=== moving_average_filter ===
Fig. 1: moving_average_filter, clock network drawn from the DEF
Bar = 100 um.
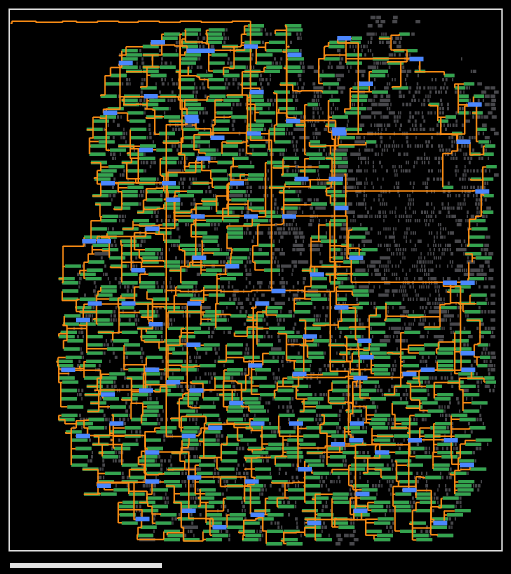

`config.mk`:
```
export PLATFORM = sky130hd
export DESIGN_NAME = moving_average_filter
export DESIGN_NICKNAME = d
export VERILOG_FILES = /design/src/rtl/moving_average_filter.sv
export SDC_FILE = /design/constraint.sdc
export NUM_CORES = 1
export LEC_CHECK = 0
export ABC_AREA = 1
export CAP_MARGIN = 20
export CORE_ASPECT_RATIO = 1.1
export CORE_UTILIZATION = 35
export DETAILED_ROUTE_END_ITERATION = 10
export PLACE_DENSITY_LB_ADDON = 0.15
export RECOVER_POWER = 100
export SLEW_MARGIN = 15
export SYNTH_ARGS = -nofsm -noshare
export SYNTH_HDL_FRONTEND = slang
export SYNTH_SLANG_ARGS = --single-unit
```
`constraint.sdc`:
```
create_clock -name clock -period 4.2 [get_ports clock]
set_input_delay 0.63 -clock clock [delete_from_list [all_inputs] [get_ports clock]]
set_output_delay 0.63 -clock clock [all_outputs]
set_load 0.1 [all_outputs]
```
`src/rtl/moving_average_filter.sv`:
```
`default_nettype none
// ============================================================================
//  Module      : moving_average_filter
//  Description : Multi-channel boxcar averager. Per-channel history of the
//                last 2**win_log2 samples plus a running sum; outputs the
//                signed mean. Optional macro MAF_ROUND_EN selects round half
//                up instead of floor.
//  Revision    : 1.0  initial release
// ============================================================================
module moving_average_filter #(
    parameter int DATA_WIDTH = 24,
    parameter int MAX_LOG2   = 4,
    parameter int CHANNELS   = 2,
    localparam int CH_W      = (CHANNELS > 1) ? $clog2(CHANNELS) : 1,
    localparam int W_W       = (MAX_LOG2 > 0) ? $clog2(MAX_LOG2 + 1) : 1
) (
    input  logic                         clock,
    input  logic                         reset,
    input  logic                         write,
    input  logic [CH_W-1:0]              channel,
    input  logic signed [DATA_WIDTH-1:0] data_in,
    input  logic [W_W-1:0]               win_log2,
    output logic                         ready,
    output logic                         done,
    output logic [CH_W-1:0]              done_channel,
    output logic signed [DATA_WIDTH-1:0] data_out
);

    localparam int c_DEPTH = 1 << MAX_LOG2;
    localparam int c_TOTAL = CHANNELS * c_DEPTH;
    localparam int c_AW    = (c_TOTAL > 1) ? $clog2(c_TOTAL) : 1;
    localparam int c_PW    = (MAX_LOG2 > 0) ? MAX_LOG2 : 1;
    localparam int c_ACC_W = DATA_WIDTH + MAX_LOG2;
    localparam logic [W_W-1:0]  c_MAX_WIN   = W_W'(MAX_LOG2);
    localparam logic [c_AW-1:0] c_FLUSH_END = c_AW'(c_TOTAL - 1);

    typedef enum logic [2:0] {
        S_FLUSH  = 3'd0,
        S_IDLE   = 3'd1,
        S_READ   = 3'd2,
        S_UPDATE = 3'd3,
        S_DONE   = 3'd4
    } state_t;

    state_t                       r_state;
    state_t                       w_state_next;
    logic [c_AW-1:0]              r_flush_cnt;
    logic [W_W-1:0]               r_active_log2;
    logic [CH_W-1:0]              r_ch;
    logic signed [DATA_WIDTH-1:0] r_data;
    logic signed [DATA_WIDTH-1:0] r_old;
    logic [CH_W-1:0]              r_done_channel;
    logic signed [DATA_WIDTH-1:0] r_data_out;

    logic signed [DATA_WIDTH-1:0] r_hist [c_TOTAL];
    logic signed [c_ACC_W-1:0]    r_acc  [CHANNELS];
    logic [c_PW-1:0]              r_ptr  [CHANNELS];

    logic [W_W-1:0]               w_win_clamped;
    logic                         w_win_match;
    logic                         w_ch_valid;
    logic                         w_flush_last;
    logic [c_PW-1:0]              w_ptr_cur;
    logic [c_PW-1:0]              w_ptr_mask;
    logic [c_AW-1:0]              w_addr;
    logic signed [c_ACC_W-1:0]    w_acc_new;
    logic signed [c_ACC_W-1:0]    w_acc_round;

    assign w_win_clamped = (win_log2 > c_MAX_WIN) ? c_MAX_WIN : win_log2;
    assign w_win_match   = (w_win_clamped == r_active_log2);
    assign w_ch_valid    = (int'(channel) < CHANNELS);
    assign w_flush_last  = (r_flush_cnt == c_FLUSH_END);

    assign w_ptr_cur  = r_ptr[r_ch];
    assign w_ptr_mask = c_PW'((32'd1 << r_active_log2) - 32'd1);
    assign w_addr     = c_AW'(int'(r_ch) * c_DEPTH + int'(w_ptr_cur));

    // Running sum: drop the oldest sample, add the newest (both sign-extended).
    assign w_acc_new = r_acc[r_ch] - c_ACC_W'(r_old) + c_ACC_W'(r_data);

`ifdef MAF_ROUND_EN
    logic signed [c_ACC_W-1:0] w_round;
    assign w_round     = (r_active_log2 != '0) ?
                         (c_ACC_W'(1) << (r_active_log2 - W_W'(1))) : '0;
    assign w_acc_round = w_acc_new + w_round;
`else
    assign w_acc_round = w_acc_new;
`endif

    assign ready        = (r_state == S_IDLE) && w_win_match;
    assign done         = (r_state == S_DONE);
    assign done_channel = r_done_channel;
    assign data_out     = r_data_out;

    always_comb begin
        w_state_next = r_state;
        case (r_state)
            S_FLUSH:  if (w_flush_last) w_state_next = S_IDLE;
            S_IDLE: begin
                // A window change wins over a coincident write.
                if (!w_win_match)
                    w_state_next = S_FLUSH;
                else if (write && w_ch_valid)
                    w_state_next = S_READ;
            end
            S_READ:   w_state_next = S_UPDATE;
            S_UPDATE: w_state_next = S_DONE;
            S_DONE:   w_state_next = S_IDLE;
            default:  w_state_next = S_FLUSH;
        endcase
    end

    always_ff @(posedge clock) begin
        if (reset) begin
            r_state        <= S_FLUSH;
            r_flush_cnt    <= '0;
            r_active_log2  <= '0;
            r_ch           <= '0;
            r_data         <= '0;
            r_done_channel <= '0;
            r_data_out     <= '0;
            for (int i = 0; i < CHANNELS; i++) begin
                r_acc[i] <= '0;
                r_ptr[i] <= '0;
            end
        end else begin
            r_state <= w_state_next;
            case (r_state)
                S_FLUSH: begin
                    for (int i = 0; i < CHANNELS; i++) begin
                        r_acc[i] <= '0;
                        r_ptr[i] <= '0;
                    end
                    if (w_flush_last) begin
                        r_flush_cnt   <= '0;
                        r_active_log2 <= w_win_clamped;
                    end else begin
                        r_flush_cnt <= r_flush_cnt + c_AW'(1);
                    end
                end
                S_IDLE: begin
                    if (w_state_next == S_READ) begin
                        r_ch   <= channel;
                        r_data <= data_in;
                    end
                end
                S_UPDATE: begin
                    r_acc[r_ch]    <= w_acc_new;
                    r_ptr[r_ch]    <= (w_ptr_cur + c_PW'(1)) & w_ptr_mask;
                    r_data_out     <= DATA_WIDTH'(w_acc_round >>> r_active_log2);
                    r_done_channel <= r_ch;
                end
                default: ;
            endcase
        end
    end

    // History RAM: one synchronous read port, one write port, no reset.
    always_ff @(posedge clock) begin
        if (!reset) begin
            if (r_state == S_FLUSH)
                r_hist[r_flush_cnt] <= '0;
            else if (r_state == S_UPDATE)
                r_hist[w_addr] <= r_data;
        end
        if (r_state == S_READ)
            r_old <= r_hist[w_addr];
    end

endmodule
`default_nettype wire

```
=== shift_add_multiplier ===
===== config.mk =====
export PLATFORM = sky130hd
export DESIGN_NAME = shift_add_multiplier
export DESIGN_NICKNAME = d
export VERILOG_FILES = /design/src/rtl/shift_add_multiplier_pkg.sv /design/src/rtl/shift_add_multiplier_rca.sv /design/src/rtl/shift_add_multiplier.sv
export SDC_FILE = /design/constraint.sdc
export NUM_CORES = 1
export LEC_CHECK = 0
export CAP_MARGIN = 10
export CORE_ASPECT_RATIO = 0.8
export CORE_MARGIN = 2
export CORE_UTILIZATION = 54
export DETAILED_ROUTE_END_ITERATION = 10
export GPL_ROUTABILITY_DRIVEN = 0
export PLACE_DENSITY = 0.91
export REMOVE_ABC_BUFFERS = 1
export SYNTH_ARGS = -nofsm -noshare
export SYNTH_HDL_FRONTEND = slang
export SYNTH_HIERARCHICAL = 1
export SYNTH_SLANG_ARGS = --single-unit
export TNS_END_PERCENT = 30

===== constraint.sdc =====
create_clock -name clk -period 5.32 [get_ports clk]
set_input_delay 0.798 -clock clk [delete_from_list [all_inputs] [get_ports clk]]
set_output_delay 0.798 -clock clk [all_outputs]
set_load 0.005 [all_outputs]

===== src/rtl/shift_add_multiplier_pkg.sv =====
// shift_add_multiplier_pkg: shared state encodings and sizing constants for the shift-add multiplier.
package shift_add_multiplier_pkg;
    typedef enum logic [1:0] {
        IDLE = 2'd0,
        RUN  = 2'd1,
        DONE = 2'd2
    } state_t;
    localparam int WIDTH  = 4;
    localparam int CYCLES = 4;
endpackage


===== src/rtl/shift_add_multiplier_rca.sv =====
// ripple_carry_adder: WIDTH-bit ripple-carry adder with carry in and carry out.
module ripple_carry_adder #(
    parameter int WIDTH = 4
) (
    input  logic [WIDTH-1:0] a,
    input  logic [WIDTH-1:0] b,
    input  logic             c_in,
    output logic [WIDTH-1:0] sum,
    output logic             c_out
);
    logic [WIDTH:0] c;
    assign c[0] = c_in;
    for (genvar i = 0; i < WIDTH; i++) begin : g_bit
        assign sum[i]   = a[i] ^ b[i] ^ c[i];
        assign c[i+1] = (a[i] & b[i]) | (c[i] & (a[i] ^ b[i]));
    end
    assign c_out = c[WIDTH];
endmodule


===== src/rtl/shift_add_multiplier.sv =====
// shift_add_multiplier: sequential unsigned multiplier, one add-and-shift step per RUN cycle.
module shift_add_multiplier #(
    parameter int WIDTH = shift_add_multiplier_pkg::WIDTH
) (
    input  logic               clk,
    input  logic               rst,
    input  logic               start,
    input  logic [WIDTH-1:0]   a,
    input  logic [WIDTH-1:0]   b,
    output logic [2*WIDTH-1:0] product,
    output logic               busy,
    output logic               done
);
    import shift_add_multiplier_pkg::*;
    localparam int CW = $clog2(CYCLES);
    state_t           state;
    logic [WIDTH-1:0] mcand;
    logic [2*WIDTH:0] p;
    logic [2*WIDTH:0] p_sum;
    logic [2*WIDTH:0] p_next;
    logic [CW-1:0]    count;
    logic [WIDTH-1:0] sum;
    logic             cout;
    logic             last;
    ripple_carry_adder #(.WIDTH(WIDTH)) u_adder (
        .a    (p[2*WIDTH-1:WIDTH]),
        .b    (mcand),
        .c_in (1'b0),
        .sum  (sum),
        .c_out(cout)
    );
    // The carry lands in p[2*WIDTH] before the shift so it is never lost.
    assign p_sum  = p[0] ? {cout, sum, p[WIDTH-1:0]} : p;
    assign p_next = {1'b0, p_sum[2*WIDTH:1]};
    assign last   = count == CW'(CYCLES - 1);
    always_ff @(posedge clk) begin
        if (rst) begin
            state   <= IDLE;
            mcand   <= '0;
            p       <= '0;
            count   <= '0;
            product <= '0;
            busy    <= 1'b0;
            done    <= 1'b0;
        end else begin
            case (state)
                IDLE: begin
                    done <= 1'b0;
                    if (start) begin
                        mcand <= a;
                        p     <= {{(WIDTH+1){1'b0}}, b};
                        count <= '0;
                        busy  <= 1'b1;
                        state <= RUN;
                    end
                end
                RUN: begin
                    p     <= p_next;
                    count <= count + 1'b1;
                    if (last) begin
                        product <= p_next[2*WIDTH-1:0];
                        busy    <= 1'b0;
                        done    <= 1'b1;
                        state   <= DONE;
                    end
                end
                DONE: begin
                    done  <= 1'b0;
                    state <= IDLE;
                end
                default: begin
                    busy  <= 1'b0;
                    done  <= 1'b0;
                    state <= IDLE;
                end
            endcase
        end
    end
endmodule


=== kw_ram_fifo_ctl ===
===== src/rtl/kw_ram_fifo_ctl.sv =====
// FIFO controller for a KW_ram_1ra_1ws_dff: owns the pointers, occupancy and status flags.
// Data never passes through here; the pusher drives RAM data_in and the popper reads RAM data_out.
module kw_ram_fifo_ctl #(
    parameter int DEPTH      = 32,
    parameter int ADDR_WIDTH = $clog2(DEPTH),
    parameter int AE_LEVEL   = 2,
    parameter int AF_LEVEL   = DEPTH - 2
) (
    input  logic                  clock,
    input  logic                  reset_n,
    input  logic                  clear,
    input  logic                  push_valid,
    output logic                  push_ready,
    output logic                  pop_valid,
    input  logic                  pop_ready,
    output logic                  ram_cs_n,
    output logic                  ram_we_n,
    output logic [ADDR_WIDTH-1:0] ram_wr_addr,
    output logic [ADDR_WIDTH-1:0] ram_rd_addr,
    output logic [ADDR_WIDTH:0]   count,
    output logic                  empty,
    output logic                  full,
    output logic                  almost_empty,
    output logic                  almost_full
);

    localparam logic [ADDR_WIDTH-1:0] LAST_ADDR = ADDR_WIDTH'(DEPTH - 1);
    localparam logic [ADDR_WIDTH-1:0] ADDR_ONE  = ADDR_WIDTH'(1);
    localparam logic [ADDR_WIDTH:0]   FULL_CNT  = (ADDR_WIDTH + 1)'(DEPTH);
    localparam logic [ADDR_WIDTH:0]   AE_CNT    = (ADDR_WIDTH + 1)'(AE_LEVEL);
    localparam logic [ADDR_WIDTH:0]   AF_CNT    = (ADDR_WIDTH + 1)'(AF_LEVEL);
    localparam logic [ADDR_WIDTH:0]   CNT_ONE   = (ADDR_WIDTH + 1)'(1);

    logic [ADDR_WIDTH-1:0] wr_ptr_q;
    logic [ADDR_WIDTH-1:0] rd_ptr_q;
    logic [ADDR_WIDTH:0]   count_q;
    logic [ADDR_WIDTH-1:0] wr_ptr_next;
    logic [ADDR_WIDTH-1:0] rd_ptr_next;
    logic [ADDR_WIDTH:0]   count_next;
    logic                  push_fire;
    logic                  pop_fire;

    // Flags come from the registered count only, so ready/valid never depend
    // combinationally on push_valid or pop_ready.
    assign empty        = (count_q == '0);
    assign full         = (count_q == FULL_CNT);
    assign almost_empty = (count_q <= AE_CNT);
    assign almost_full  = (count_q >= AF_CNT);

    assign push_ready = ~full;
    assign pop_valid  = ~empty;

    assign push_fire = push_valid & push_ready & ~clear;
    assign pop_fire  = pop_valid & pop_ready & ~clear;

    // Write strobe and address must settle before the edge where the RAM samples them.
    assign ram_we_n    = ~push_fire;
    assign ram_cs_n    = ~(push_fire | ~empty);
    assign ram_wr_addr = wr_ptr_q;
    assign ram_rd_addr = rd_ptr_q;
    assign count       = count_q;

    always_comb begin
        wr_ptr_next = wr_ptr_q;
        rd_ptr_next = rd_ptr_q;
        count_next  = count_q;
        if (clear) begin
            wr_ptr_next = '0;
            rd_ptr_next = '0;
            count_next  = '0;
        end else begin
            if (push_fire) begin
                wr_ptr_next = (wr_ptr_q == LAST_ADDR) ? '0 : wr_ptr_q + ADDR_ONE;
            end
            if (pop_fire) begin
                rd_ptr_next = (rd_ptr_q == LAST_ADDR) ? '0 : rd_ptr_q + ADDR_ONE;
            end
            case ({push_fire, pop_fire})
                2'b10:   count_next = count_q + CNT_ONE;
                2'b01:   count_next = count_q - CNT_ONE;
                default: count_next = count_q;
            endcase
        end
    end

    always_ff @(posedge clock or negedge reset_n) begin
        if (!reset_n) begin
            wr_ptr_q <= '0;
            rd_ptr_q <= '0;
            count_q  <= '0;
        end else begin
            wr_ptr_q <= wr_ptr_next;
            rd_ptr_q <= rd_ptr_next;
            count_q  <= count_next;
        end
    end

endmodule


===== config.mk =====
export PLATFORM = sky130hd
export DESIGN_NAME = kw_ram_fifo_ctl
export DESIGN_NICKNAME = d
export VERILOG_FILES = /design/src/rtl/kw_ram_fifo_ctl.sv
export SDC_FILE = /design/constraint.sdc
export NUM_CORES = 1
export LEC_CHECK = 0
export ABC_AREA = 1
export CAP_MARGIN = 20
export CORE_MARGIN = 5
export CORE_UTILIZATION = 48
export CTS_CLUSTER_DIAMETER = 30
export DETAILED_ROUTE_END_ITERATION = 7
export HOLD_SLACK_MARGIN = 0.1
export PLACE_DENSITY = 0.9
export SKIP_CTS_REPAIR_TIMING = 1
export SYNTH_ARGS = -nofsm -noshare
export SYNTH_HDL_FRONTEND = slang
export SYNTH_SLANG_ARGS = --single-unit
export TNS_END_PERCENT = 100

===== constraint.sdc =====
create_clock -name clock -period 2.3 [get_ports clock]
set_input_delay 0.46 -clock clock [delete_from_list [all_inputs] [get_ports clock]]
set_output_delay 0.46 -clock clock [all_outputs]
set_load 0.005 [all_outputs]

=== dom_mask_rng ===
**config.mk**
```make
export PLATFORM = sky130hd
export DESIGN_NAME = dom_mask_rng
export DESIGN_NICKNAME = d
export VERILOG_FILES = /design/src/rtl/dom_mask_rng_pkg.sv /design/src/rtl/galois_lfsr_step.sv /design/src/rtl/dom_mask_rng.sv
export SDC_FILE = /design/constraint.sdc
export NUM_CORES = 1
export LEC_CHECK = 0
export CELL_PAD_IN_SITES_DETAIL_PLACEMENT = 1
export CELL_PAD_IN_SITES_GLOBAL_PLACEMENT = 1
export CORE_MARGIN = 2
export CORE_UTILIZATION = 45
export CTS_BUF_LIST = sky130_fd_sc_hd__clkbuf_4
export DETAILED_ROUTE_END_ITERATION = 10
export GPL_TIMING_DRIVEN = 0
export MAX_ROUTING_LAYER = met4
export PLACE_DENSITY_LB_ADDON = 0.15
export SLEW_MARGIN = 20
export SYNTH_ARGS = -nofsm -noshare
export SYNTH_HDL_FRONTEND = slang
export SYNTH_SLANG_ARGS = --single-unit
```
**constraint.sdc**
```tcl
create_clock -name clk -period 3.4 [get_ports clk]
set_input_delay 0.68 -clock clk [delete_from_list [all_inputs] [get_ports clk]]
set_output_delay 0.68 -clock clk [all_outputs]
set_load 0.005 [all_outputs]
```
**src/rtl/dom_mask_rng_pkg.sv**
```systemverilog
// Shared constants and state encoding for the DOM GF(2^2) mask generator.
package dom_mask_rng_pkg;

    localparam int          SHARE_W      = 2;
    localparam int          LFSR_W_DEF   = 16;
    localparam logic [15:0] TAPS_DEF     = 16'hB400;
    localparam logic [15:0] SEED_DEF     = 16'hACE1;
    localparam int          WARMUP_DEF   = 32;

    typedef enum logic [1:0] {
        ST_LOAD   = 2'd0,
        ST_WARMUP = 2'd1,
        ST_RUN    = 2'd2
    } state_e;

endpackage

```
**src/rtl/galois_lfsr_step.sv**
```systemverilog
// Combinational Galois LFSR advance by STEPS shifts (right shift, TAPS folded in on lsb=1).
module galois_lfsr_step #(
    parameter int                LFSR_W = 16,
    parameter logic [LFSR_W-1:0] TAPS   = 16'hB400,
    parameter int                STEPS  = 1
) (
    input  logic [LFSR_W-1:0] s_in,
    output logic [LFSR_W-1:0] s_out
);

    generate
        for (genvar gi = 0; gi < STEPS; gi++) begin : g_step
            logic [LFSR_W-1:0] s_cur;
            logic [LFSR_W-1:0] s_nxt;
            if (gi == 0) begin : g_first
                assign s_cur = s_in;
            end else begin : g_chain
                assign s_cur = g_step[gi-1].s_nxt;
            end
            assign s_nxt = (s_cur >> 1) ^ (s_cur[0] ? TAPS : '0);
        end
    endgenerate

    assign s_out = g_step[STEPS-1].s_nxt;

endmodule

```
**src/rtl/dom_mask_rng.sv**
```systemverilog
// Fresh Z0/Z1 mask source for the DOM GF(2^2) multiplier: seeded LFSR, warm-up FSM,
// valid/ready handshake delivering one 4-bit word per accepted transfer.
module dom_mask_rng
    import dom_mask_rng_pkg::*;
#(
    parameter int                LFSR_W       = LFSR_W_DEF,
    parameter logic [LFSR_W-1:0] TAPS         = TAPS_DEF,
    parameter logic [LFSR_W-1:0] SEED_DEFAULT = SEED_DEF,
    parameter int                WARMUP_CYC   = WARMUP_DEF
) (
    input  logic                clk,
    input  logic                reset,
    input  logic                seed_load,
    input  logic [LFSR_W-1:0]   seed,
    input  logic                z_ready,
    output logic [SHARE_W-1:0]  z0,
    output logic [SHARE_W-1:0]  z1,
    output logic                z_valid,
    output logic                busy,
    output logic                lock_err
);

    localparam logic [7:0] WARM_LAST = 8'(WARMUP_CYC - 1);

    state_e            state_q, state_d;
    logic [LFSR_W-1:0] lfsr_q, lfsr_d;
    logic [7:0]        warm_cnt_q, warm_cnt_d;
    logic              lock_err_q, lock_err_d;
    logic [LFSR_W-1:0] step1_s, step4_s;

    galois_lfsr_step #(.LFSR_W(LFSR_W), .TAPS(TAPS), .STEPS(1)) u_step1 (
        .s_in  (lfsr_q),
        .s_out (step1_s)
    );

    galois_lfsr_step #(.LFSR_W(LFSR_W), .TAPS(TAPS), .STEPS(4)) u_step4 (
        .s_in  (lfsr_q),
        .s_out (step4_s)
    );

    always_comb begin
        state_d    = state_q;
        lfsr_d     = lfsr_q;
        warm_cnt_d = warm_cnt_q;
        lock_err_d = lock_err_q;

        case (state_q)
            ST_LOAD: begin
                warm_cnt_d = '0;
                state_d    = ST_WARMUP;
            end
            ST_WARMUP: begin
                lfsr_d     = step1_s;
                warm_cnt_d = warm_cnt_q + 8'd1;
                if (warm_cnt_q == WARM_LAST) begin
                    state_d = ST_RUN;
                end
            end
            ST_RUN: begin
                if (z_ready) begin
                    lfsr_d = step4_s;
                end
            end
            default: begin
                state_d = ST_LOAD;
            end
        endcase

        // An all-zero state can only come from a fault; recover and flag it.
        if (state_q != ST_LOAD && lfsr_q == '0) begin
            lock_err_d = 1'b1;
            lfsr_d     = SEED_DEFAULT;
            state_d    = ST_LOAD;
        end

        // Reseed overrides everything, including a same-cycle handshake.
        if (seed_load) begin
            lfsr_d  = (seed == '0) ? SEED_DEFAULT : seed;
            state_d = ST_LOAD;
        end
    end

    always_ff @(posedge clk or negedge reset) begin
        if (!reset) begin
            state_q    <= ST_LOAD;
            lfsr_q     <= SEED_DEFAULT;
            warm_cnt_q <= '0;
            lock_err_q <= 1'b0;
        end else begin
            state_q    <= state_d;
            lfsr_q     <= lfsr_d;
            warm_cnt_q <= warm_cnt_d;
            lock_err_q <= lock_err_d;
        end
    end

    // Masks are gated while invalid so no stale or seed bits leak to the multiplier.
    assign z_valid  = (state_q == ST_RUN);
    assign busy     = (state_q != ST_RUN);
    assign z0       = z_valid ? lfsr_q[1:0] : '0;
    assign z1       = z_valid ? lfsr_q[3:2] : '0;
    assign lock_err = lock_err_q;

endmodule
```
Fig. 2: dom_mask_rng, clock network drawn from the DEF
Bar = 20 um.
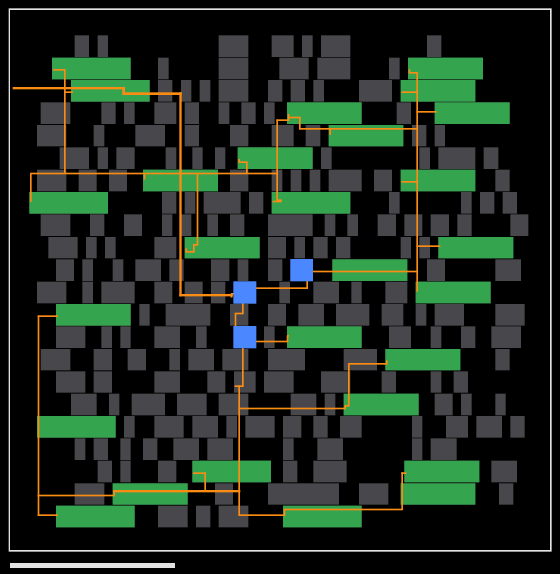
clock wires -> orange  # length 348 um
flip-flops -> green  # count 27
clock-net drivers -> blue  # count 3
routed clock nets = 4
flops lie = spread over the die
clk latency late pin: 0.33 ns
P_clk: 150 uW
Clock power frac: 0.199
Setup Skew: 0.0129 ns

==> CHANGELOG.md, dom_mask_rng <==
## Implementation

* First-pass GRT wire length at 8320 um
* Crit path buf inv count at 4
* Comb gates at between 100 and 150
* Synth cell types at 37
* Fraction of area in registers at 0.334
* Mux cell area share after synthesis at 0.0543
* Delay-heaviest family, CP: buffers and inverters
* Initial DRC count at between 70 and 80
* Tot GR Track Use at 0.264
* Status: completed
* Die area at 4300 um2
* Critical path's largest stage delay at roughly 0.50 ns
* Max_cap viols at 0
* Crit path capture type: output port
* Final Instance Area at 2050 um2
* Fillers at 465
* Most frequent logic cell in the layout: nand2_1
-- dom_mask_rng: synthesized netlist by cell type (all sizes together) (6+ instances only) --
cell type | number | share of area
a21oi | 12 | 0.035
nand2 | 34 | 0.075
dfstp | 8 | 0.12
buf | 11 | 0.050
a211oi | 6 | 0.026
dfrtp | 19 | 0.28
xor2 | 6 | 0.031
o21ai | 16 | 0.047
nor2 | 9 | 0.020
o22ai | 11 | 0.040
inv | 13 | 0.029
nor4 | 9 | 0.040
xnor2 | 8 | 0.041
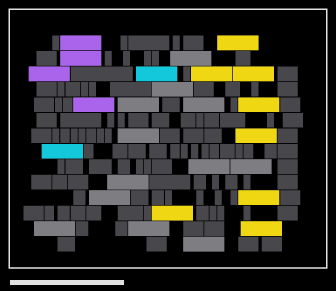
Fig. 3. Sequential cells colored by netlist name (shift_add_multiplier).
Bar = 20 um. Other sequential cells in the stronger gray, the rest of the logic in the fainter gray.
count -> cyan  # placed flops 2
product -> yellow  # placed flops 8
mcand -> purple  # placed flops 4, where north-west

==> CHANGELOG.md, shift_add_multiplier <==
## Implementation

* Status: completed
* # Taps at 24
* Critical R2R Capture: product[6]$_SDFFE_PP0P_
* Worst R2R Path Depth at 10
* Setup crit start: p[4]$_SDFFE_PP0P_
* Tool warnings at 25
* Post-cts gate resize count at 0
* Synth area leader: dfxtp_1
* Dominant kind of cell: combinational gates
* Largest net degree at the start of global routing at 24
* CP required at approximately 5.6 ns
* Setup violations, final at 0
* Hold_sp: product[7]$_SDFFE_PP0P_
* Tcrit/Tclk final at 0.454
* Top logic family: simple AND/OR/NAND/NOR gates
* CTS buffer count at 3
* Clock power frac at 0.358
* Synth cell count leaders: 26 x dfxtp_1, 21 x nor2_1, 10 x inv_1, 8 x nand2_1, 7 x mux2i_1
* # Cells Yosys at approximately 120
* Post-synth seq share at 0.454
* Register area at approximately 520 um2
* Fillers at ~160
* DR top layer: met4
* Share of synthesized registers carrying an async set or reset at 0
* Post-DR vias/cell at around 5.4
* Tmin final at 2.41 ns
* Main flop type: dfxtp_1
* Combinational power at roughly 40 uW
* Routed metal-1 wirelength at ~910 um
* Worst vdd ir at approximately 0.35 mV
## shift_add_multiplier: per-stage QoR
step                cell area (um2)  power, uW  setup slack, ns  utilization
finish                         1390        388             2.91        0.712
CTS                            1390        389             2.89        0.712
global route                   1390        400             2.78        0.712
floorplan                      1100        234             3.13            -
detailed placement             1330        253             2.80        0.685
global placement               1330        250             2.86        0.685
## shift_add_multiplier: per-layer routing
metal  up-vias  track usage
met3         9       0.0659
met1       399        0.207
met4         0       0.0829
met5         -            0
li1        435            -
met2        39        0.357
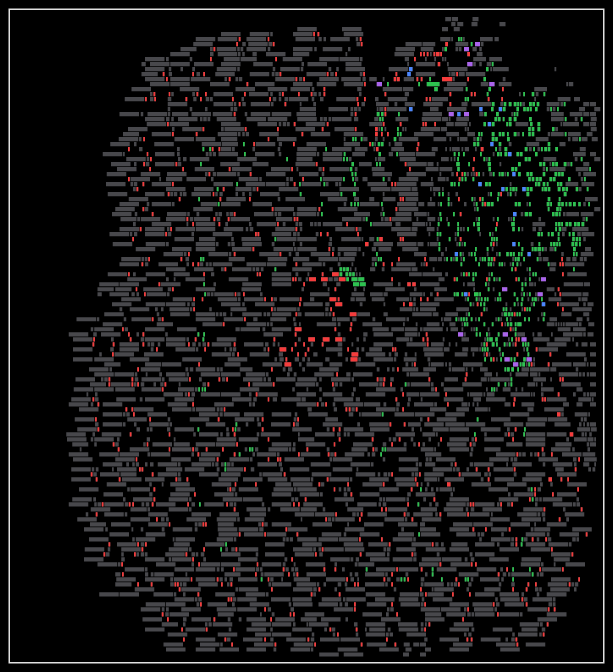
Fig. 4. Logic cells by family (moving_average_filter).
nor cells -> red  # cells 649, most used nor2_1, where spread over the die
nand cells -> green  # cells 565, most used nand2_1
and/or cells -> blue  # cells 19, most used and2_0, where north-east
xor and xnor cells -> purple  # cells 16, most used xnor2_1

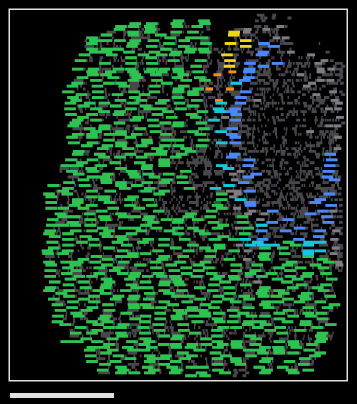
Fig. 5. Sequential cells colored by netlist name (moving_average_filter).
Bar = 100 um. Other sequential cells in the stronger gray, the rest of the logic in the fainter gray.
r_acc -> blue  # placed flops 56
r_old -> cyan  # placed flops 24
r_flush_cnt -> orange  # placed flops 5
r_ptr -> yellow  # placed flops 8
r_hist -> green  # placed flops 768

## Picture notes: Fig. 1
flip-flops -> green  # count 918
clock-net drivers -> blue  # count 98
clock wires -> orange  # length 11600 um
routed clock nets = 99
flops lie = spread over the die

==> CHANGELOG.md, moving_average_filter <==
## Implementation

* Total Power at 18500 uW
* DR top layer: met4
* CTS buffer count at about 100
* Final Max Slew Viols at around 150
* Hold Buf Count CTS at 0
* First-pass GRT wire length at between 150000 and 200000 um
* Worst R2R Path Depth at 10
* Worst setup SP type: register
* CP required at 4.73 ns
* Non-clock buffering overhead at 0.0348
* Tcrit/Tclk final at 0.931
* Status: finished, violations left
* GRT met2 Usage at 0.357
* Slew headroom at -0.321
* Failing checks: max-capacitance violations, max-slew violations
* Clock Sinks at 918
* Detailed Routing Iterations Pass 1 at 5
* # Taps at 1495
* Number of enable flip-flop cells at roughly 860
* Fillers at 10693
* # IOs at a little under 60
* Hold EP: data_out[19]$_SDFFE_PP0P_
* Max_cap viols at 3
* Largest register FFs at 768
* Core box area at 111000 um2
* Placed insts at 5006
-- moving_average_filter: layout by cell type, fill, tap and decap left out, drive strengths merged, types with 30 or more instances in the layout --
cell,n
ha,33
nand2,382
edfxtp,856
buf,56
o21ai,521
mux2i,30
a21oi,65
clkbuf,207
dfxtp,62
nor2,638
inv,227
nand3,172
clkinv,46
o22ai,236
-- moving_average_filter: through the flow --
stage                     hold slack, ns  setup slack, ns
final                              0.464            0.290
after global routing               0.480            0.101
after CTS                          0.467            0.518
after detailed placement           0.458            0.528
after global placement             0.456            0.528
after floorplan                    0.445            0.799
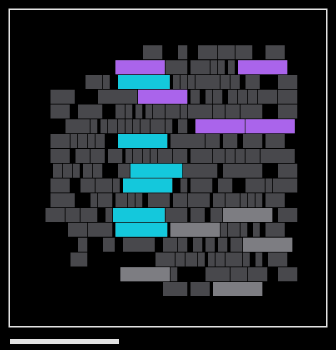
Fig. 6. Sequential cells colored by netlist name (kw_ram_fifo_ctl).
Bar = 20 um. Other sequential cells in the stronger gray, the rest of the logic in the fainter gray.
ram_rd_addr -> purple  # placed flops 5
count -> cyan  # placed flops 6, where center
not colored = 5

==> CHANGELOG.md, kw_ram_fifo_ctl <==
## Implementation

* Fillers at around 160
* Status: completed
* Fraction of area in registers at 0.253
* CP required at around 1.8 ns
* Synthesized area at approximately 1100 um2
* Clk latency late pin at around 0.28 ns
* Most frequent logic cell in the layout: clkdlybuf4s50_1
* Unrepaired setup endpoints after global routing: yes
* Setup Skew at approximately 0.0021 ns
* Gate Area at between 600 and 700 um2
* Post-Syn Instances at roughly 130
* # H-tree levels at 1
* Dominant kind of cell: combinational gates
* Core Rows at 17
* Internal power at around 1000 uW
* Placed insts at slightly below 200
* Tool warnings at 27
* Setup crit start: count[4]$_DFFE_PN0P_
* Critical R2R Capture: count[5]$_DFFE_PN0P_
* Number of enable flip-flop cells at 0
* Area leader share at 0.360
[kw_ram_fifo_ctl: stage by stage]
stage               hold WS (ns)  worst slack [ns]  total power, uW  utilization
floorplan                  0.164             0.169              982            -
global placement           0.519           -0.0581             1490        0.692
detailed placement         0.533            -0.171             1550        0.692
CTS                        0.545            -0.111             1700        0.702
global route               0.577           -0.0259             1850        0.723
finish                     0.544            0.0520             1730        0.723
[kw_ram_fifo_ctl: flip-flops by register name (all words and copies together), names as in the netlist]
register,flops
ram_wr_addr,5
count,6
ram_rd_addr,5

=== data_mem_arbiter ===
Fig. 7: data_mem_arbiter, routing congestion map
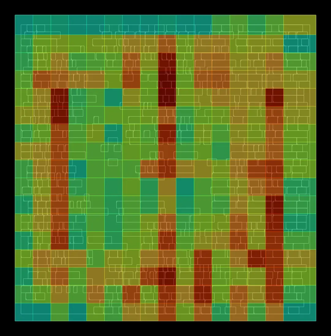

**src/rtl/data_mem_arbiter.sv**
```systemverilog
// Round-robin arbiter sharing the single-port data memory between the CPU
// datapath and the loader/debug port. Every access runs ARB -> ISSUE -> RESP.
// Grants, memory strobes and done pulses are registered. Read data and
// cpu_stall are combinational so the PC enable can be gated in the same cycle.
module data_mem_arbiter #(
  parameter int N      = 32,
  parameter int ADDR_W = 10
) (
  input  logic              clk,
  input  logic              rst,
  // CPU port
  input  logic              cpu_req,
  input  logic              cpu_wr,
  input  logic [ADDR_W-1:0] cpu_addr,
  input  logic [N-1:0]      cpu_wdata,
  output logic              cpu_gnt,
  output logic              cpu_done,
  output logic [N-1:0]      cpu_rdata,
  output logic              cpu_stall,
  // Loader / debug port
  input  logic              ldr_req,
  input  logic              ldr_wr,
  input  logic [ADDR_W-1:0] ldr_addr,
  input  logic [N-1:0]      ldr_wdata,
  output logic              ldr_gnt,
  output logic              ldr_done,
  output logic [N-1:0]      ldr_rdata,
  // Data memory side
  output logic              mem_rd,
  output logic              mem_wr,
  output logic [ADDR_W-1:0] mem_addr,
  output logic [N-1:0]      mem_wdata,
  input  logic [N-1:0]      mem_rdata
);

  typedef enum logic [1:0] {
    IDLE  = 2'd0,
    ISSUE = 2'd1,
    RESP  = 2'd2
  } state_e;

  typedef enum logic {
    PORT_CPU = 1'b0,
    PORT_LDR = 1'b1
  } port_e;

  state_e state_q, state_d;

  // The port granted most recently. It is both the owner of the access in
  // flight and the loser of the next tie, so one register serves both roles.
  port_e last_owner_q;

  logic              cap_wr_q;
  logic [N-1:0]      cpu_hold_q;
  logic [N-1:0]      ldr_hold_q;

  logic              grant;
  port_e             win;
  logic              win_wr;
  logic [ADDR_W-1:0] win_addr;
  logic [N-1:0]      win_wdata;
  logic              resp_read;

  // Next-state and arbitration: requests are sampled in IDLE and in RESP.
  always_comb begin
    // NOTE: every signal assigned here gets a default first, so no path
    // through the case can leave it unassigned and infer a latch.
    state_d   = state_q;
    grant     = 1'b0;
    win       = PORT_CPU;
    win_wr    = 1'b0;
    win_addr  = '0;
    win_wdata = '0;

    case (state_q)
      IDLE, RESP: begin
        if (cpu_req || ldr_req) begin
          grant   = 1'b1;
          state_d = ISSUE;
          // A lone requester wins; on a tie the port that was not granted last wins.
          if (cpu_req && (!ldr_req || last_owner_q == PORT_LDR)) begin
            win = PORT_CPU;
          end else begin
            win = PORT_LDR;
          end
        end else begin
          state_d = IDLE;
        end
      end
      ISSUE:   state_d = RESP;
      default: state_d = IDLE;
    endcase

    if (win == PORT_CPU) begin
      win_wr    = cpu_wr;
      win_addr  = cpu_addr;
      win_wdata = cpu_wdata;
    end else begin
      win_wr    = ldr_wr;
      win_addr  = ldr_addr;
      win_wdata = ldr_wdata;
    end
  end

  // State register.
  always_ff @(posedge clk or negedge rst) begin
    if (!rst) begin
      state_q <= IDLE;
    end else begin
      // NOTE: clocked state uses non-blocking assignments so every register
      // samples pre-edge values regardless of block ordering.
      state_q <= state_d;
    end
  end

  // Registered outputs, request capture and read-data hold registers.
  always_ff @(posedge clk or negedge rst) begin
    if (!rst) begin
      // NOTE: the hold registers are plain flops and are cleared like any
      // other state; the memory array lives outside this block.
      last_owner_q <= PORT_LDR;
      cap_wr_q     <= 1'b0;
      cpu_gnt      <= 1'b0;
      ldr_gnt      <= 1'b0;
      cpu_done     <= 1'b0;
      ldr_done     <= 1'b0;
      mem_rd       <= 1'b0;
      mem_wr       <= 1'b0;
      mem_addr     <= '0;
      mem_wdata    <= '0;
      cpu_hold_q   <= '0;
      ldr_hold_q   <= '0;
    end else begin
      cpu_gnt  <= grant && (win == PORT_CPU);
      ldr_gnt  <= grant && (win == PORT_LDR);
      // Strobes are raised on the capture edge, so they are high exactly in ISSUE.
      mem_rd   <= grant && !win_wr;
      mem_wr   <= grant &&  win_wr;
      cpu_done <= (state_q == ISSUE) && (last_owner_q == PORT_CPU);
      ldr_done <= (state_q == ISSUE) && (last_owner_q == PORT_LDR);

      // mem_addr/mem_wdata double as the captured request registers.
      if (grant) begin
        last_owner_q <= win;
        cap_wr_q     <= win_wr;
        mem_addr     <= win_addr;
        mem_wdata    <= win_wdata;
      end

      if (resp_read && last_owner_q == PORT_CPU) cpu_hold_q <= mem_rdata;
      if (resp_read && last_owner_q == PORT_LDR) ldr_hold_q <= mem_rdata;
    end
  end

  assign resp_read = (state_q == RESP) && !cap_wr_q;

  // During RESP of a read the owner sees memory data directly; otherwise its hold value.
  assign cpu_rdata = (resp_read && last_owner_q == PORT_CPU) ? mem_rdata : cpu_hold_q;
  assign ldr_rdata = (resp_read && last_owner_q == PORT_LDR) ? mem_rdata : ldr_hold_q;

  assign cpu_stall = cpu_req & ~cpu_done;

endmodule

```
**config.mk**
```make
export PLATFORM = sky130hd
export DESIGN_NAME = data_mem_arbiter
export DESIGN_NICKNAME = d
export VERILOG_FILES = /design/src/rtl/data_mem_arbiter.sv
export SDC_FILE = /design/constraint.sdc
export NUM_CORES = 1
export LEC_CHECK = 0
export ABC_CLOCK_PERIOD_IN_PS = 2650
export CAP_MARGIN = 10
export CORE_AREA = 2 2 114 116
export DETAILED_ROUTE_END_ITERATION = 8
export DIE_AREA = 0 0 116 118
export GPL_ROUTABILITY_DRIVEN = 0
export GPL_TIMING_DRIVEN = 1
export PLACE_DENSITY = 0.79
export SLEW_MARGIN = 25
export SYNTH_ARGS = -nofsm -noshare
export SYNTH_HDL_FRONTEND = slang
export SYNTH_SLANG_ARGS = --single-unit
```
**constraint.sdc**
```tcl
create_clock -name clk -period 2.65 [get_ports clk]
set_clock_uncertainty 0.05 [all_clocks]
set_input_delay 0.53 -clock clk [delete_from_list [all_inputs] [get_ports clk]]
set_output_delay 0.53 -clock clk [all_outputs]
set_load 0.03 [all_outputs]
```
=== factorial_engine_ctrl ===
===== src/rtl/factorial_pkg.sv =====
// Shared definitions for the factorial engine controller.
//   - register select codes (s_addr[5:3]) for the bus-mapped CSRs
//   - sequencing FSM state encoding
//   - bit positions inside OPDONE and MODE/STATUS
package factorial_pkg;

  localparam logic [2:0] OFS_OPSTART  = 3'd0;  // 0x00
  localparam logic [2:0] OFS_OPCLEAR  = 3'd1;  // 0x08
  localparam logic [2:0] OFS_OPDONE   = 3'd2;  // 0x10
  localparam logic [2:0] OFS_INTREN   = 3'd3;  // 0x18
  localparam logic [2:0] OFS_OPERAND  = 3'd4;  // 0x20
  localparam logic [2:0] OFS_RESULT_H = 3'd5;  // 0x28
  localparam logic [2:0] OFS_RESULT_L = 3'd6;  // 0x30
  localparam logic [2:0] OFS_STATUS   = 3'd7;  // 0x38

  localparam int OPDONE_DONE_BIT = 0;
  localparam int OPDONE_BUSY_BIT = 1;
  localparam int STATUS_MODE_BIT = 0;
  localparam int STATUS_OVF_BIT  = 8;

  typedef enum logic [2:0] {
    ST_IDLE  = 3'd0,
    ST_CHECK = 3'd1,
    ST_ISSUE = 3'd2,
    ST_WAIT  = 3'd3,
    ST_DONE  = 3'd4,
    ST_ABORT = 3'd5
  } state_t;

endpackage


===== src/rtl/factorial_regfile.sv =====
// Control/status register file for the factorial engine.
// Decodes bus writes into OPSTART (one-cycle pulse), OPCLEAR (level), INTREN,
// OPERAND and MODE; OPSTART/OPERAND/MODE writes are dropped while the engine
// is busy. Reads are a combinational mux, zero when not selected or unmapped.
// Ports:
//   clk, reset            clock, synchronous active-high reset
//   s_sel/s_wr/s_addr/s_din/s_dout   register bus
//   busy, done, ovf, acc  live engine status shown on reads
//   opstart, opclear, intren, operand, mode   register outputs to the FSM
module factorial_regfile
  import factorial_pkg::*;
#(
  parameter int DATA_W   = 64,
  parameter int RESULT_W = 128
) (
  input  logic                clk,
  input  logic                reset,
  input  logic                s_sel,
  input  logic                s_wr,
  input  logic [15:0]         s_addr,
  input  logic [63:0]         s_din,
  output logic [63:0]         s_dout,
  input  logic                busy,
  input  logic                done,
  input  logic                ovf,
  input  logic [RESULT_W-1:0] acc,
  output logic                opstart,
  output logic                opclear,
  output logic                intren,
  output logic [DATA_W-1:0]   operand,
  output logic                mode
);

  logic [2:0]   sel;
  logic         hit;
  logic         wr;
  logic         rd;
  logic [127:0] acc_ext;
  logic         unused_bits;

  // Only the first 64 bytes are mapped; byte lanes within a register are ignored.
  assign sel         = s_addr[5:3];
  assign hit         = (s_addr[15:6] == '0);
  assign wr          = s_sel & s_wr & hit;
  assign rd          = s_sel & ~s_wr & hit;
  // Zero-extension makes RESULT_H read 0 for a 64-bit accumulator.
  assign acc_ext     = 128'(acc);
  assign unused_bits = ^{s_addr[2:0], s_din};

  always_ff @(posedge clk) begin
    if (reset) begin
      opstart <= 1'b0;
      opclear <= 1'b0;
      intren  <= 1'b0;
      operand <= '0;
      mode    <= 1'b0;
    end else begin
      opstart <= wr && (sel == OFS_OPSTART) && s_din[0] && !busy;
      if (wr) begin
        case (sel)
          OFS_OPCLEAR: opclear <= s_din[0];
          OFS_INTREN:  intren  <= s_din[0];
          OFS_OPERAND: if (!busy) operand <= s_din[DATA_W-1:0];
          OFS_STATUS:  if (!busy) mode <= s_din[STATUS_MODE_BIT];
          default: ;
        endcase
      end
    end
  end

  always_comb begin
    s_dout = '0;
    if (rd) begin
      case (sel)
        OFS_OPDONE: begin
          s_dout[OPDONE_DONE_BIT] = done;
          s_dout[OPDONE_BUSY_BIT] = busy;
        end
        OFS_INTREN:   s_dout[0] = intren;
        OFS_OPERAND:  s_dout = 64'(operand);
        OFS_RESULT_H: s_dout = acc_ext[127:64];
        OFS_RESULT_L: s_dout = acc_ext[63:0];
        OFS_STATUS: begin
          s_dout[STATUS_MODE_BIT] = mode;
          s_dout[STATUS_OVF_BIT]  = ovf;
        end
        default: s_dout = '0;
      endcase
    end
  end

endmodule


===== src/rtl/factorial_engine_ctrl.sv =====
// Factorial engine controller: CSRs plus the sequencing FSM that computes
// n! (MODE=0) or n!! (MODE=1) by driving an external iterative multiplier.
// Ports:
//   clk, reset                    clock, synchronous active-high reset
//   s_sel/s_wr/s_addr/s_din/s_dout register bus
//   mul_start, mul_clear, mul_a, mul_b    multiplier request side
//   mul_done, mul_result          multiplier completion (result valid with done)
//   intr                          level interrupt, INTREN & done
module factorial_engine_ctrl
  import factorial_pkg::*;
#(
  parameter int DATA_W   = 64,
  parameter int RESULT_W = 128
) (
  input  logic                       clk,
  input  logic                       reset,
  input  logic                       s_sel,
  input  logic                       s_wr,
  input  logic [15:0]                s_addr,
  input  logic [63:0]                s_din,
  output logic [63:0]                s_dout,
  output logic                       mul_start,
  output logic                       mul_clear,
  output logic [RESULT_W-1:0]        mul_a,
  output logic [DATA_W-1:0]          mul_b,
  input  logic                       mul_done,
  input  logic [RESULT_W+DATA_W-1:0] mul_result,
  output logic                       intr
);

  state_t              state;
  logic [RESULT_W-1:0] acc;
  logic [DATA_W-1:0]   factor;
  logic [DATA_W-1:0]   factor_dec;
  logic [1:0]          step;
  logic                ovf;
  logic                done;
  logic                busy;
  logic                opstart;
  logic                opclear;
  logic                intren;
  logic                mode;
  logic [DATA_W-1:0]   operand;

  factorial_regfile #(
    .DATA_W   (DATA_W),
    .RESULT_W (RESULT_W)
  ) u_regfile (
    .clk     (clk),
    .reset   (reset),
    .s_sel   (s_sel),
    .s_wr    (s_wr),
    .s_addr  (s_addr),
    .s_din   (s_din),
    .s_dout  (s_dout),
    .busy    (busy),
    .done    (done),
    .ovf     (ovf),
    .acc     (acc),
    .opstart (opstart),
    .opclear (opclear),
    .intren  (intren),
    .operand (operand),
    .mode    (mode)
  );

  // acc and factor only move on mul_done or abort, so the multiplier operands
  // stay stable for the whole request.
  assign mul_a = acc;
  assign mul_b = factor;
  assign intr  = intren & done;

  assign factor_dec = (factor >= DATA_W'(step)) ? factor - DATA_W'(step) : '0;

  always_ff @(posedge clk) begin
    if (reset) begin
      state     <= ST_IDLE;
      acc       <= RESULT_W'(1);
      factor    <= '0;
      step      <= 2'd1;
      ovf       <= 1'b0;
      done      <= 1'b0;
      busy      <= 1'b0;
      mul_start <= 1'b0;
      mul_clear <= 1'b1;
    end else begin
      mul_start <= 1'b0;
      // OPCLEAR overrides everything, including a coincident mul_done.
      if (opclear) begin
        state     <= ST_ABORT;
        acc       <= RESULT_W'(1);
        ovf       <= 1'b0;
        done      <= 1'b0;
        busy      <= 1'b0;
        mul_clear <= 1'b1;
      end else begin
        case (state)
          ST_IDLE, ST_DONE: begin
            if (opstart) begin
              state     <= ST_CHECK;
              factor    <= operand;
              step      <= mode ? 2'd2 : 2'd1;
              acc       <= RESULT_W'(1);
              ovf       <= 1'b0;
              done      <= 1'b0;
              busy      <= 1'b1;
              mul_clear <= 1'b0;
            end
          end
          ST_CHECK: begin
            if (factor <= DATA_W'(1)) begin
              state <= ST_DONE;
              done  <= 1'b1;
              busy  <= 1'b0;
            end else begin
              // Registered so the pulse coincides with the ISSUE cycle.
              state     <= ST_ISSUE;
              mul_start <= 1'b1;
            end
          end
          ST_ISSUE: state <= ST_WAIT;
          ST_WAIT: begin
            if (mul_done) begin
              acc    <= mul_result[RESULT_W-1:0];
              ovf    <= ovf | (|mul_result[RESULT_W+DATA_W-1:RESULT_W]);
              factor <= factor_dec;
              state  <= ST_CHECK;
            end
          end
          ST_ABORT: state <= ST_IDLE;
          default:  state <= ST_IDLE;
        endcase
      end
    end
  end

endmodule


===== config.mk =====
export PLATFORM = sky130hd
export DESIGN_NAME = factorial_engine_ctrl
export DESIGN_NICKNAME = d
export VERILOG_FILES = /design/src/rtl/factorial_pkg.sv /design/src/rtl/factorial_regfile.sv /design/src/rtl/factorial_engine_ctrl.sv
export SDC_FILE = /design/constraint.sdc
export NUM_CORES = 1
export LEC_CHECK = 0
export ABC_AREA = 1
export CAP_MARGIN = 20
export CORE_AREA = 3 3 210 212
export DETAILED_ROUTE_END_ITERATION = 6
export DIE_AREA = 0 0 213 215
export GPL_ROUTABILITY_DRIVEN = 0
export GPL_TIMING_DRIVEN = 0
export HOLD_SLACK_MARGIN = 0.12
export PLACE_DENSITY_LB_ADDON = 0.15
export SLEW_MARGIN = 15
export SYNTH_ARGS = -nofsm -noshare
export SYNTH_HDL_FRONTEND = slang
export SYNTH_SLANG_ARGS = --single-unit

===== constraint.sdc =====
create_clock -name clk -period 5.8 [get_ports clk]
set_input_delay 1.16 -clock clk [delete_from_list [all_inputs] [get_ports clk]]
set_output_delay 1.16 -clock clk [all_outputs]
set_load 0.1 [all_outputs]

=== conv_stream_layer ===
## config.mk

```make
export PLATFORM = sky130hd
export DESIGN_NAME = conv_stream_layer
export DESIGN_NICKNAME = d
export VERILOG_FILES = /design/src/rtl/conv_stream_layer.sv
export SDC_FILE = /design/constraint.sdc
export NUM_CORES = 2
export LEC_CHECK = 0
export CAP_MARGIN = 40
export CORE_ASPECT_RATIO = 1.5
export CORE_MARGIN = 8
export CORE_UTILIZATION = 65
export CTS_CLUSTER_DIAMETER = 200
export DETAILED_ROUTE_END_ITERATION = 12
export PLACE_DENSITY = 0.82
export SETUP_SLACK_MARGIN = 0.3
export SLEW_MARGIN = 0
export SYNTH_ARGS = -nofsm -noshare
export SYNTH_HDL_FRONTEND = slang
export SYNTH_SLANG_ARGS = --single-unit
```

## constraint.sdc

```tcl
create_clock -name clk -period 12.7 [get_ports clk]
set_input_delay 2.54 -clock clk [delete_from_list [all_inputs] [get_ports clk]]
set_output_delay 2.54 -clock clk [all_outputs]
set_load 0.005 [all_outputs]
```

## src/rtl/conv_stream_layer.sv

```systemverilog
// conv_stream_layer: streaming KxK valid convolution over a raster pixel stream with line buffers, stride and optional ReLU
module conv_stream_layer #(
  parameter int    DATA_WIDTH  = 8,
  parameter int    KDATA_WIDTH = 8,
  parameter int    KERNEL_SIZE = 3,
  parameter int    IMGCOL      = 7,
  parameter int    IMGROW      = 7,
  parameter int    STRIDE      = 1,
  parameter string ACTIVATION  = "RELU",
  parameter int    OUT_WIDTH   = DATA_WIDTH + KDATA_WIDTH + $clog2(KERNEL_SIZE * KERNEL_SIZE)
) (
  input  logic                                       clk,
  input  logic                                       rst,
  input  logic                                       kernel_wr_en,
  input  logic [$clog2(KERNEL_SIZE*KERNEL_SIZE)-1:0] kernel_wr_addr,
  input  logic signed [KDATA_WIDTH-1:0]              kernel_wr_data,
  input  logic                                       pix_valid,
  output logic                                       pix_ready,
  input  logic signed [DATA_WIDTH-1:0]               pix_data,
  output logic                                       out_valid,
  input  logic                                       out_ready,
  output logic signed [OUT_WIDTH-1:0]                out_data,
  output logic                                       out_last,
  output logic                                       busy
);
  localparam int K      = KERNEL_SIZE;
  localparam int KK     = K * K;
  localparam int CW     = $clog2(IMGCOL);
  localparam int RW     = $clog2(IMGROW);
  localparam int PW     = DATA_WIDTH + KDATA_WIDTH;
  localparam int LAST_R = K - 1 + ((IMGROW - K) / STRIDE) * STRIDE;
  localparam int LAST_C = K - 1 + ((IMGCOL - K) / STRIDE) * STRIDE;
  localparam bit RELU   = (ACTIVATION == "RELU");

  logic [RW-1:0] row;
  logic [CW-1:0] col;
  logic signed [DATA_WIDTH-1:0]  lb [K-1][IMGCOL];
  logic signed [DATA_WIDTH-1:0]  win [K][K];
  logic signed [DATA_WIDTH-1:0]  colv [K];
  logic signed [KDATA_WIDTH-1:0] kern [KK];
  logic signed [PW-1:0]          prod [KK];
  logic signed [OUT_WIDTH-1:0]   sum, act;
  logic [31:0] r_off, c_off;
  logic en, acc, start, emit, last_win, col_end, row_end;
  logic v1, l1, v2, l2;

  assign en        = !out_valid || out_ready;
  assign pix_ready = en;
  assign acc       = pix_valid && en;
  assign start     = acc && row == '0 && col == '0;
  assign col_end   = col == CW'(IMGCOL - 1);
  assign row_end   = row == RW'(IMGROW - 1);
  assign r_off     = 32'(row) - 32'(K - 1);
  assign c_off     = 32'(col) - 32'(K - 1);
  assign emit      = row >= RW'(K - 1) && col >= CW'(K - 1) &&
                     (r_off % 32'(STRIDE)) == 32'd0 && (c_off % 32'(STRIDE)) == 32'd0;
  assign last_win  = row == RW'(LAST_R) && col == CW'(LAST_C);

  // New window column, oldest row first: line buffers then the incoming pixel
  always_comb begin
    for (int i = 0; i < K - 1; i++) colv[i] = lb[K-2-i][col];
    colv[K-1] = pix_data;
  end

  always_ff @(posedge clk) begin
    if (acc) begin
      lb[0][col] <= pix_data;
      for (int i = 1; i < K - 1; i++) lb[i][col] <= lb[i-1][col];
      for (int i = 0; i < K; i++) begin
        for (int j = 0; j < K - 1; j++) win[i][j] <= win[i][j+1];
        win[i][K-1] <= colv[i];
      end
    end
  end

  always_ff @(posedge clk) begin
    if (en)
      for (int i = 0; i < K; i++)
        for (int j = 0; j < K; j++)
          prod[i*K+j] <= PW'(win[i][j]) * PW'(kern[i*K+j]);
  end

  always_comb begin
    sum = '0;
    for (int k = 0; k < KK; k++) sum = sum + OUT_WIDTH'(prod[k]);
  end

  assign act = (RELU && sum[OUT_WIDTH-1]) ? '0 : sum;

  always_ff @(posedge clk or posedge rst) begin
    if (rst) begin
      row       <= '0;
      col       <= '0;
      v1        <= 1'b0;
      l1        <= 1'b0;
      v2        <= 1'b0;
      l2        <= 1'b0;
      out_valid <= 1'b0;
      out_last  <= 1'b0;
      out_data  <= '0;
      busy      <= 1'b0;
      for (int k = 0; k < KK; k++) kern[k] <= '0;
    end else begin
      // Kernel is frozen from the first accepted pixel until the last result leaves
      if (kernel_wr_en && !busy && !start && int'(kernel_wr_addr) < KK)
        kern[kernel_wr_addr] <= kernel_wr_data;
      busy <= start ? 1'b1 : (out_valid && out_ready && out_last) ? 1'b0 : busy;
      if (acc) begin
        col <= col_end ? '0 : col + 1'b1;
        row <= col_end ? (row_end ? '0 : row + 1'b1) : row;
      end
      if (en) begin
        v1        <= acc && emit;
        l1        <= acc && emit && last_win;
        v2        <= v1;
        l2        <= l1;
        out_valid <= v2;
        out_last  <= l2;
        if (v2) out_data <= act;
      end
    end
  end
endmodule

```

Fig. 8: factorial_engine_ctrl, logic cells by family
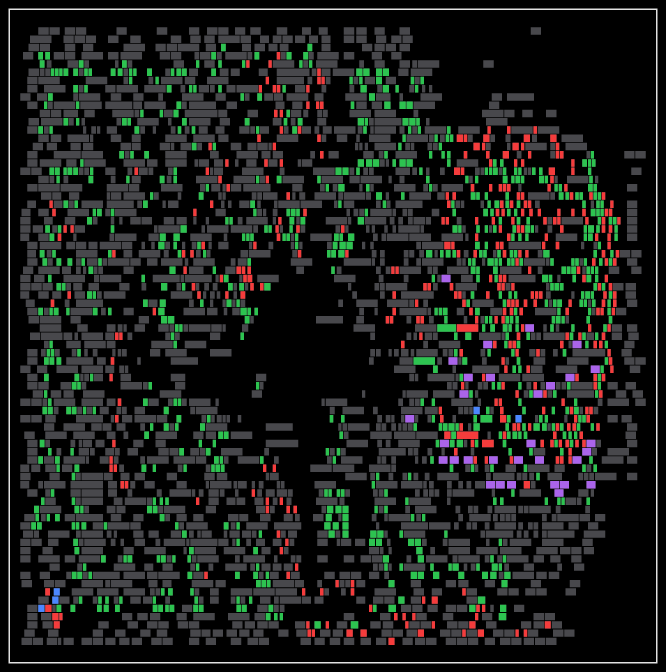
xor and xnor cells -> purple  # cells 31, most used xor2_1
nor cells -> red  # cells 360, most used nor2_1, where spread over the die
and/or cells -> blue  # cells 5
nand cells -> green  # cells 722, most used nand2_1, where spread over the die

==> CHANGELOG.md, factorial_engine_ctrl <==
## Implementation

* Root buffer cell: clkbuf_16
* Total grt overflow at 0
* Worst setup SP type: primary input
* Met3 usage at 0.0634
* # H-tree levels at 1
* Tot GR Track Use at 0.308
* Met1 Usage GRT at 0.405
* Internal power at around 3400 uW
* Area share of and-or/or-and cells after synthesis at 0.189
* Clock network share of area at 0.0549
* Synth cell count leaders: 454 x nand2_1, 329 x nor2_1, 320 x a21oi_1, 270 x dfxtp_1, 177 x nand3_1
* Hold Vio Cnt, Final at 0
* Net Count, Synth at around 2400
* Die area at approximately 46000 um2
* Routed WL at between 70000 and 80000 um
* Post-CTS Setup Inserts at 0
* FA/HA/MAJ Cells, Area Fraction at 0.00319
* Synth warn at 0
* Post-Synth XOR/XNOR Area at 0.0192
* Tcrit/Tclk final at 0.981
* Non-clock buffer total of the final layout at just under 700
* Simple-Gate Fraction of Synth Area at 0.332
* Status: completed
* Setup CP Type: primary input to output port
* Hold Buf Count CTS at 0
* # IOs at between 500 and 600
* P_sw at 975 uW
* Logic share of the area at 0.361
* Comb gates at 1602
* Die height at 215 um
## factorial_engine_ctrl: state kept, by name, indices dropped and copies added, names as in the netlist
| name | count |
|---|---|
| mul_start | 1 |
| state | 3 |
| u_regfile.mode | 1 |
| mul_b | 64 |
| done | 1 |
| step | 2 |
| u_regfile.operand | 64 |
| busy | 1 |
| u_regfile.intren | 1 |
| ovf | 1 |
| mul_a | 128 |
| u_regfile.opstart | 1 |
| mul_clear | 1 |
| u_regfile.opclear | 1 |
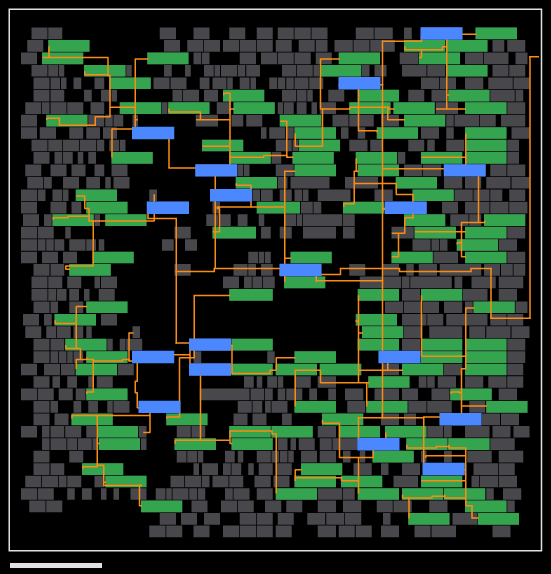
Fig. 9. Clock network drawn from the DEF (data_mem_arbiter).
Bar = 20 um.
clock wires -> orange  # length 1440 um
flip-flops -> green  # count 116
clock-net drivers -> blue  # count 17
routed clock nets = 18
flops lie = spread over the die
P_clk: 2060 uW
Clock power frac: 0.232
clk latency late pin: 0.40 ns

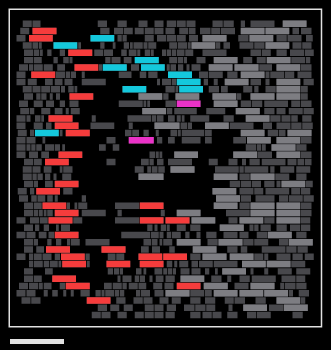
Fig. 10. Sequential cells colored by netlist name (data_mem_arbiter).
Bar = 20 um. Other sequential cells in the stronger gray, the rest of the logic in the fainter gray.
mem_addr -> cyan  # placed flops 10
mem_wdata -> red  # placed flops 32
state_q -> magenta  # placed flops 2
not colored = 72
register area: 2910 um2
sequential power: 2650 uW

About Fig. 7:
Tot GR Track Use: 0.217
met3 usage: 0.0865
met1 Usage GRT: 0.236
GRT Max-Usage Layer: met2

==> CHANGELOG.md, data_mem_arbiter <==
## Implementation

* Status: finished, violations left
* Failing checks: negative setup slack
* Clk_buf instances at 23
* Cell leakage power at around 0.0034 uW
* Unrepaired setup endpoints after global routing: yes
* Critical path's largest stage delay at between 0.5 and 0.6 ns
* Synthesized flop and latch total at 116
* Comb gates at ~250
* Worst R2R Path Depth at 6
* Crit. path cell count at 6
* Area grow syn2layout at 65.8%
* Max_cap viols at 0
* Setup crit start: last_owner_q$_DFFE_PN1P_
* Wire length per cell at 18.9 um
* YS chip area at slightly below 5000 um2
* Combinational power share at 0.470
* Most frequent logic cell in the layout: clkdlybuf4s50_1
* Share of synthesized registers carrying an async set or reset at 1.00
* Core box area at roughly 12000 um2
* Crit path buf inv count at 4
* Biggest regs: cpu_hold_q (32), ldr_hold_q (32), mem_wdata (32)
* Slew headroom at 0.666
* Non-clock inverters at 4
* Min setup slack post-route at -0.0169 ns
* Synth cell count leaders: 115 x dfrtp_1, 60 x mux2_2, 47 x nor2_1, 43 x a31oi_1, 43 x o2111ai_1
* Worst vdd ir at 0.471 mV
* Non-clock buffering overhead at 0.317
* CTS tree: built
* Setup violations, final at 19
[data_mem_arbiter: layer usage]
layer / vias up / wire [um]
li1: 2037 / -
met1: 2169 / 6020
met2: 219 / 7990
met3: 32 / 1470
met4: 0 / 395
met5: - / 0
[data_mem_arbiter: per-stage QoR]
step	hold slack [ns]	cell area, um2	utilization	setup slack, ns
finish	0.426	8230	0.663	-0.0169
global route	0.447	8230	0.663	-0.0766
CTS	0.425	8040	0.648	-0.190
detailed placement	0.318	7470	0.602	0.00177
global placement	0.317	7470	0.602	0.0211
floorplan	0.184	4960	-	0.412
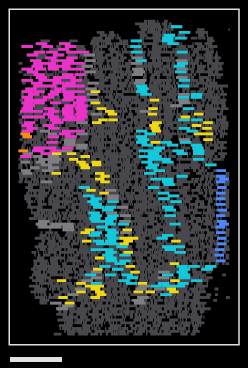
Fig. 11. Sequential cells colored by netlist name (conv_stream_layer).
Bar = 50 um. Other sequential cells in the stronger gray, the rest of the logic in the fainter gray.
kern -> yellow  # placed flops 72
prod -> cyan  # placed flops 144
row -> orange  # placed flops 3
lb -> magenta  # placed flops 112, where north-west
out_data -> blue  # placed flops 19, where east
not colored = 82
fraction of area in registers: 0.284
register area: 12500 um2
sequential power: 2160 uW
Core Util, Final: 0.707

==> CHANGELOG.md, conv_stream_layer <==
## Implementation

* Mux cell area share after synthesis at 0.0375
* Area grow syn2layout at 8.03%
* Die X at about 220 um
* Placed insts at about 4400
* Worst Tran Pin Value at about 0.92 ns
* Total Power at between 5000 and 6000 uW
* Status: completed
* Met1 Usage GRT at 0.313
* Core box area at roughly 62000 um2
* Fillers at 4217
* Initial DRC count at about 1600
* Tool warnings at 26
* Post-Syn Instances at 3585
* # H-tree levels at 2
* Biggest regs: prod (144), lb (112)
* Core Rows at 112
* Final HPWL DP at about 71000 um
* Hold Vio Cnt, Final at 0
* Critical R2R Capture: prod[0][14]$_DFFE_PN_
* GRT Max-Usage Layer: met2
* YS chip area at ~41000 um2
* Setup violations, final at 0
* Final Instance Area at ~44000 um2
* Top pwr grp: registers
* Max Buffers Root-to-Sink at 3
* Hold Crit Class: register to register
==> conv_stream_layer: layer usage <==
metal / wire [um] / up-vias
met2: 46700 / 844
met1: 33000 / 13036
met5: 17 / -
li1: - / 11438
met3: 4580 / 252
met4: 5220 / 2
==> conv_stream_layer: layout make-up <==
class	count	area share
Antenna cell	2	0.000114
Clock buffer	55	0.0272
Clock inverter	27	0.00864
Inverter	832	0.0714
Multi-Input combinational cell	2287	0.568
Sequential cell	432	0.284
Tap cell	798	0.0227
Timing Repair Buffer	72	0.0180

=== stage_if_flat ===
Fig. 12: stage_if_flat, placement by cell class
Bar = 20 um.
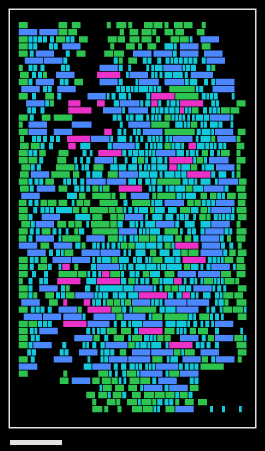

<file path="config.mk">
export PLATFORM = sky130hd
export DESIGN_NAME = stage_if_flat
export DESIGN_NICKNAME = d
export VERILOG_FILES = /design/src/rtl/stage_if_if.sv /design/src/rtl/stage_if.sv /design/src/flat_wrapper.sv
export SDC_FILE = /design/constraint.sdc
export NUM_CORES = 1
export LEC_CHECK = 0
export ABC_AREA = 1
export CAP_MARGIN = 20
export CORE_ASPECT_RATIO = 1.75
export CORE_MARGIN = 3
export CORE_UTILIZATION = 40
export CTS_CLUSTER_SIZE = 10
export DETAILED_ROUTE_END_ITERATION = 12
export MAX_ROUTING_LAYER = met4
export PLACE_DENSITY_LB_ADDON = 0.3
export SYNTH_ARGS = -nofsm -noshare
export SYNTH_HDL_FRONTEND = slang
export SYNTH_SLANG_ARGS = --single-unit
</file>
<file path="constraint.sdc">
create_clock -name clock -period 1.4 [get_ports clock]
set_input_delay 0.35 -clock clock [delete_from_list [all_inputs] [get_ports clock]]
set_output_delay 0.35 -clock clock [all_outputs]
set_load 0.01 [all_outputs]
</file>
<file path="src/rtl/stage_if_if.sv">
// stage_if_if: fetch-stage bus bundling the imem request/response handshake and the if_id packet
//   master (fetch): drives imem_req_valid/imem_req_addr/if_packet, samples imem_req_ready/imem_resp_*
//   slave (memory/decode side): the mirror image
interface stage_if_if;
  typedef struct packed {
    logic [31:0] inst;
    logic [31:0] pc;
    logic [31:0] npc;
    logic        valid;
  } if_id_packet_t;
  logic          imem_req_valid;
  logic [31:0]   imem_req_addr;
  logic          imem_req_ready;
  logic          imem_resp_valid;
  logic [31:0]   imem_resp_data;
  if_id_packet_t if_packet;
  modport master (
    output imem_req_valid, imem_req_addr, if_packet,
    input  imem_req_ready, imem_resp_valid, imem_resp_data
  );
  modport slave (
    input  imem_req_valid, imem_req_addr, if_packet,
    output imem_req_ready, imem_resp_valid, imem_resp_data
  );
endinterface

</file>
<file path="src/rtl/stage_if.sv">
// stage_if: fetch stage holding the PC, issuing one imem request at a time and presenting if_packet
//   clock/reset: system clock, synchronous active-high reset
//   id_stall: dispatch cannot take if_packet; redirect_en/redirect_pc: retire-side flush target
//   bus: imem request/response handshake and registered if_packet
module stage_if #(
  parameter logic [31:0] RESET_PC = 32'h0,
  parameter logic [31:0] PC_STEP  = 32'd4
) (
  input  logic        clock,
  input  logic        reset,
  input  logic        id_stall,
  input  logic        redirect_en,
  input  logic [31:0] redirect_pc,
  stage_if_if.master  bus
);
  localparam logic [31:0] NOP = 32'h0000_0013;
  typedef enum logic [1:0] {REQ, WAIT, HOLD, DRAIN} state_t;
  state_t      state;
  logic [31:0] pc;
  logic        outstanding;
  assign bus.imem_req_valid = state == REQ && !reset;
  assign bus.imem_req_addr  = pc;
  // a request is still in flight after this edge unless its response lands now
  assign outstanding = (state == REQ && bus.imem_req_ready) ||
                       ((state == WAIT || state == DRAIN) && !bus.imem_resp_valid);
  always_ff @(posedge clock) begin
    if (reset) begin
      state         <= REQ;
      pc            <= RESET_PC;
      bus.if_packet <= {NOP, RESET_PC, RESET_PC + PC_STEP, 1'b0};
    end else if (redirect_en) begin
      state               <= outstanding ? DRAIN : REQ;
      pc                  <= redirect_pc & ~32'd3;
      bus.if_packet.valid <= 1'b0;
      bus.if_packet.inst  <= NOP;
    end else begin
      case (state)
        REQ: if (bus.imem_req_ready) state <= WAIT;
        WAIT: if (bus.imem_resp_valid) begin
          bus.if_packet <= {bus.imem_resp_data, pc, pc + PC_STEP, 1'b1};
          pc            <= pc + PC_STEP;
          state         <= HOLD;
        end
        HOLD: if (!id_stall) begin
          bus.if_packet.valid <= 1'b0;
          bus.if_packet.inst  <= NOP;
          state               <= REQ;
        end
        DRAIN: if (bus.imem_resp_valid) state <= REQ;
      endcase
    end
  end
endmodule

</file>
<file path="src/flat_wrapper.sv">
// flat-port wrapper written by rule: the top's interface ports become plain ports
module stage_if_flat 
#(
  parameter logic [31:0] RESET_PC = 32'h0,
  parameter logic [31:0] PC_STEP  = 32'd4
)
  (clock, reset, id_stall, redirect_en, redirect_pc, bus_imem_req_valid, bus_imem_req_addr, bus_if_packet, bus_imem_req_ready, bus_imem_resp_valid, bus_imem_resp_data);
  stage_if_if bus_i ();
  input  logic clock;
  input  logic reset;
  input  logic id_stall;
  input  logic redirect_en;
  input  logic [31:0] redirect_pc;
  output wire logic [$bits(bus_i.imem_req_valid)-1:0] bus_imem_req_valid;
  output wire logic [$bits(bus_i.imem_req_addr)-1:0] bus_imem_req_addr;
  output wire logic [$bits(bus_i.if_packet)-1:0] bus_if_packet;
  input wire logic [$bits(bus_i.imem_req_ready)-1:0] bus_imem_req_ready;
  input wire logic [$bits(bus_i.imem_resp_valid)-1:0] bus_imem_resp_valid;
  input wire logic [$bits(bus_i.imem_resp_data)-1:0] bus_imem_resp_data;
  assign bus_imem_req_valid = bus_i.imem_req_valid;
  assign bus_imem_req_addr = bus_i.imem_req_addr;
  assign bus_if_packet = bus_i.if_packet;
  assign bus_i.imem_req_ready = bus_imem_req_ready;
  assign bus_i.imem_resp_valid = bus_imem_resp_valid;
  assign bus_i.imem_resp_data = bus_imem_resp_data;
  stage_if #(.RESET_PC(RESET_PC), .PC_STEP(PC_STEP)) u_core (.clock(clock), .reset(reset), .id_stall(id_stall), .redirect_en(redirect_en), .redirect_pc(redirect_pc), .bus(bus_i));
endmodule
</file>
=== alu_muldiv_unit ===
==> src/rtl/alu_muldiv_unit.sv <==
// EX-stage ALU with iterative multiply/divide into HI/LO and HI/LO hazard stall.
// Define ALU_MULDIV_DIV_EN to compile in the divider; otherwise div/divu are no-ops.
module alu_muldiv_unit #(
  parameter int WIDTH = 32,
  parameter int CNT_W = $clog2(WIDTH + 1)
) (
  input  logic             clk,
  input  logic             rst_n,
  input  logic             in_valid,
  input  logic [1:0]       ALUOp,
  input  logic [5:0]       funct,
  input  logic [WIDTH-1:0] a,
  input  logic [WIDTH-1:0] b,
  output logic [3:0]       ALUcontrol,
  output logic [WIDTH-1:0] result,
  output logic             zero,
  output logic             busy,
  output logic             stall
);

  localparam logic [5:0] F_ADD   = 6'b100000;
  localparam logic [5:0] F_SUB   = 6'b100010;
  localparam logic [5:0] F_AND   = 6'b100100;
  localparam logic [5:0] F_OR    = 6'b100101;
  localparam logic [5:0] F_XOR   = 6'b100110;
  localparam logic [5:0] F_NOR   = 6'b100111;
  localparam logic [5:0] F_SLT   = 6'b101010;
  localparam logic [5:0] F_SLTU  = 6'b101011;
  localparam logic [5:0] F_MULT  = 6'b011000;
  localparam logic [5:0] F_MULTU = 6'b011001;
  localparam logic [5:0] F_MFHI  = 6'b010000;
  localparam logic [5:0] F_MTHI  = 6'b010001;
  localparam logic [5:0] F_MFLO  = 6'b010010;
  localparam logic [5:0] F_MTLO  = 6'b010011;
`ifdef ALU_MULDIV_DIV_EN
  localparam logic [5:0] F_DIV   = 6'b011010;
  localparam logic [5:0] F_DIVU  = 6'b011011;
`endif

  typedef enum logic {S_IDLE, S_RUN} state_t;

  state_t r_state, w_state_nxt;

  logic [WIDTH-1:0] r_hi, r_lo;
  logic [WIDTH-1:0] r_acc_hi, r_acc_lo, r_opb;
  logic [CNT_W-1:0] r_cnt;
  logic             r_neg_q;
`ifdef ALU_MULDIV_DIV_EN
  logic             r_is_div, r_dz, r_neg_r;
`endif

  logic             w_rtype, w_is_mul, w_is_mfhi, w_is_mflo, w_is_mthi, w_is_mtlo;
  logic             w_hilo_cls, w_accept, w_start_mul, w_last;
  logic             w_a_neg, w_b_neg;
  logic [WIDTH-1:0] w_a_mag, w_b_mag, w_alu;
  logic             w_lt_s, w_lt_u;
  logic [WIDTH:0]   w_mul_sum;
  logic [WIDTH-1:0] w_mul_hi_n, w_mul_lo_n;
  logic [2*WIDTH-1:0] w_prod, w_prod_s;
  logic [WIDTH-1:0] w_step_hi, w_step_lo, w_fin_hi, w_fin_lo;
`ifdef ALU_MULDIV_DIV_EN
  logic             w_is_div, w_start_div, w_b_zero, w_ge;
  logic [WIDTH:0]   w_shift, w_trial;
  logic [WIDTH-1:0] w_div_hi_n, w_div_lo_n;
`endif

  // Instruction class decode
  assign w_rtype    = (ALUOp == 2'b10);
  assign w_is_mul   = w_rtype && (funct == F_MULT || funct == F_MULTU);
  assign w_is_mfhi  = w_rtype && (funct == F_MFHI);
  assign w_is_mflo  = w_rtype && (funct == F_MFLO);
  assign w_is_mthi  = w_rtype && (funct == F_MTHI);
  assign w_is_mtlo  = w_rtype && (funct == F_MTLO);
`ifdef ALU_MULDIV_DIV_EN
  assign w_is_div   = w_rtype && (funct == F_DIV || funct == F_DIVU);
  assign w_hilo_cls = w_is_mul | w_is_div | w_is_mfhi | w_is_mflo | w_is_mthi | w_is_mtlo;
`else
  assign w_hilo_cls = w_is_mul | w_is_mfhi | w_is_mflo | w_is_mthi | w_is_mtlo;
`endif

  assign busy        = (r_state == S_RUN);
  assign stall       = in_valid & w_hilo_cls & busy;
  assign w_accept    = in_valid & w_hilo_cls & ~busy;
  assign w_start_mul = w_accept & w_is_mul;
  assign w_last      = (r_cnt == CNT_W'(WIDTH - 1));

  // funct[0] clear selects the signed variant of mult/div
  assign w_a_neg = ~funct[0] & a[WIDTH-1];
  assign w_b_neg = ~funct[0] & b[WIDTH-1];
  assign w_a_mag = w_a_neg ? -a : a;
  assign w_b_mag = w_b_neg ? -b : b;

  always_comb begin
    ALUcontrol = 4'b0010;
    case (ALUOp)
      2'b00: ALUcontrol = 4'b0010;
      2'b01: ALUcontrol = 4'b0110;
      2'b11: ALUcontrol = 4'b0001;
      default: begin
        case (funct)
          F_ADD:   ALUcontrol = 4'b0010;
          F_SUB:   ALUcontrol = 4'b0110;
          F_AND:   ALUcontrol = 4'b0000;
          F_OR:    ALUcontrol = 4'b0001;
          F_XOR:   ALUcontrol = 4'b0011;
          F_NOR:   ALUcontrol = 4'b1100;
          F_SLT:   ALUcontrol = 4'b0111;
          F_SLTU:  ALUcontrol = 4'b1000;
          default: ALUcontrol = 4'b0010;
        endcase
      end
    endcase
  end

  assign w_lt_s = ($signed(a) < $signed(b));
  assign w_lt_u = (a < b);

  always_comb begin
    w_alu = a + b;
    case (ALUcontrol)
      4'b0000: w_alu = a & b;
      4'b0001: w_alu = a | b;
      4'b0011: w_alu = a ^ b;
      4'b0110: w_alu = a - b;
      4'b0111: w_alu = {{(WIDTH-1){1'b0}}, w_lt_s};
      4'b1000: w_alu = {{(WIDTH-1){1'b0}}, w_lt_u};
      4'b1100: w_alu = ~(a | b);
      default: w_alu = a + b;
    endcase
  end

  always_comb begin
    result = w_alu;
    if (w_is_mfhi)      result = r_hi;
    else if (w_is_mflo) result = r_lo;
  end

  assign zero = (result == '0);

  // Shift-add multiply: r_acc_hi accumulates, r_acc_lo holds the shrinking multiplier
  assign w_mul_sum  = {1'b0, r_acc_hi} + (r_acc_lo[0] ? {1'b0, r_opb} : {(WIDTH+1){1'b0}});
  assign w_mul_hi_n = w_mul_sum[WIDTH:1];
  assign w_mul_lo_n = {w_mul_sum[0], r_acc_lo[WIDTH-1:1]};
  assign w_prod     = {w_mul_hi_n, w_mul_lo_n};
  assign w_prod_s   = r_neg_q ? -w_prod : w_prod;

`ifdef ALU_MULDIV_DIV_EN
  // Restoring divide: r_acc_hi is the partial remainder, r_acc_lo shifts dividend out, quotient in
  assign w_start_div = w_accept & w_is_div;
  assign w_b_zero    = (b == '0);
  assign w_shift     = {r_acc_hi, r_acc_lo[WIDTH-1]};
  assign w_trial     = w_shift - {1'b0, r_opb};
  assign w_ge        = ~w_trial[WIDTH];
  assign w_div_hi_n  = w_ge ? w_trial[WIDTH-1:0] : w_shift[WIDTH-1:0];
  assign w_div_lo_n  = {r_acc_lo[WIDTH-2:0], w_ge};
`endif

  always_comb begin
    w_step_hi = w_mul_hi_n;
    w_step_lo = w_mul_lo_n;
    w_fin_hi  = w_prod_s[2*WIDTH-1:WIDTH];
    w_fin_lo  = w_prod_s[WIDTH-1:0];
`ifdef ALU_MULDIV_DIV_EN
    if (r_is_div) begin
      if (r_dz) begin
        // r_acc_hi holds the raw dividend for the divide-by-zero result
        w_step_hi = r_acc_hi;
        w_step_lo = r_acc_lo;
        w_fin_hi  = r_acc_hi;
        w_fin_lo  = '1;
      end else begin
        w_step_hi = w_div_hi_n;
        w_step_lo = w_div_lo_n;
        w_fin_hi  = r_neg_r ? -w_div_hi_n : w_div_hi_n;
        w_fin_lo  = r_neg_q ? -w_div_lo_n : w_div_lo_n;
      end
    end
`endif
  end

  always_comb begin
    w_state_nxt = r_state;
    case (r_state)
      S_IDLE: begin
`ifdef ALU_MULDIV_DIV_EN
        if (w_start_mul || w_start_div) w_state_nxt = S_RUN;
`else
        if (w_start_mul) w_state_nxt = S_RUN;
`endif
      end
      S_RUN:   if (w_last) w_state_nxt = S_IDLE;
      default: w_state_nxt = S_IDLE;
    endcase
  end

  always_ff @(posedge clk) begin
    if (!rst_n) r_state <= S_IDLE;
    else        r_state <= w_state_nxt;
  end

  always_ff @(posedge clk) begin
    if (!rst_n) begin
      r_hi     <= '0;
      r_lo     <= '0;
      r_acc_hi <= '0;
      r_acc_lo <= '0;
      r_opb    <= '0;
      r_cnt    <= '0;
      r_neg_q  <= 1'b0;
`ifdef ALU_MULDIV_DIV_EN
      r_is_div <= 1'b0;
      r_dz     <= 1'b0;
      r_neg_r  <= 1'b0;
`endif
    end else begin
      if (w_accept && w_is_mthi) r_hi <= a;
      if (w_accept && w_is_mtlo) r_lo <= a;
      if (w_start_mul) begin
        r_acc_hi <= '0;
        r_acc_lo <= w_a_mag;
        r_opb    <= w_b_mag;
        r_neg_q  <= w_a_neg ^ w_b_neg;
        r_cnt    <= '0;
`ifdef ALU_MULDIV_DIV_EN
        r_is_div <= 1'b0;
        r_dz     <= 1'b0;
`endif
      end
`ifdef ALU_MULDIV_DIV_EN
      if (w_start_div) begin
        r_acc_hi <= w_b_zero ? a : '0;
        r_acc_lo <= w_a_mag;
        r_opb    <= w_b_mag;
        r_neg_q  <= w_a_neg ^ w_b_neg;
        r_neg_r  <= w_a_neg;
        r_is_div <= 1'b1;
        r_dz     <= w_b_zero;
        r_cnt    <= '0;
      end
`endif
      if (busy) begin
        r_cnt    <= w_last ? '0 : r_cnt + CNT_W'(1);
        r_acc_hi <= w_step_hi;
        r_acc_lo <= w_step_lo;
        if (w_last) begin
          r_hi <= w_fin_hi;
          r_lo <= w_fin_lo;
        end
      end
    end
  end

endmodule
==> config.mk <==
export PLATFORM = sky130hd
export DESIGN_NAME = alu_muldiv_unit
export DESIGN_NICKNAME = d
export VERILOG_FILES = /design/src/rtl/alu_muldiv_unit.sv
export SDC_FILE = /design/constraint.sdc
export NUM_CORES = 1
export LEC_CHECK = 0
export CAP_MARGIN = 5
export CORE_MARGIN = 2
export CORE_UTILIZATION = 30
export DETAILED_ROUTE_END_ITERATION = 6
export HOLD_SLACK_MARGIN = 0.15
export PLACE_DENSITY = 0.47
export SKIP_CTS_REPAIR_TIMING = 1
export SLEW_MARGIN = 20
export SYNTH_ARGS = -nofsm -noshare
export SYNTH_HDL_FRONTEND = slang
export SYNTH_SLANG_ARGS = --single-unit
==> constraint.sdc <==
create_clock -name clk -period 23.7 [get_ports clk]
set_clock_uncertainty 0.15 [all_clocks]
set_input_delay 7.11 -clock clk [delete_from_list [all_inputs] [get_ports clk]]
set_output_delay 7.11 -clock clk [all_outputs]
set_load 0.05 [all_outputs]
Fig. 13: stage_if_flat, routing congestion map
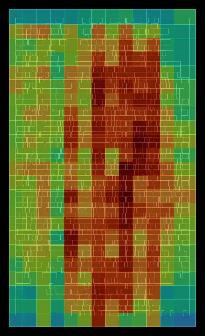
met1 Usage GRT: 0.271
wire length per cell: 18.6 um

## Picture notes: Fig. 12
registers -> blue  # cells 125
remaining logic cells -> cyan  # cells 591
clock drivers and dummy loads -> magenta  # cells 32
remaining buffers and delay cells -> green  # cells 298
fraction of area in registers: 0.274
Core Util, Final: 0.723
core box area: 13100 um2

==> CHANGELOG.md, stage_if_flat <==
## Implementation

* Setup violations, final at approximately 59
* Power density over the cells at slightly below 1000 nW/um2
* Synth warn at 0
* Reg-to-reg critical path startpoint: u_core.bus.imem_req_addr[8]$_SDFFE_PP0P_
* Met3 usage at 0.0728
* Main flop type: dfxtp_1
* Vias in the first global route at roughly 6200
* Failing checks: negative setup slack
* Final Non-Filler Cells at 1217
* Clk latency late pin at approximately 0.42 ns
* Routed metal-1 wirelength at between 7000 and 8000 um
* Drt drc at 0
* Status: finished, violations left
* Clk_buf instances at 18
* Min setup slack post-route at -0.141 ns
* Max Buffers Root-to-Sink at 2
* Worst vdd ir at 0.896 mV
==> stage_if_flat: registers in the layout (all words and copies together), names as in the netlist <==
| register | cells |
|---|---|
| u_core.state | 2 |
| u_core.bus.if_packet | 93 |
| u_core.bus.imem_req_addr | 30 |
==> stage_if_flat: repair_timing <==
item                                    CTS  global route
gates resized                           307           263
pin swaps                                17            31
endpoints found under the setup margin  166           187
gates cloned                              3             6
hold buffers                              0             0
setup buffers                             2            13
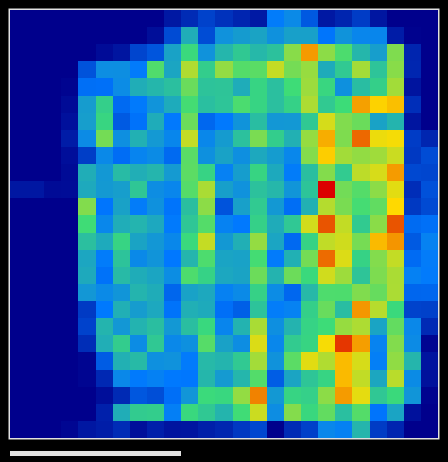
Fig. 14. Routed metal per tile (alu_muldiv_unit).
Bar = 100 um. The die is cut into 25 by 25 equal tiles; dark blue is low, red is high, scaled to the fullest tile. Values are wire area over tile area, all layers added.
tiles over half the peak = 21%
densest ninth of the die = east
mean over tiles = 0.19
via count: 19039
wire length per cell: 23.3 um

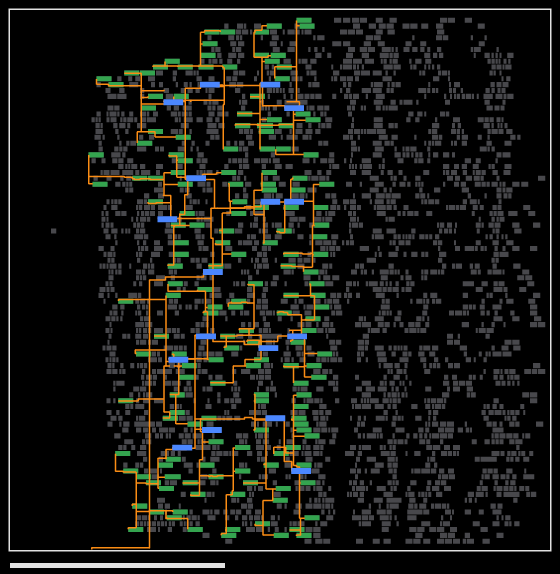
Fig. 15. Clock network drawn from the DEF (alu_muldiv_unit).
Bar = 100 um.
flip-flops -> green  # count 168
clock wires -> orange  # length 2560 um
clock-net drivers -> blue  # count 17
routed clock nets = 18
Clock power frac: 0.333
P_clk: 284 uW
clk latency late pin: 0.45 ns

==> CHANGELOG.md, alu_muldiv_unit <==
## Implementation

* Status: completed
* Placed insts at approximately 3200
* Worst R2R Path Depth at 15
* Delay-heaviest family, CP: simple AND/OR/NAND/NOR gates
* GRT met2 Usage at 0.375
* Synthesized flop and latch total at between 150 and 200
* Main area contributors: dfxtp_1 18%, ha_1 9.0%, xnor2_1 6.7%
* Non-clock inverters at 117
* Final Instance Area at 20700 um2
* CP required at approximately 16 ns
* # IOs at roughly 110
* Final Max Slew Viols at 0
* Total Power at 855 uW
* Die height at between 200 and 300 um
* CP max-delay cell: clkdlybuf4s50_1
* Vias in the first global route at around 18000
* Worst Tran Pin Value at approximately 1.0 ns
* Routed metal-1 wirelength at 36500 um
* DR top layer: met4
* Post-Syn Instances at between 2000 and 2500
* Routed wl met2 at about 34000 um
==> alu_muldiv_unit: sequential cells by signal, indices dropped and copies added, names as in the netlist <==
name      count
busy          1
r_lo         32
r_opb        32
r_acc_hi     32
r_cnt         6
r_hi         32
r_neg_q       1
r_acc_lo     32
==> alu_muldiv_unit: power by group <==
group          switching, uW  internal [uW]  leakage (uW)
clock                    124            161      0.000275
combinational            190           96.8       0.00707
sequential             0.432            283       0.00135
total                    314            540       0.00870
==> alu_muldiv_unit: worst min-delay path, cell delays in order (launching register included) <==
cell and delay (ns):
dfxtp_1 0.31, nand2_1 0.05, a21boi_0 0.06

=== spi_master_ctrl ===
Fig. 16: spi_master_ctrl, logic cells by family
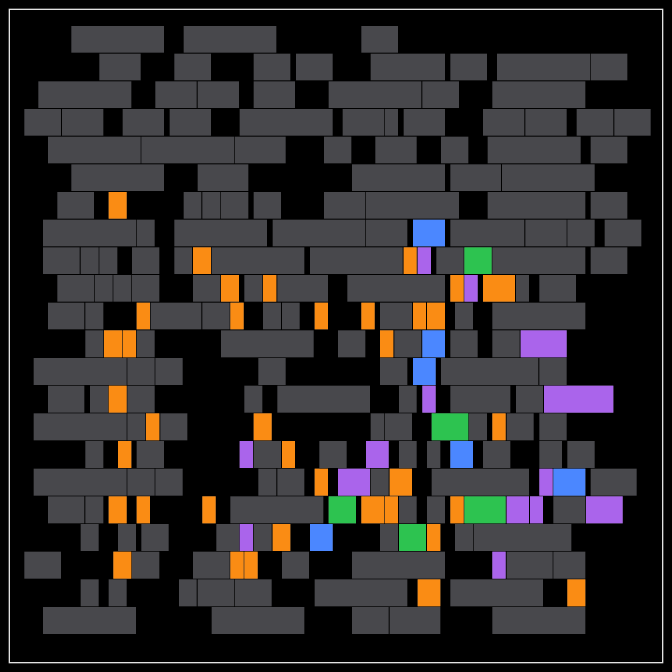

$ cat src/rtl/spi_pkg.sv
// Shared SPI definitions, imported by the master controller, its shifter and
// the slave side.
//   spi_cmd_e    : 2-bit command field carried at the head of every frame.
//   spim_state_e : master controller FSM states.
//   FRAME_BITS_C : MOSI bits per frame (2-bit command + 8-bit payload).
package spi_pkg;

  typedef enum logic [1:0] {
    CMD_WR_ADDR = 2'b00,
    CMD_WR_DATA = 2'b01,
    CMD_RD_ADDR = 2'b10,
    CMD_RD_DATA = 2'b11
  } spi_cmd_e;

  typedef enum logic [2:0] {
    IDLE,
    START,
    SEND,
    WAIT,
    RECV,
    STOP
  } spim_state_e;

  localparam int FRAME_BITS_C = 10;

endpackage

$ cat src/rtl/spim_shifter.sv
// Datapath for the SPI master: a load/shift-out register for MOSI, a
// shift-in register for MISO, and a phase bit counter with a done flag.
// Ports:
//   clk, rst          : clock, asynchronous active-high reset
//   load, load_data   : parallel load of the outgoing frame
//   shift_out         : shift the outgoing frame left by one bit
//   tx_msb            : current outgoing bit (frame MSB)
//   shift_in, sin     : shift one MISO bit in at the LSB
//   rx_next           : received word including the bit on sin this cycle
//   cnt_clr, cnt_en   : clear / increment the phase counter
//   cnt_last, done    : done is high while the counter equals cnt_last
module spim_shifter #(
  parameter int TX_W  = 10,
  parameter int RX_W  = 8,
  parameter int CNT_W = 4
) (
  input  logic              clk,
  input  logic              rst,
  input  logic              load,
  input  logic [TX_W-1:0]   load_data,
  input  logic              shift_out,
  output logic              tx_msb,
  input  logic              shift_in,
  input  logic              sin,
  output logic [RX_W-1:0]   rx_next,
  input  logic              cnt_clr,
  input  logic              cnt_en,
  input  logic [CNT_W-1:0]  cnt_last,
  output logic              done
);

  logic [TX_W-1:0]  tx_q, tx_d;
  // Only RX_W-1 bits are stored: the final bit is merged straight from sin
  // into rx_next so the full word can be registered on the last sample edge.
  logic [RX_W-2:0]  rx_q, rx_d;
  logic [CNT_W-1:0] cnt_q, cnt_d;

  assign tx_msb  = tx_q[TX_W-1];
  assign rx_next = {rx_q, sin};
  assign done    = (cnt_q == cnt_last);

  // NOTE: every variable gets a default at the top of the block so that no
  // path leaves it unassigned, which would otherwise infer a latch.
  always_comb begin
    tx_d  = tx_q;
    rx_d  = rx_q;
    cnt_d = cnt_q;
    if (load)           tx_d = load_data;
    else if (shift_out) tx_d = {tx_q[TX_W-2:0], 1'b0};
    if (shift_in)       rx_d = rx_next[RX_W-2:0];
    if (cnt_clr)        cnt_d = '0;
    else if (cnt_en)    cnt_d = cnt_q + 1'b1;
  end

  // NOTE: sequential state uses non-blocking assignments so all flops
  // update together from pre-edge values regardless of statement order.
  always_ff @(posedge clk or posedge rst) begin
    if (rst) begin
      tx_q  <= '0;
      rx_q  <= '0;
      cnt_q <= '0;
    end else begin
      tx_q  <= tx_d;
      rx_q  <= rx_d;
      cnt_q <= cnt_d;
    end
  end

endmodule

$ cat src/rtl/spi_master_ctrl.sv
// SPI master controller. Accepts one command per valid/ready handshake and
// sends it as a 10-bit frame (cmd[1:0], payload[7:0]) MSB first on MOSI
// under ss_n, using clk as the bit clock. Read-data commands additionally
// collect an RD_BITS MISO reply after RD_TURNAROUND idle cycles and return
// it with a one-cycle rsp_valid pulse. All outputs are registered.
// Ports:
//   clk, rst             : clock (also SPI bit clock), async active-high reset
//   req_valid/req_ready  : command handshake; req_ready only in IDLE
//   req_cmd, req_data    : command and payload (payload ignored for rd_data)
//   rsp_valid, rsp_data  : read reply strobe and held reply byte
//   busy                 : FSM not in IDLE
//   ss_n, MOSI, MISO     : SPI slave select, data out, data in
module spi_master_ctrl
  import spi_pkg::*;
#(
  parameter int FRAME_BITS    = FRAME_BITS_C,
  parameter int RD_BITS       = 8,
  parameter int RD_TURNAROUND = 2,
  parameter int IDLE_GAP      = 1
) (
  input  logic       clk,
  input  logic       rst,
  input  logic       req_valid,
  output logic       req_ready,
  input  logic [1:0] req_cmd,
  input  logic [7:0] req_data,
  output logic       rsp_valid,
  output logic [7:0] rsp_data,
  output logic       busy,
  output logic       ss_n,
  output logic       MOSI,
  input  logic       MISO
);

  localparam int CNT_W = $clog2(FRAME_BITS + 1);
  localparam logic [CNT_W-1:0] SEND_LAST = CNT_W'(FRAME_BITS - 1);
  localparam logic [CNT_W-1:0] WAIT_LAST = CNT_W'((RD_TURNAROUND > 0) ? RD_TURNAROUND - 1 : 0);
  localparam logic [CNT_W-1:0] RECV_LAST = CNT_W'(RD_BITS - 1);
  localparam logic [CNT_W-1:0] STOP_LAST = CNT_W'(IDLE_GAP - 1);

  spim_state_e state_q, state_d;
  logic        rd_q, rd_d;
  logic        ss_n_q, ss_n_d;
  logic        mosi_q, mosi_d;
  logic        req_ready_q, req_ready_d;
  logic        busy_q, busy_d;
  logic        rsp_valid_q, rsp_valid_d;
  logic [7:0]  rsp_data_q, rsp_data_d;

  logic                  load, shift_out, shift_in, cnt_clr, cnt_en, done, tx_msb;
  logic [CNT_W-1:0]      cnt_last;
  logic [RD_BITS-1:0]    rx_next;
  logic [FRAME_BITS-1:0] load_frame;
  logic                  req_is_rd;

  assign req_is_rd  = (spi_cmd_e'(req_cmd) == CMD_RD_DATA);
  assign load_frame = FRAME_BITS'({req_cmd, (req_is_rd ? 8'h00 : req_data)});

  spim_shifter #(
    .TX_W  (FRAME_BITS),
    .RX_W  (RD_BITS),
    .CNT_W (CNT_W)
  ) u_shifter (
    .clk       (clk),
    .rst       (rst),
    .load      (load),
    .load_data (load_frame),
    .shift_out (shift_out),
    .tx_msb    (tx_msb),
    .shift_in  (shift_in),
    .sin       (MISO),
    .rx_next   (rx_next),
    .cnt_clr   (cnt_clr),
    .cnt_en    (cnt_en),
    .cnt_last  (cnt_last),
    .done      (done)
  );

  // Next state and datapath controls. The counter is cleared on every phase
  // exit so each counted phase starts from zero.
  always_comb begin
    state_d  = state_q;
    rd_d     = rd_q;
    load     = 1'b0;
    shift_in = 1'b0;
    cnt_en   = 1'b0;
    cnt_clr  = 1'b1;
    cnt_last = '0;
    unique case (state_q)
      IDLE: begin
        if (req_valid && req_ready_q) begin
          load    = 1'b1;
          rd_d    = req_is_rd;
          state_d = START;
        end
      end
      START: state_d = SEND;
      SEND: begin
        cnt_en   = 1'b1;
        cnt_clr  = done;
        cnt_last = SEND_LAST;
        if (done) state_d = !rd_q ? STOP : ((RD_TURNAROUND == 0) ? RECV : WAIT);
      end
      WAIT: begin
        cnt_en   = 1'b1;
        cnt_clr  = done;
        cnt_last = WAIT_LAST;
        if (done) state_d = RECV;
      end
      RECV: begin
        shift_in = 1'b1;
        cnt_en   = 1'b1;
        cnt_clr  = done;
        cnt_last = RECV_LAST;
        if (done) state_d = STOP;
      end
      STOP: begin
        cnt_en   = 1'b1;
        cnt_clr  = done;
        cnt_last = STOP_LAST;
        if (done) state_d = IDLE;
      end
      default: state_d = IDLE;
    endcase
  end

  // Registered outputs are computed from the next state so they line up
  // with the state they describe. The frame shifts as its MSB is registered
  // onto MOSI, so each SEND cycle presents the next bit.
  always_comb begin
    shift_out   = (state_d == SEND);
    ss_n_d      = (state_d inside {IDLE, STOP});
    mosi_d      = (state_d == SEND) ? tx_msb : 1'b0;
    req_ready_d = (state_d == IDLE);
    busy_d      = (state_d != IDLE);
    rsp_valid_d = (state_q == RECV) && done;
    rsp_data_d  = rsp_valid_d ? rx_next : rsp_data_q;
  end

  always_ff @(posedge clk or posedge rst) begin
    if (rst) begin
      state_q     <= IDLE;
      rd_q        <= 1'b0;
      ss_n_q      <= 1'b1;
      mosi_q      <= 1'b0;
      req_ready_q <= 1'b0;
      busy_q      <= 1'b0;
      rsp_valid_q <= 1'b0;
      rsp_data_q  <= 8'h00;
    end else begin
      state_q     <= state_d;
      rd_q        <= rd_d;
      ss_n_q      <= ss_n_d;
      mosi_q      <= mosi_d;
      req_ready_q <= req_ready_d;
      busy_q      <= busy_d;
      rsp_valid_q <= rsp_valid_d;
      rsp_data_q  <= rsp_data_d;
    end
  end

  assign ss_n      = ss_n_q;
  assign MOSI      = mosi_q;
  assign req_ready = req_ready_q;
  assign busy      = busy_q;
  assign rsp_valid = rsp_valid_q;
  assign rsp_data  = rsp_data_q;

endmodule
$ cat config.mk
export PLATFORM = sky130hd
export DESIGN_NAME = spi_master_ctrl
export DESIGN_NICKNAME = d
export VERILOG_FILES = /design/src/rtl/spi_pkg.sv /design/src/rtl/spim_shifter.sv /design/src/rtl/spi_master_ctrl.sv
export SDC_FILE = /design/constraint.sdc
export NUM_CORES = 1
export LEC_CHECK = 0
export CAP_MARGIN = 30
export CORE_UTILIZATION = 51
export CTS_BUF_LIST = sky130_fd_sc_hd__clkbuf_2 sky130_fd_sc_hd__clkbuf_4 sky130_fd_sc_hd__clkbuf_8
export DETAILED_ROUTE_END_ITERATION = 8
export GPL_ROUTABILITY_DRIVEN = 0
export PLACE_DENSITY_LB_ADDON = 0.05
export SYNTH_ARGS = -nofsm -noshare
export SYNTH_HDL_FRONTEND = slang
export SYNTH_SLANG_ARGS = --single-unit
$ cat constraint.sdc
create_clock -name clk -period 1.9 [get_ports clk]
set_input_delay 0.38 -clock clk [delete_from_list [all_inputs] [get_ports clk]]
set_output_delay 0.38 -clock clk [all_outputs]
set_load 0.03 [all_outputs]
=== adder_result_stage ===
## src/rtl/adder_result_stage.sv

```systemverilog
// Registered result stage behind the ripple-carry adder: flag derivation plus 2-entry valid/ready FIFO.
// Optional ADDER_RESULT_STATS_EN adds saturating transaction / overflow counters.
module adder_result_stage #(
  parameter int unsigned WIDTH = 32
) (
  input  logic             clk_i,
  input  logic             rst_i,
  input  logic             in_valid_i,
  output logic             in_ready_o,
  input  logic [WIDTH-1:0] sum_i,
  input  logic             cout_i,
  input  logic             a_msb_i,
  input  logic             b_msb_i,
  output logic             out_valid_o,
  input  logic             out_ready_i,
  output logic [WIDTH-1:0] result_o,
  output logic             carry_o,
  output logic             zero_o,
  output logic             neg_o,
  output logic             ovf_o
`ifdef ADDER_RESULT_STATS_EN
  ,
  output logic [15:0]      txn_cnt_o,
  output logic [15:0]      ovf_cnt_o
`endif
);

  localparam int unsigned DEPTH = 2;
  localparam int unsigned ENT_W = WIDTH + 4;

  typedef enum logic [1:0] {
    S_EMPTY = 2'd0,
    S_ONE   = 2'd1,
    S_FULL  = 2'd2
  } state_e;

  state_e             state_q;
  state_e             state_d;
  logic               wr_ptr_q;
  logic               rd_ptr_q;
  logic [ENT_W-1:0]   ent_q [DEPTH];
  logic               push_c;
  logic               pop_c;
  logic               ovf_c;
  logic [ENT_W-1:0]   new_ent_c;

  assign in_ready_o  = (state_q != S_FULL);
  assign out_valid_o = (state_q != S_EMPTY);
  assign push_c      = in_valid_i & in_ready_o;
  assign pop_c       = out_valid_o & out_ready_i;

  // Flags are evaluated once at capture and travel with the entry as {ovf, neg, zero, carry, sum}.
  assign ovf_c     = (a_msb_i == b_msb_i) & (sum_i[WIDTH-1] != a_msb_i);
  assign new_ent_c = {ovf_c, sum_i[WIDTH-1], ~|sum_i, cout_i, sum_i};

  assign {ovf_o, neg_o, zero_o, carry_o, result_o} = ent_q[rd_ptr_q];

  // State register
  always_ff @(posedge clk_i) begin
    if (rst_i) begin
      state_q <= S_EMPTY;
    end else begin
      state_q <= state_d;
    end
  end

  // Occupancy next-state
  always_comb begin
    state_d = state_q;
    unique case (state_q)
      S_EMPTY: if (push_c) state_d = S_ONE;
      S_ONE: begin
        if (push_c && !pop_c)      state_d = S_FULL;
        else if (pop_c && !push_c) state_d = S_EMPTY;
      end
      S_FULL:  if (pop_c) state_d = S_ONE;
      default: state_d = S_EMPTY;
    endcase
  end

  // Storage and pointers; entries are cleared on reset so the head reads zero.
  always_ff @(posedge clk_i) begin
    if (rst_i) begin
      wr_ptr_q <= 1'b0;
      rd_ptr_q <= 1'b0;
      for (int i = 0; i < int'(DEPTH); i++) begin
        ent_q[i] <= '0;
      end
    end else begin
      if (push_c) begin
        ent_q[wr_ptr_q] <= new_ent_c;
        wr_ptr_q        <= ~wr_ptr_q;
      end
      if (pop_c) begin
        rd_ptr_q <= ~rd_ptr_q;
      end
    end
  end

`ifdef ADDER_RESULT_STATS_EN
  // Saturating statistics counters
  always_ff @(posedge clk_i) begin
    if (rst_i) begin
      txn_cnt_o <= 16'd0;
      ovf_cnt_o <= 16'd0;
    end else if (push_c) begin
      if (txn_cnt_o != 16'hFFFF) txn_cnt_o <= txn_cnt_o + 16'd1;
      if (ovf_c && (ovf_cnt_o != 16'hFFFF)) ovf_cnt_o <= ovf_cnt_o + 16'd1;
    end
  end
`endif

endmodule

```

## config.mk

```make
export PLATFORM = sky130hd
export DESIGN_NAME = adder_result_stage
export DESIGN_NICKNAME = d
export VERILOG_FILES = /design/src/rtl/adder_result_stage.sv
export SDC_FILE = /design/constraint.sdc
export NUM_CORES = 1
export LEC_CHECK = 0
export ABC_AREA = 1
export CORE_MARGIN = 5
export CORE_UTILIZATION = 45
export DETAILED_ROUTE_END_ITERATION = 12
export GPL_TIMING_DRIVEN = 0
export PLACE_DENSITY = 0.85
export SYNTH_ARGS = -nofsm -noshare
export SYNTH_HDL_FRONTEND = slang
export SYNTH_SLANG_ARGS = --single-unit
```

## constraint.sdc

```tcl
create_clock -name clk_i -period 2.4 [get_ports clk_i]
set_clock_uncertainty 0.1 [all_clocks]
set_input_delay 0.48 -clock clk_i [delete_from_list [all_inputs] [get_ports clk_i]]
set_output_delay 0.48 -clock clk_i [all_outputs]
set_load 0.05 [all_outputs]
```

=== psubsb_serial_flat ===
### config.mk
export PLATFORM = sky130hd
export DESIGN_NAME = psubsb_serial_flat
export DESIGN_NICKNAME = d
export VERILOG_FILES = /design/src/rtl/psubsb_serial_if.sv /design/src/rtl/psubsb_serial.sv /design/src/flat_wrapper.sv
export SDC_FILE = /design/constraint.sdc
export NUM_CORES = 1
export LEC_CHECK = 0
export CAP_MARGIN = 20
export CORE_MARGIN = 4
export CORE_UTILIZATION = 45
export DETAILED_ROUTE_END_ITERATION = 12
export GPL_TIMING_DRIVEN = 0
export PLACE_DENSITY = 0.82
export SLEW_MARGIN = 20
export SYNTH_ARGS = -nofsm -noshare
export SYNTH_HDL_FRONTEND = slang
export SYNTH_SLANG_ARGS = --single-unit
### constraint.sdc
create_clock -name clk_i -period 3.4 [get_ports clk_i]
set_input_delay 0.68 -clock clk_i [delete_from_list [all_inputs] [get_ports clk_i]]
set_output_delay 0.68 -clock clk_i [all_outputs]
set_load 0.005 [all_outputs]
### src/rtl/psubsb_serial_if.sv
// Start/result handshake bundle for the serial packed saturating subtractor.
// The requester drives start and operands; the subtractor answers with status and results.
interface psubsb_serial_if #(
    parameter int LANES  = 4,
    parameter int LANE_W = 4
);
    localparam int W = LANES * LANE_W;

    logic             start;
    logic [W-1:0]     A;
    logic [W-1:0]     B;
    logic             ready;
    logic             busy;
    logic             done;
    logic [W-1:0]     Result;
    logic [LANES-1:0] SatFlags;

    modport master (
        output start, A, B,
        input  ready, busy, done, Result, SatFlags
    );

    modport slave (
        input  start, A, B,
        output ready, busy, done, Result, SatFlags
    );
endinterface

### src/rtl/psubsb_serial.sv
// Packed signed saturating subtract, one lane per clock through a shared LANE_W subtractor.
// Lanes are processed LSB first; Result and SatFlags hold until the next accepted start.
module psubsb_serial #(
    parameter int LANES  = 4,
    parameter int LANE_W = 4
) (
    input  logic              clk_i,
    input  logic              rst_i,
    psubsb_serial_if.slave    bus
);
    // state  | meaning
    // S_IDLE | no job since reset, ready for start
    // S_BUSY | one lane written per cycle, counter selects the lane
    // S_DONE | Result/SatFlags valid and held, ready for start
    typedef enum logic [1:0] {
        S_IDLE,
        S_BUSY,
        S_DONE
    } state_e;

    localparam int W  = LANES * LANE_W;
    localparam int CW = (LANES > 1) ? $clog2(LANES) : 1;
    localparam logic [CW-1:0] LAST_LANE = CW'(LANES - 1);

    state_e           state_q, state_d;
    logic [CW-1:0]    cnt_q, cnt_d;
    logic [W-1:0]     a_q, a_d;
    logic [W-1:0]     b_q, b_d;
    logic [W-1:0]     result_q, result_d;
    logic [LANES-1:0] sat_q, sat_d;
    logic             done_q, done_d;

    logic [LANE_W-1:0] a_lane;
    logic [LANE_W-1:0] b_lane;
    logic [LANE_W-1:0] diff;
    logic [LANE_W-1:0] lane_res;
    logic              sat_pos;
    logic              sat_neg;

    // Overflow is detected from the sign bits alone, so B = most-negative needs no special case.
    always_comb begin
        a_lane  = a_q[cnt_q*LANE_W +: LANE_W];
        b_lane  = b_q[cnt_q*LANE_W +: LANE_W];
        diff    = a_lane + ~b_lane + LANE_W'(1);
        sat_pos = ~a_lane[LANE_W-1] &  b_lane[LANE_W-1] &  diff[LANE_W-1];
        sat_neg =  a_lane[LANE_W-1] & ~b_lane[LANE_W-1] & ~diff[LANE_W-1];
        if (sat_pos) begin
            lane_res = {1'b0, {(LANE_W-1){1'b1}}};
        end else if (sat_neg) begin
            lane_res = {1'b1, {(LANE_W-1){1'b0}}};
        end else begin
            lane_res = diff;
        end
    end

    always_comb begin
        state_d  = state_q;
        cnt_d    = cnt_q;
        a_d      = a_q;
        b_d      = b_q;
        result_d = result_q;
        sat_d    = sat_q;
        done_d   = 1'b0;
        case (state_q)
            S_IDLE, S_DONE: begin
                if (bus.start) begin
                    state_d  = S_BUSY;
                    cnt_d    = '0;
                    a_d      = bus.A;
                    b_d      = bus.B;
                    result_d = '0;
                    sat_d    = '0;
                end
            end
            S_BUSY: begin
                result_d[cnt_q*LANE_W +: LANE_W] = lane_res;
                sat_d[cnt_q] = sat_pos | sat_neg;
                if (cnt_q == LAST_LANE) begin
                    state_d = S_DONE;
                    cnt_d   = '0;
                    done_d  = 1'b1;
                end else begin
                    cnt_d = cnt_q + CW'(1);
                end
            end
            default: begin
                state_d = S_IDLE;
                cnt_d   = '0;
            end
        endcase
    end

    always_ff @(posedge clk_i) begin
        if (rst_i) begin
            state_q  <= S_IDLE;
            cnt_q    <= '0;
            a_q      <= '0;
            b_q      <= '0;
            result_q <= '0;
            sat_q    <= '0;
            done_q   <= 1'b0;
        end else begin
            state_q  <= state_d;
            cnt_q    <= cnt_d;
            a_q      <= a_d;
            b_q      <= b_d;
            result_q <= result_d;
            sat_q    <= sat_d;
            done_q   <= done_d;
        end
    end

    assign bus.ready    = (state_q == S_IDLE) || (state_q == S_DONE);
    assign bus.busy     = (state_q == S_BUSY);
    assign bus.done     = done_q;
    assign bus.Result   = result_q;
    assign bus.SatFlags = sat_q;
endmodule

### src/flat_wrapper.sv
// flat-port wrapper written by rule: the top's interface ports become plain ports
module psubsb_serial_flat 
#(
    parameter int LANES  = 4,
    parameter int LANE_W = 4
)
  (clk_i, rst_i, bus_start, bus_A, bus_B, bus_ready, bus_busy, bus_done, bus_Result, bus_SatFlags);
  psubsb_serial_if #(.LANES(LANES), .LANE_W(LANE_W)) bus_i ();
  input  logic clk_i;
  input  logic rst_i;
  input wire logic [$bits(bus_i.start)-1:0] bus_start;
  input wire logic [$bits(bus_i.A)-1:0] bus_A;
  input wire logic [$bits(bus_i.B)-1:0] bus_B;
  output wire logic [$bits(bus_i.ready)-1:0] bus_ready;
  output wire logic [$bits(bus_i.busy)-1:0] bus_busy;
  output wire logic [$bits(bus_i.done)-1:0] bus_done;
  output wire logic [$bits(bus_i.Result)-1:0] bus_Result;
  output wire logic [$bits(bus_i.SatFlags)-1:0] bus_SatFlags;
  assign bus_i.start = bus_start;
  assign bus_i.A = bus_A;
  assign bus_i.B = bus_B;
  assign bus_ready = bus_i.ready;
  assign bus_busy = bus_i.busy;
  assign bus_done = bus_i.done;
  assign bus_Result = bus_i.Result;
  assign bus_SatFlags = bus_i.SatFlags;
  psubsb_serial #(.LANES(LANES), .LANE_W(LANE_W)) u_core (.clk_i(clk_i), .rst_i(rst_i), .bus(bus_i));
endmodule
Fig. 17: psubsb_serial_flat, placement by cell class
Bar = 20 um.
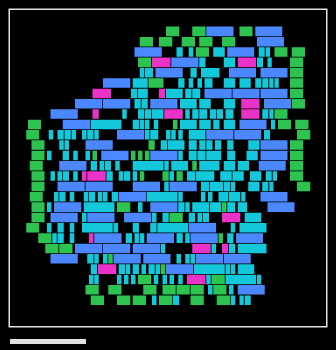
remaining buffers and delay cells -> green  # cells 72
clock drivers and dummy loads -> magenta  # cells 16
registers -> blue  # cells 57
remaining logic cells -> cyan  # cells 214
Core Util, Final: 0.613
fraction of area in registers: 0.338
Core Rows: 27
core box area: 5510 um2

==> CHANGELOG.md, psubsb_serial_flat <==
## Implementation

* Top logic family: simple AND/OR/NAND/NOR gates
* Final Max Slew Viols at 0
* Die X at between 80 and 90 um
* First-pass GRT wire length at 9900 um
* Worst Tran Pin Value at between 0.5 and 0.6 ns
* Most frequent cell after synthesis: nand2_1
* Post-Syn Instances at between 200 and 300
* Fmax achieved at 0.315 GHz
* Largest net degree at the start of global routing at 11
* Status: completed
* Hold Vio Cnt, Final at 0
* Share of synthesized registers carrying an async set or reset at 0
* Setup Skew at 0.00832 ns
* Net Count, Synth at ~330
* Internal power at about 1100 uW
-- psubsb_serial_flat: power groups by stage --
| stage | Combinational [uW] | Clock (uW) | Sequential (uW) |
|---|---|---|---|
| 2_1_floorplan | 180 | 0 | 724 |
| 3_3_place_gp | 268 | 0 | 727 |
| 3_5_place_dp | 275 | 0 | 728 |
| 4_1_cts | 278 | 563 | 713 |
| 5_1_grt | 303 | 597 | 716 |
| 6_report | 278 | 556 | 713 |
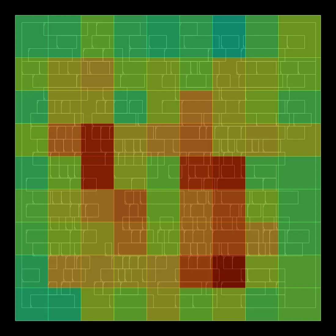
Fig. 18. Routing congestion map (spi_master_ctrl).
Tot GR Track Use: 0.230
GRT Max-Usage Layer: met2
GRT met2 Usage: 0.391
met3 usage: 0.0411
wire length per cell: 14.9 um

About Fig. 16:
nand cells -> orange  # cells 37, most used nand2_1
nor cells -> purple  # cells 14, most used nor2_1
non-inverting ao/oa cells -> green  # cells 5, most used a21o_1
and/or cells -> blue  # cells 6
Final Non-Filler Cells: 280
most frequent logic cell in the layout: dfrtp_1
logic share of the area: 0.384

==> CHANGELOG.md, spi_master_ctrl <==
## Implementation

* Final Max Slew Viols at 0
* Fmax achieved at 0.544 GHz
* Main flop type: dfrtp_1
* Hold Buf Count CTS at 0
* Top Layout Cells: 33 x dfrtp_1, 29 x a21oi_1, 26 x clkdlybuf4s50_1
* Synth cell types at approximately 40
* Detailed Routing Iterations Pass 1 at 4
* Status: completed
* Fraction of area in registers at 0.390
* Switching share of power at 0.424
* Fin Hold WS at about 0.44 ns
* Root buffer cell: clkbuf_8
* Net Count, Synth at roughly 210
* Setup Skew at between 0.01 and 0.015 ns
* Fillers at approximately 310
* Crit path buf inv count at 1
* # Taps at ~48
* Top logic family: AND-OR/OR-AND gates
* Drt drc at 0
* Post-synth seq share at 0.484
* CP max-delay cell: clkdlybuf4s50_1
* Setup crit start: ss_n$_DFF_PP1_
* DR WL met3 at 246 um
spi_master_ctrl: Yosys cell counts (2+ instances only):
master    instances
nand3_1          11
buf_2             2
mux2_2            7
clkbuf_1          8
nand2b_1          3
dfrtp_1          37
nand2_1          22
buf_1             2
o211ai_1         10
a22oi_1           9
mux2_1            8
or3_1             2
a21oi_1          29
o31ai_1           2
a21boi_0          2
buf_6             2
inv_1             4
a21o_1            3
nor2b_1           3
and3_1            2
nor2_1            8
o21ai_0           5
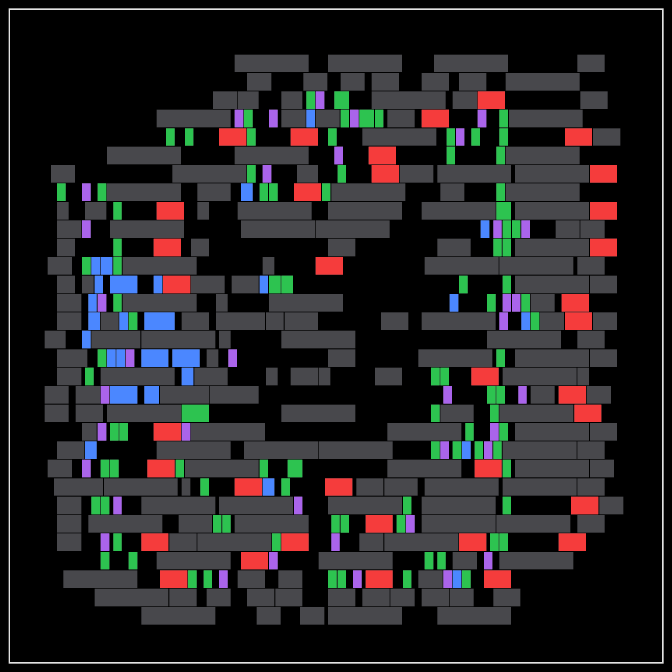
Fig. 19. Logic cells by family (adder_result_stage).
nor cells -> green  # cells 91, most used nor2_1
mux cells -> red  # cells 35, most used mux2_2, where spread over the die
inv cells -> purple  # cells 37, most used inv_1, where spread over the die
nand cells -> blue  # cells 27, most used nand2_1

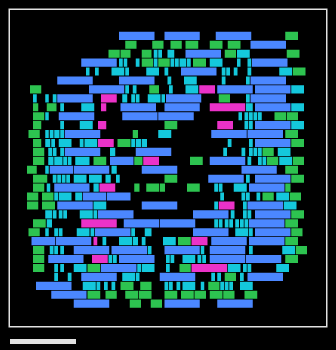
Fig. 20. Placement by cell class (adder_result_stage).
Bar = 20 um.
remaining logic cells -> cyan  # cells 196
registers -> blue  # cells 75
clock drivers and dummy loads -> magenta  # cells 15
remaining buffers and delay cells -> green  # cells 87

==> CHANGELOG.md, adder_result_stage <==
## Implementation

* Clock power frac at 0.330
* Routed Antenna Nets at 0
* Routed WL at 6940 um
* Core box area at roughly 7300 um2
* Tmin final at 2.30 ns
* Worst Tran Pin Value at ~0.52 ns
* CTS buffer count at 9
* Placed insts at 457
* Post-CTS Setup Inserts at 0
* Met1 Usage GRT at 0.174
* Fillers at slightly below 600
* Internal power at 2480 uW
* Average size of a mapped cell at around 12 um2
* Worst setup SP type: register
* Routed wl met2 at 3680 um
* Combinational power at 750 uW
* Register area at roughly 2200 um2
* Layout cell share with drive strength beyond 1 at 0.279
* Status: completed
* Synth area leader: edfxtp_1
* Initial DRC count at about 120
* Synth warn at 0
* Top pwr grp: registers
* Worst R2R Path Depth at 5
* Initial antenna violation count at 0
* Tot GR Track Use at 0.157
* Flop count at between 70 and 80
adder_result_stage: sequential cells by signal, summed over array words and instances (netlist names), named ones only:
register  flops
state_q       2
rd_ptr_q      1
ent_q        70
wr_ptr_q      1
adder_result_stage: critical path, cell delays in order, from the launching register on:
cell and delay, ns:
dfxtp_1 0.31, clkbuf_4 0.20, buf_6 0.18, mux2_2 0.35
clkdlybuf4s15_2 0.33

==> notes/layouts.md <==
Pictures saved along the way, in no particular order.

Clock network drawn from the DEF.
Bar = 20 um.
(a)
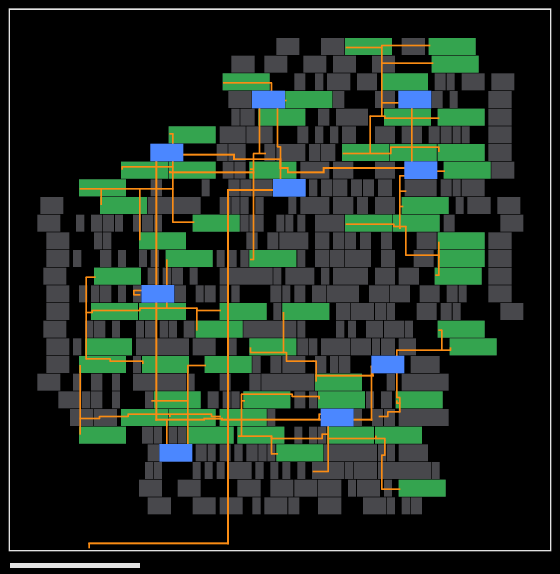
(b)
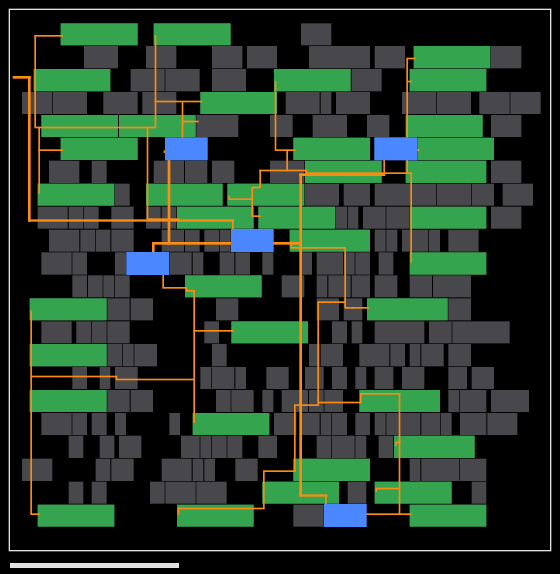
(c)
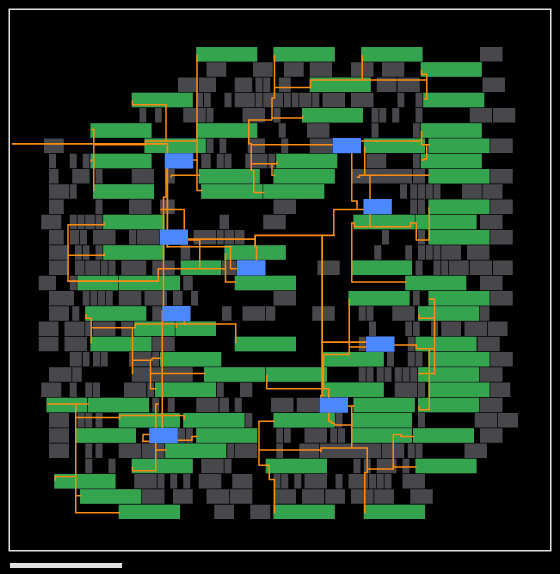
adder_result_stage is (c).
psubsb_serial_flat is (a).
spi_master_ctrl is (b).
The one with the largest die is (c).
The one with the fewest sequential cells is (b).

Key to (a):
clock-net drivers -> blue  # count 9
flip-flops -> green  # count 57
clock wires -> orange  # length 728 um
flops lie = spread over the die
routed clock nets = 10



==> screenshots <==
Clock network drawn from the DEF.
shot_01.png
Bar = 20 um.
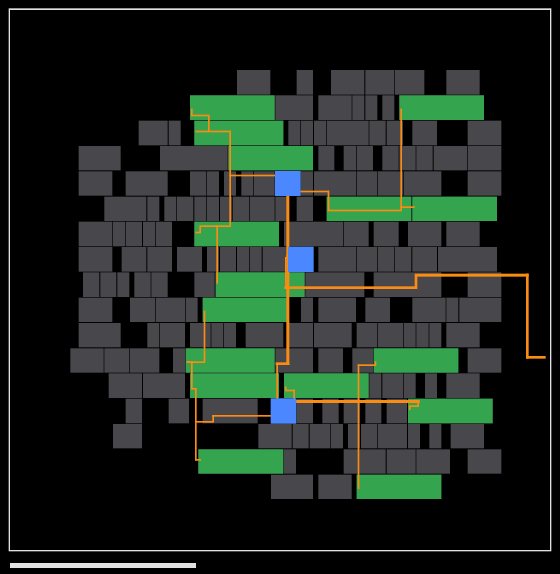
shot_02.png
Bar = 20 um.
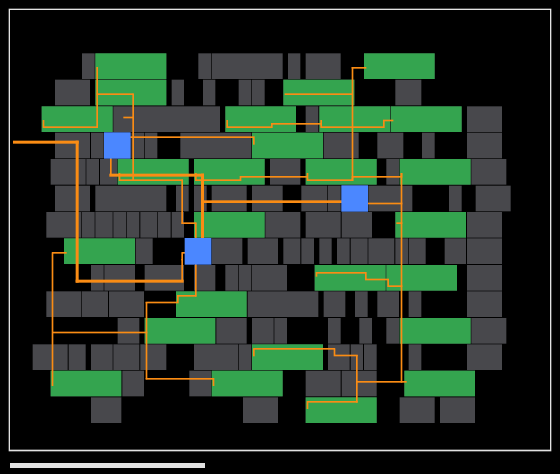
shot_03.png
Bar = 50 um.
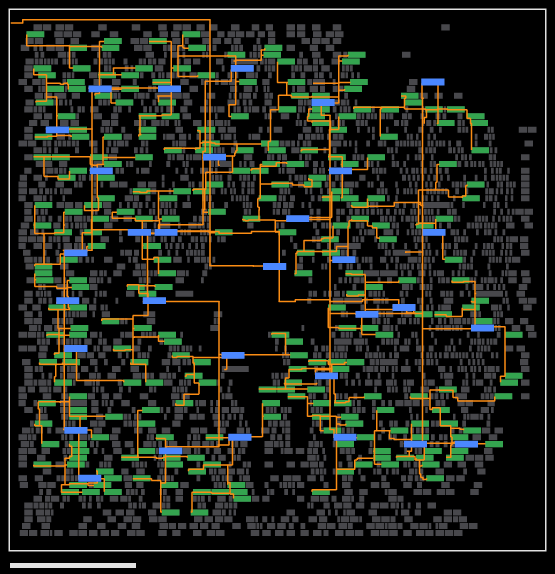
shot_04.png
Bar = 20 um.
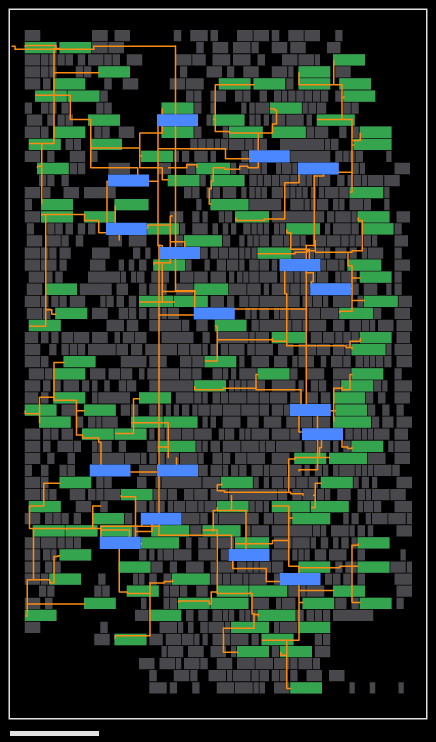
shot_05.png
Bar = 50 um.
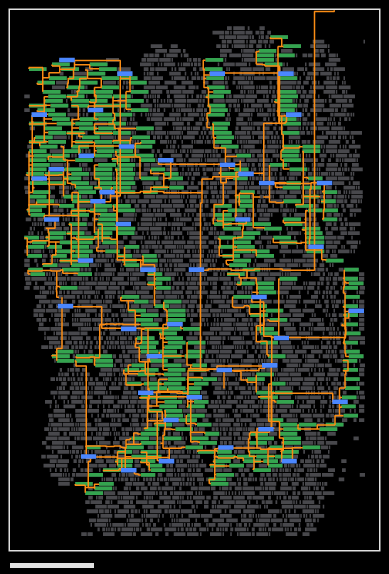
| picture | from |
|---|---|
| shot_02.png | shift_add_multiplier |
| shot_03.png | factorial_engine_ctrl |
| shot_05.png | conv_stream_layer |
| shot_01.png | kw_ram_fifo_ctl |
| shot_04.png | stage_if_flat |
Of these, largest die: shot_05.png

Key to shot_02.png:
flip-flops -> green  # count 26
clock-net drivers -> blue  # count 3
clock wires -> orange  # length 306 um
routed clock nets = 4


==> screenshots <==
Logic cells by family.
panel A
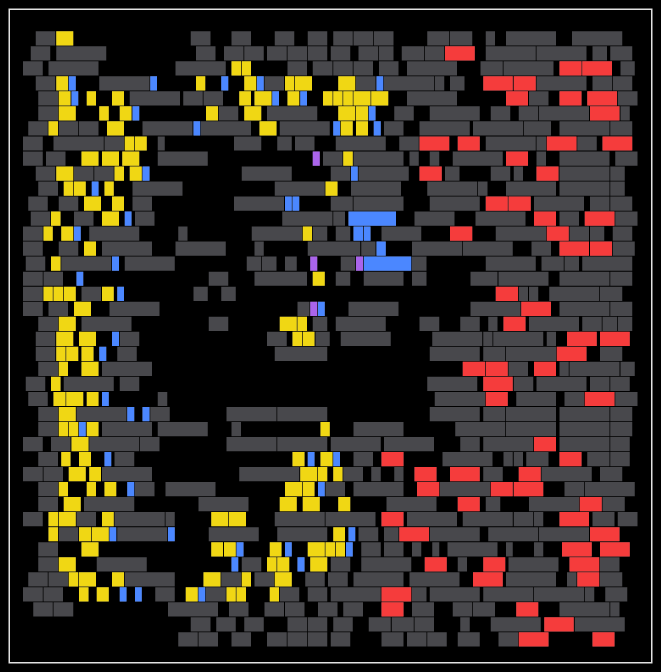
panel B
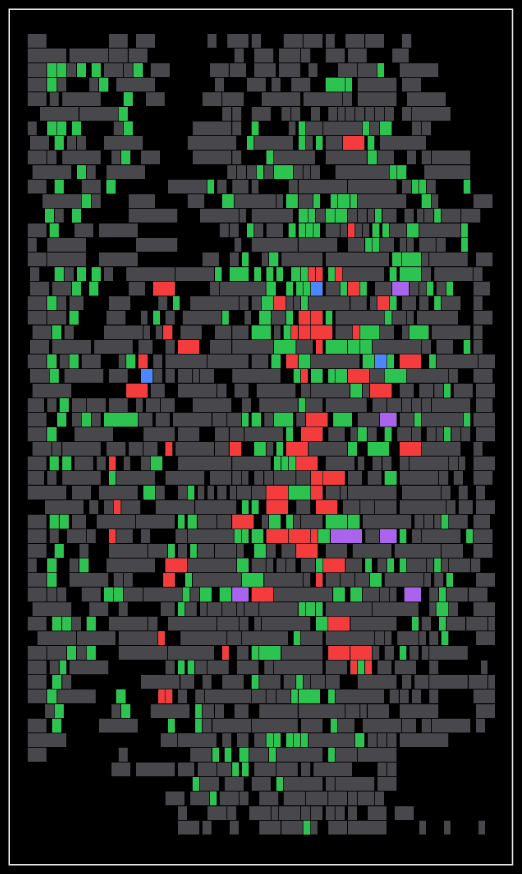
panel C
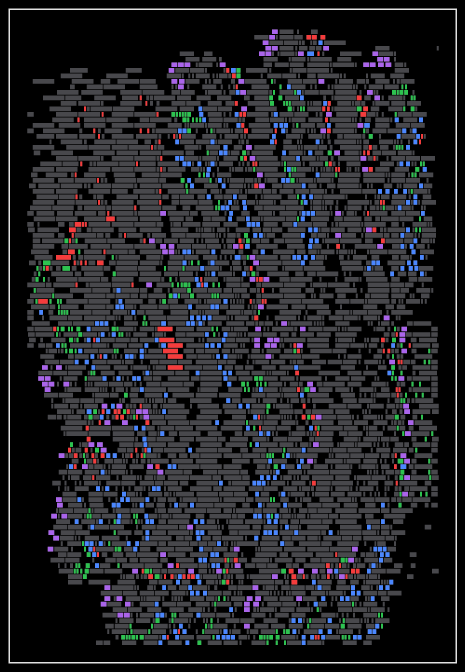
panel D
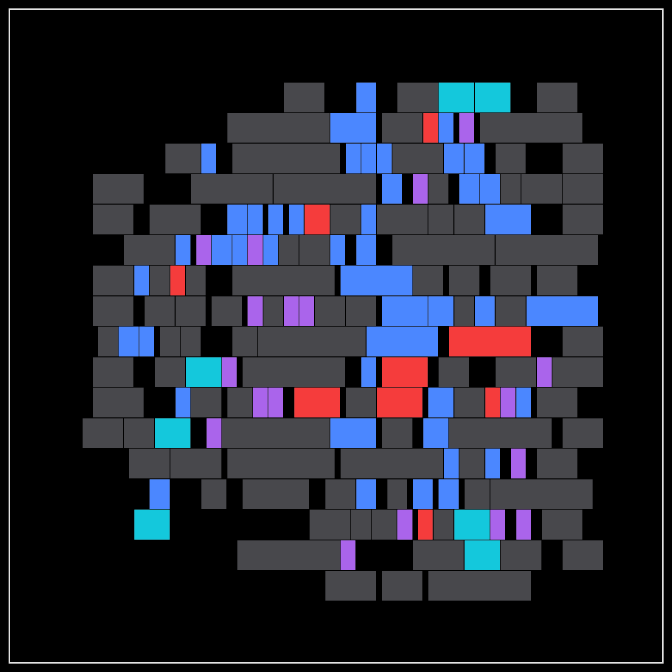
panel E
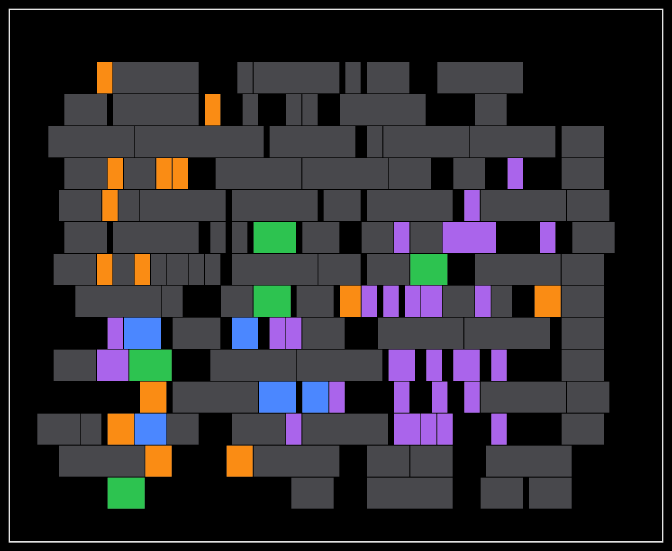
panel F
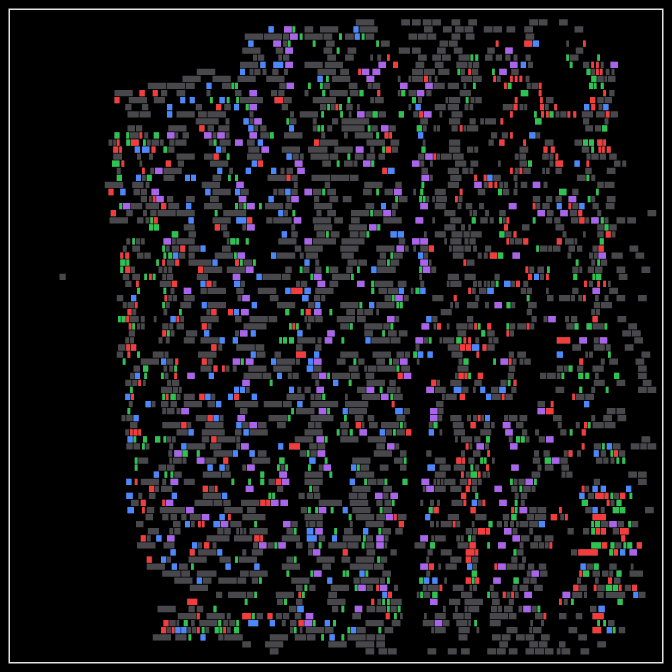
Panel A is data_mem_arbiter.
Panel D is kw_ram_fifo_ctl.
Panel B is stage_if_flat.
Panel E is shift_add_multiplier.
Panel C is conv_stream_layer.
Panel F is alu_muldiv_unit.
Of these, most cells: panel C
Of these, fewest cells: panel E

Key to panel C:
xor and xnor cells -> purple  # cells 147, most used xnor2_1, where spread over the die
nor cells -> red  # cells 188, most used nor2_1, where spread over the die
nand cells -> green  # cells 309, most used nand2_1, where spread over the die
and/or cells -> blue  # cells 376, most used and2_1, where spread over the die

No activity file was given, so power comes from the tool's default toggle rates.
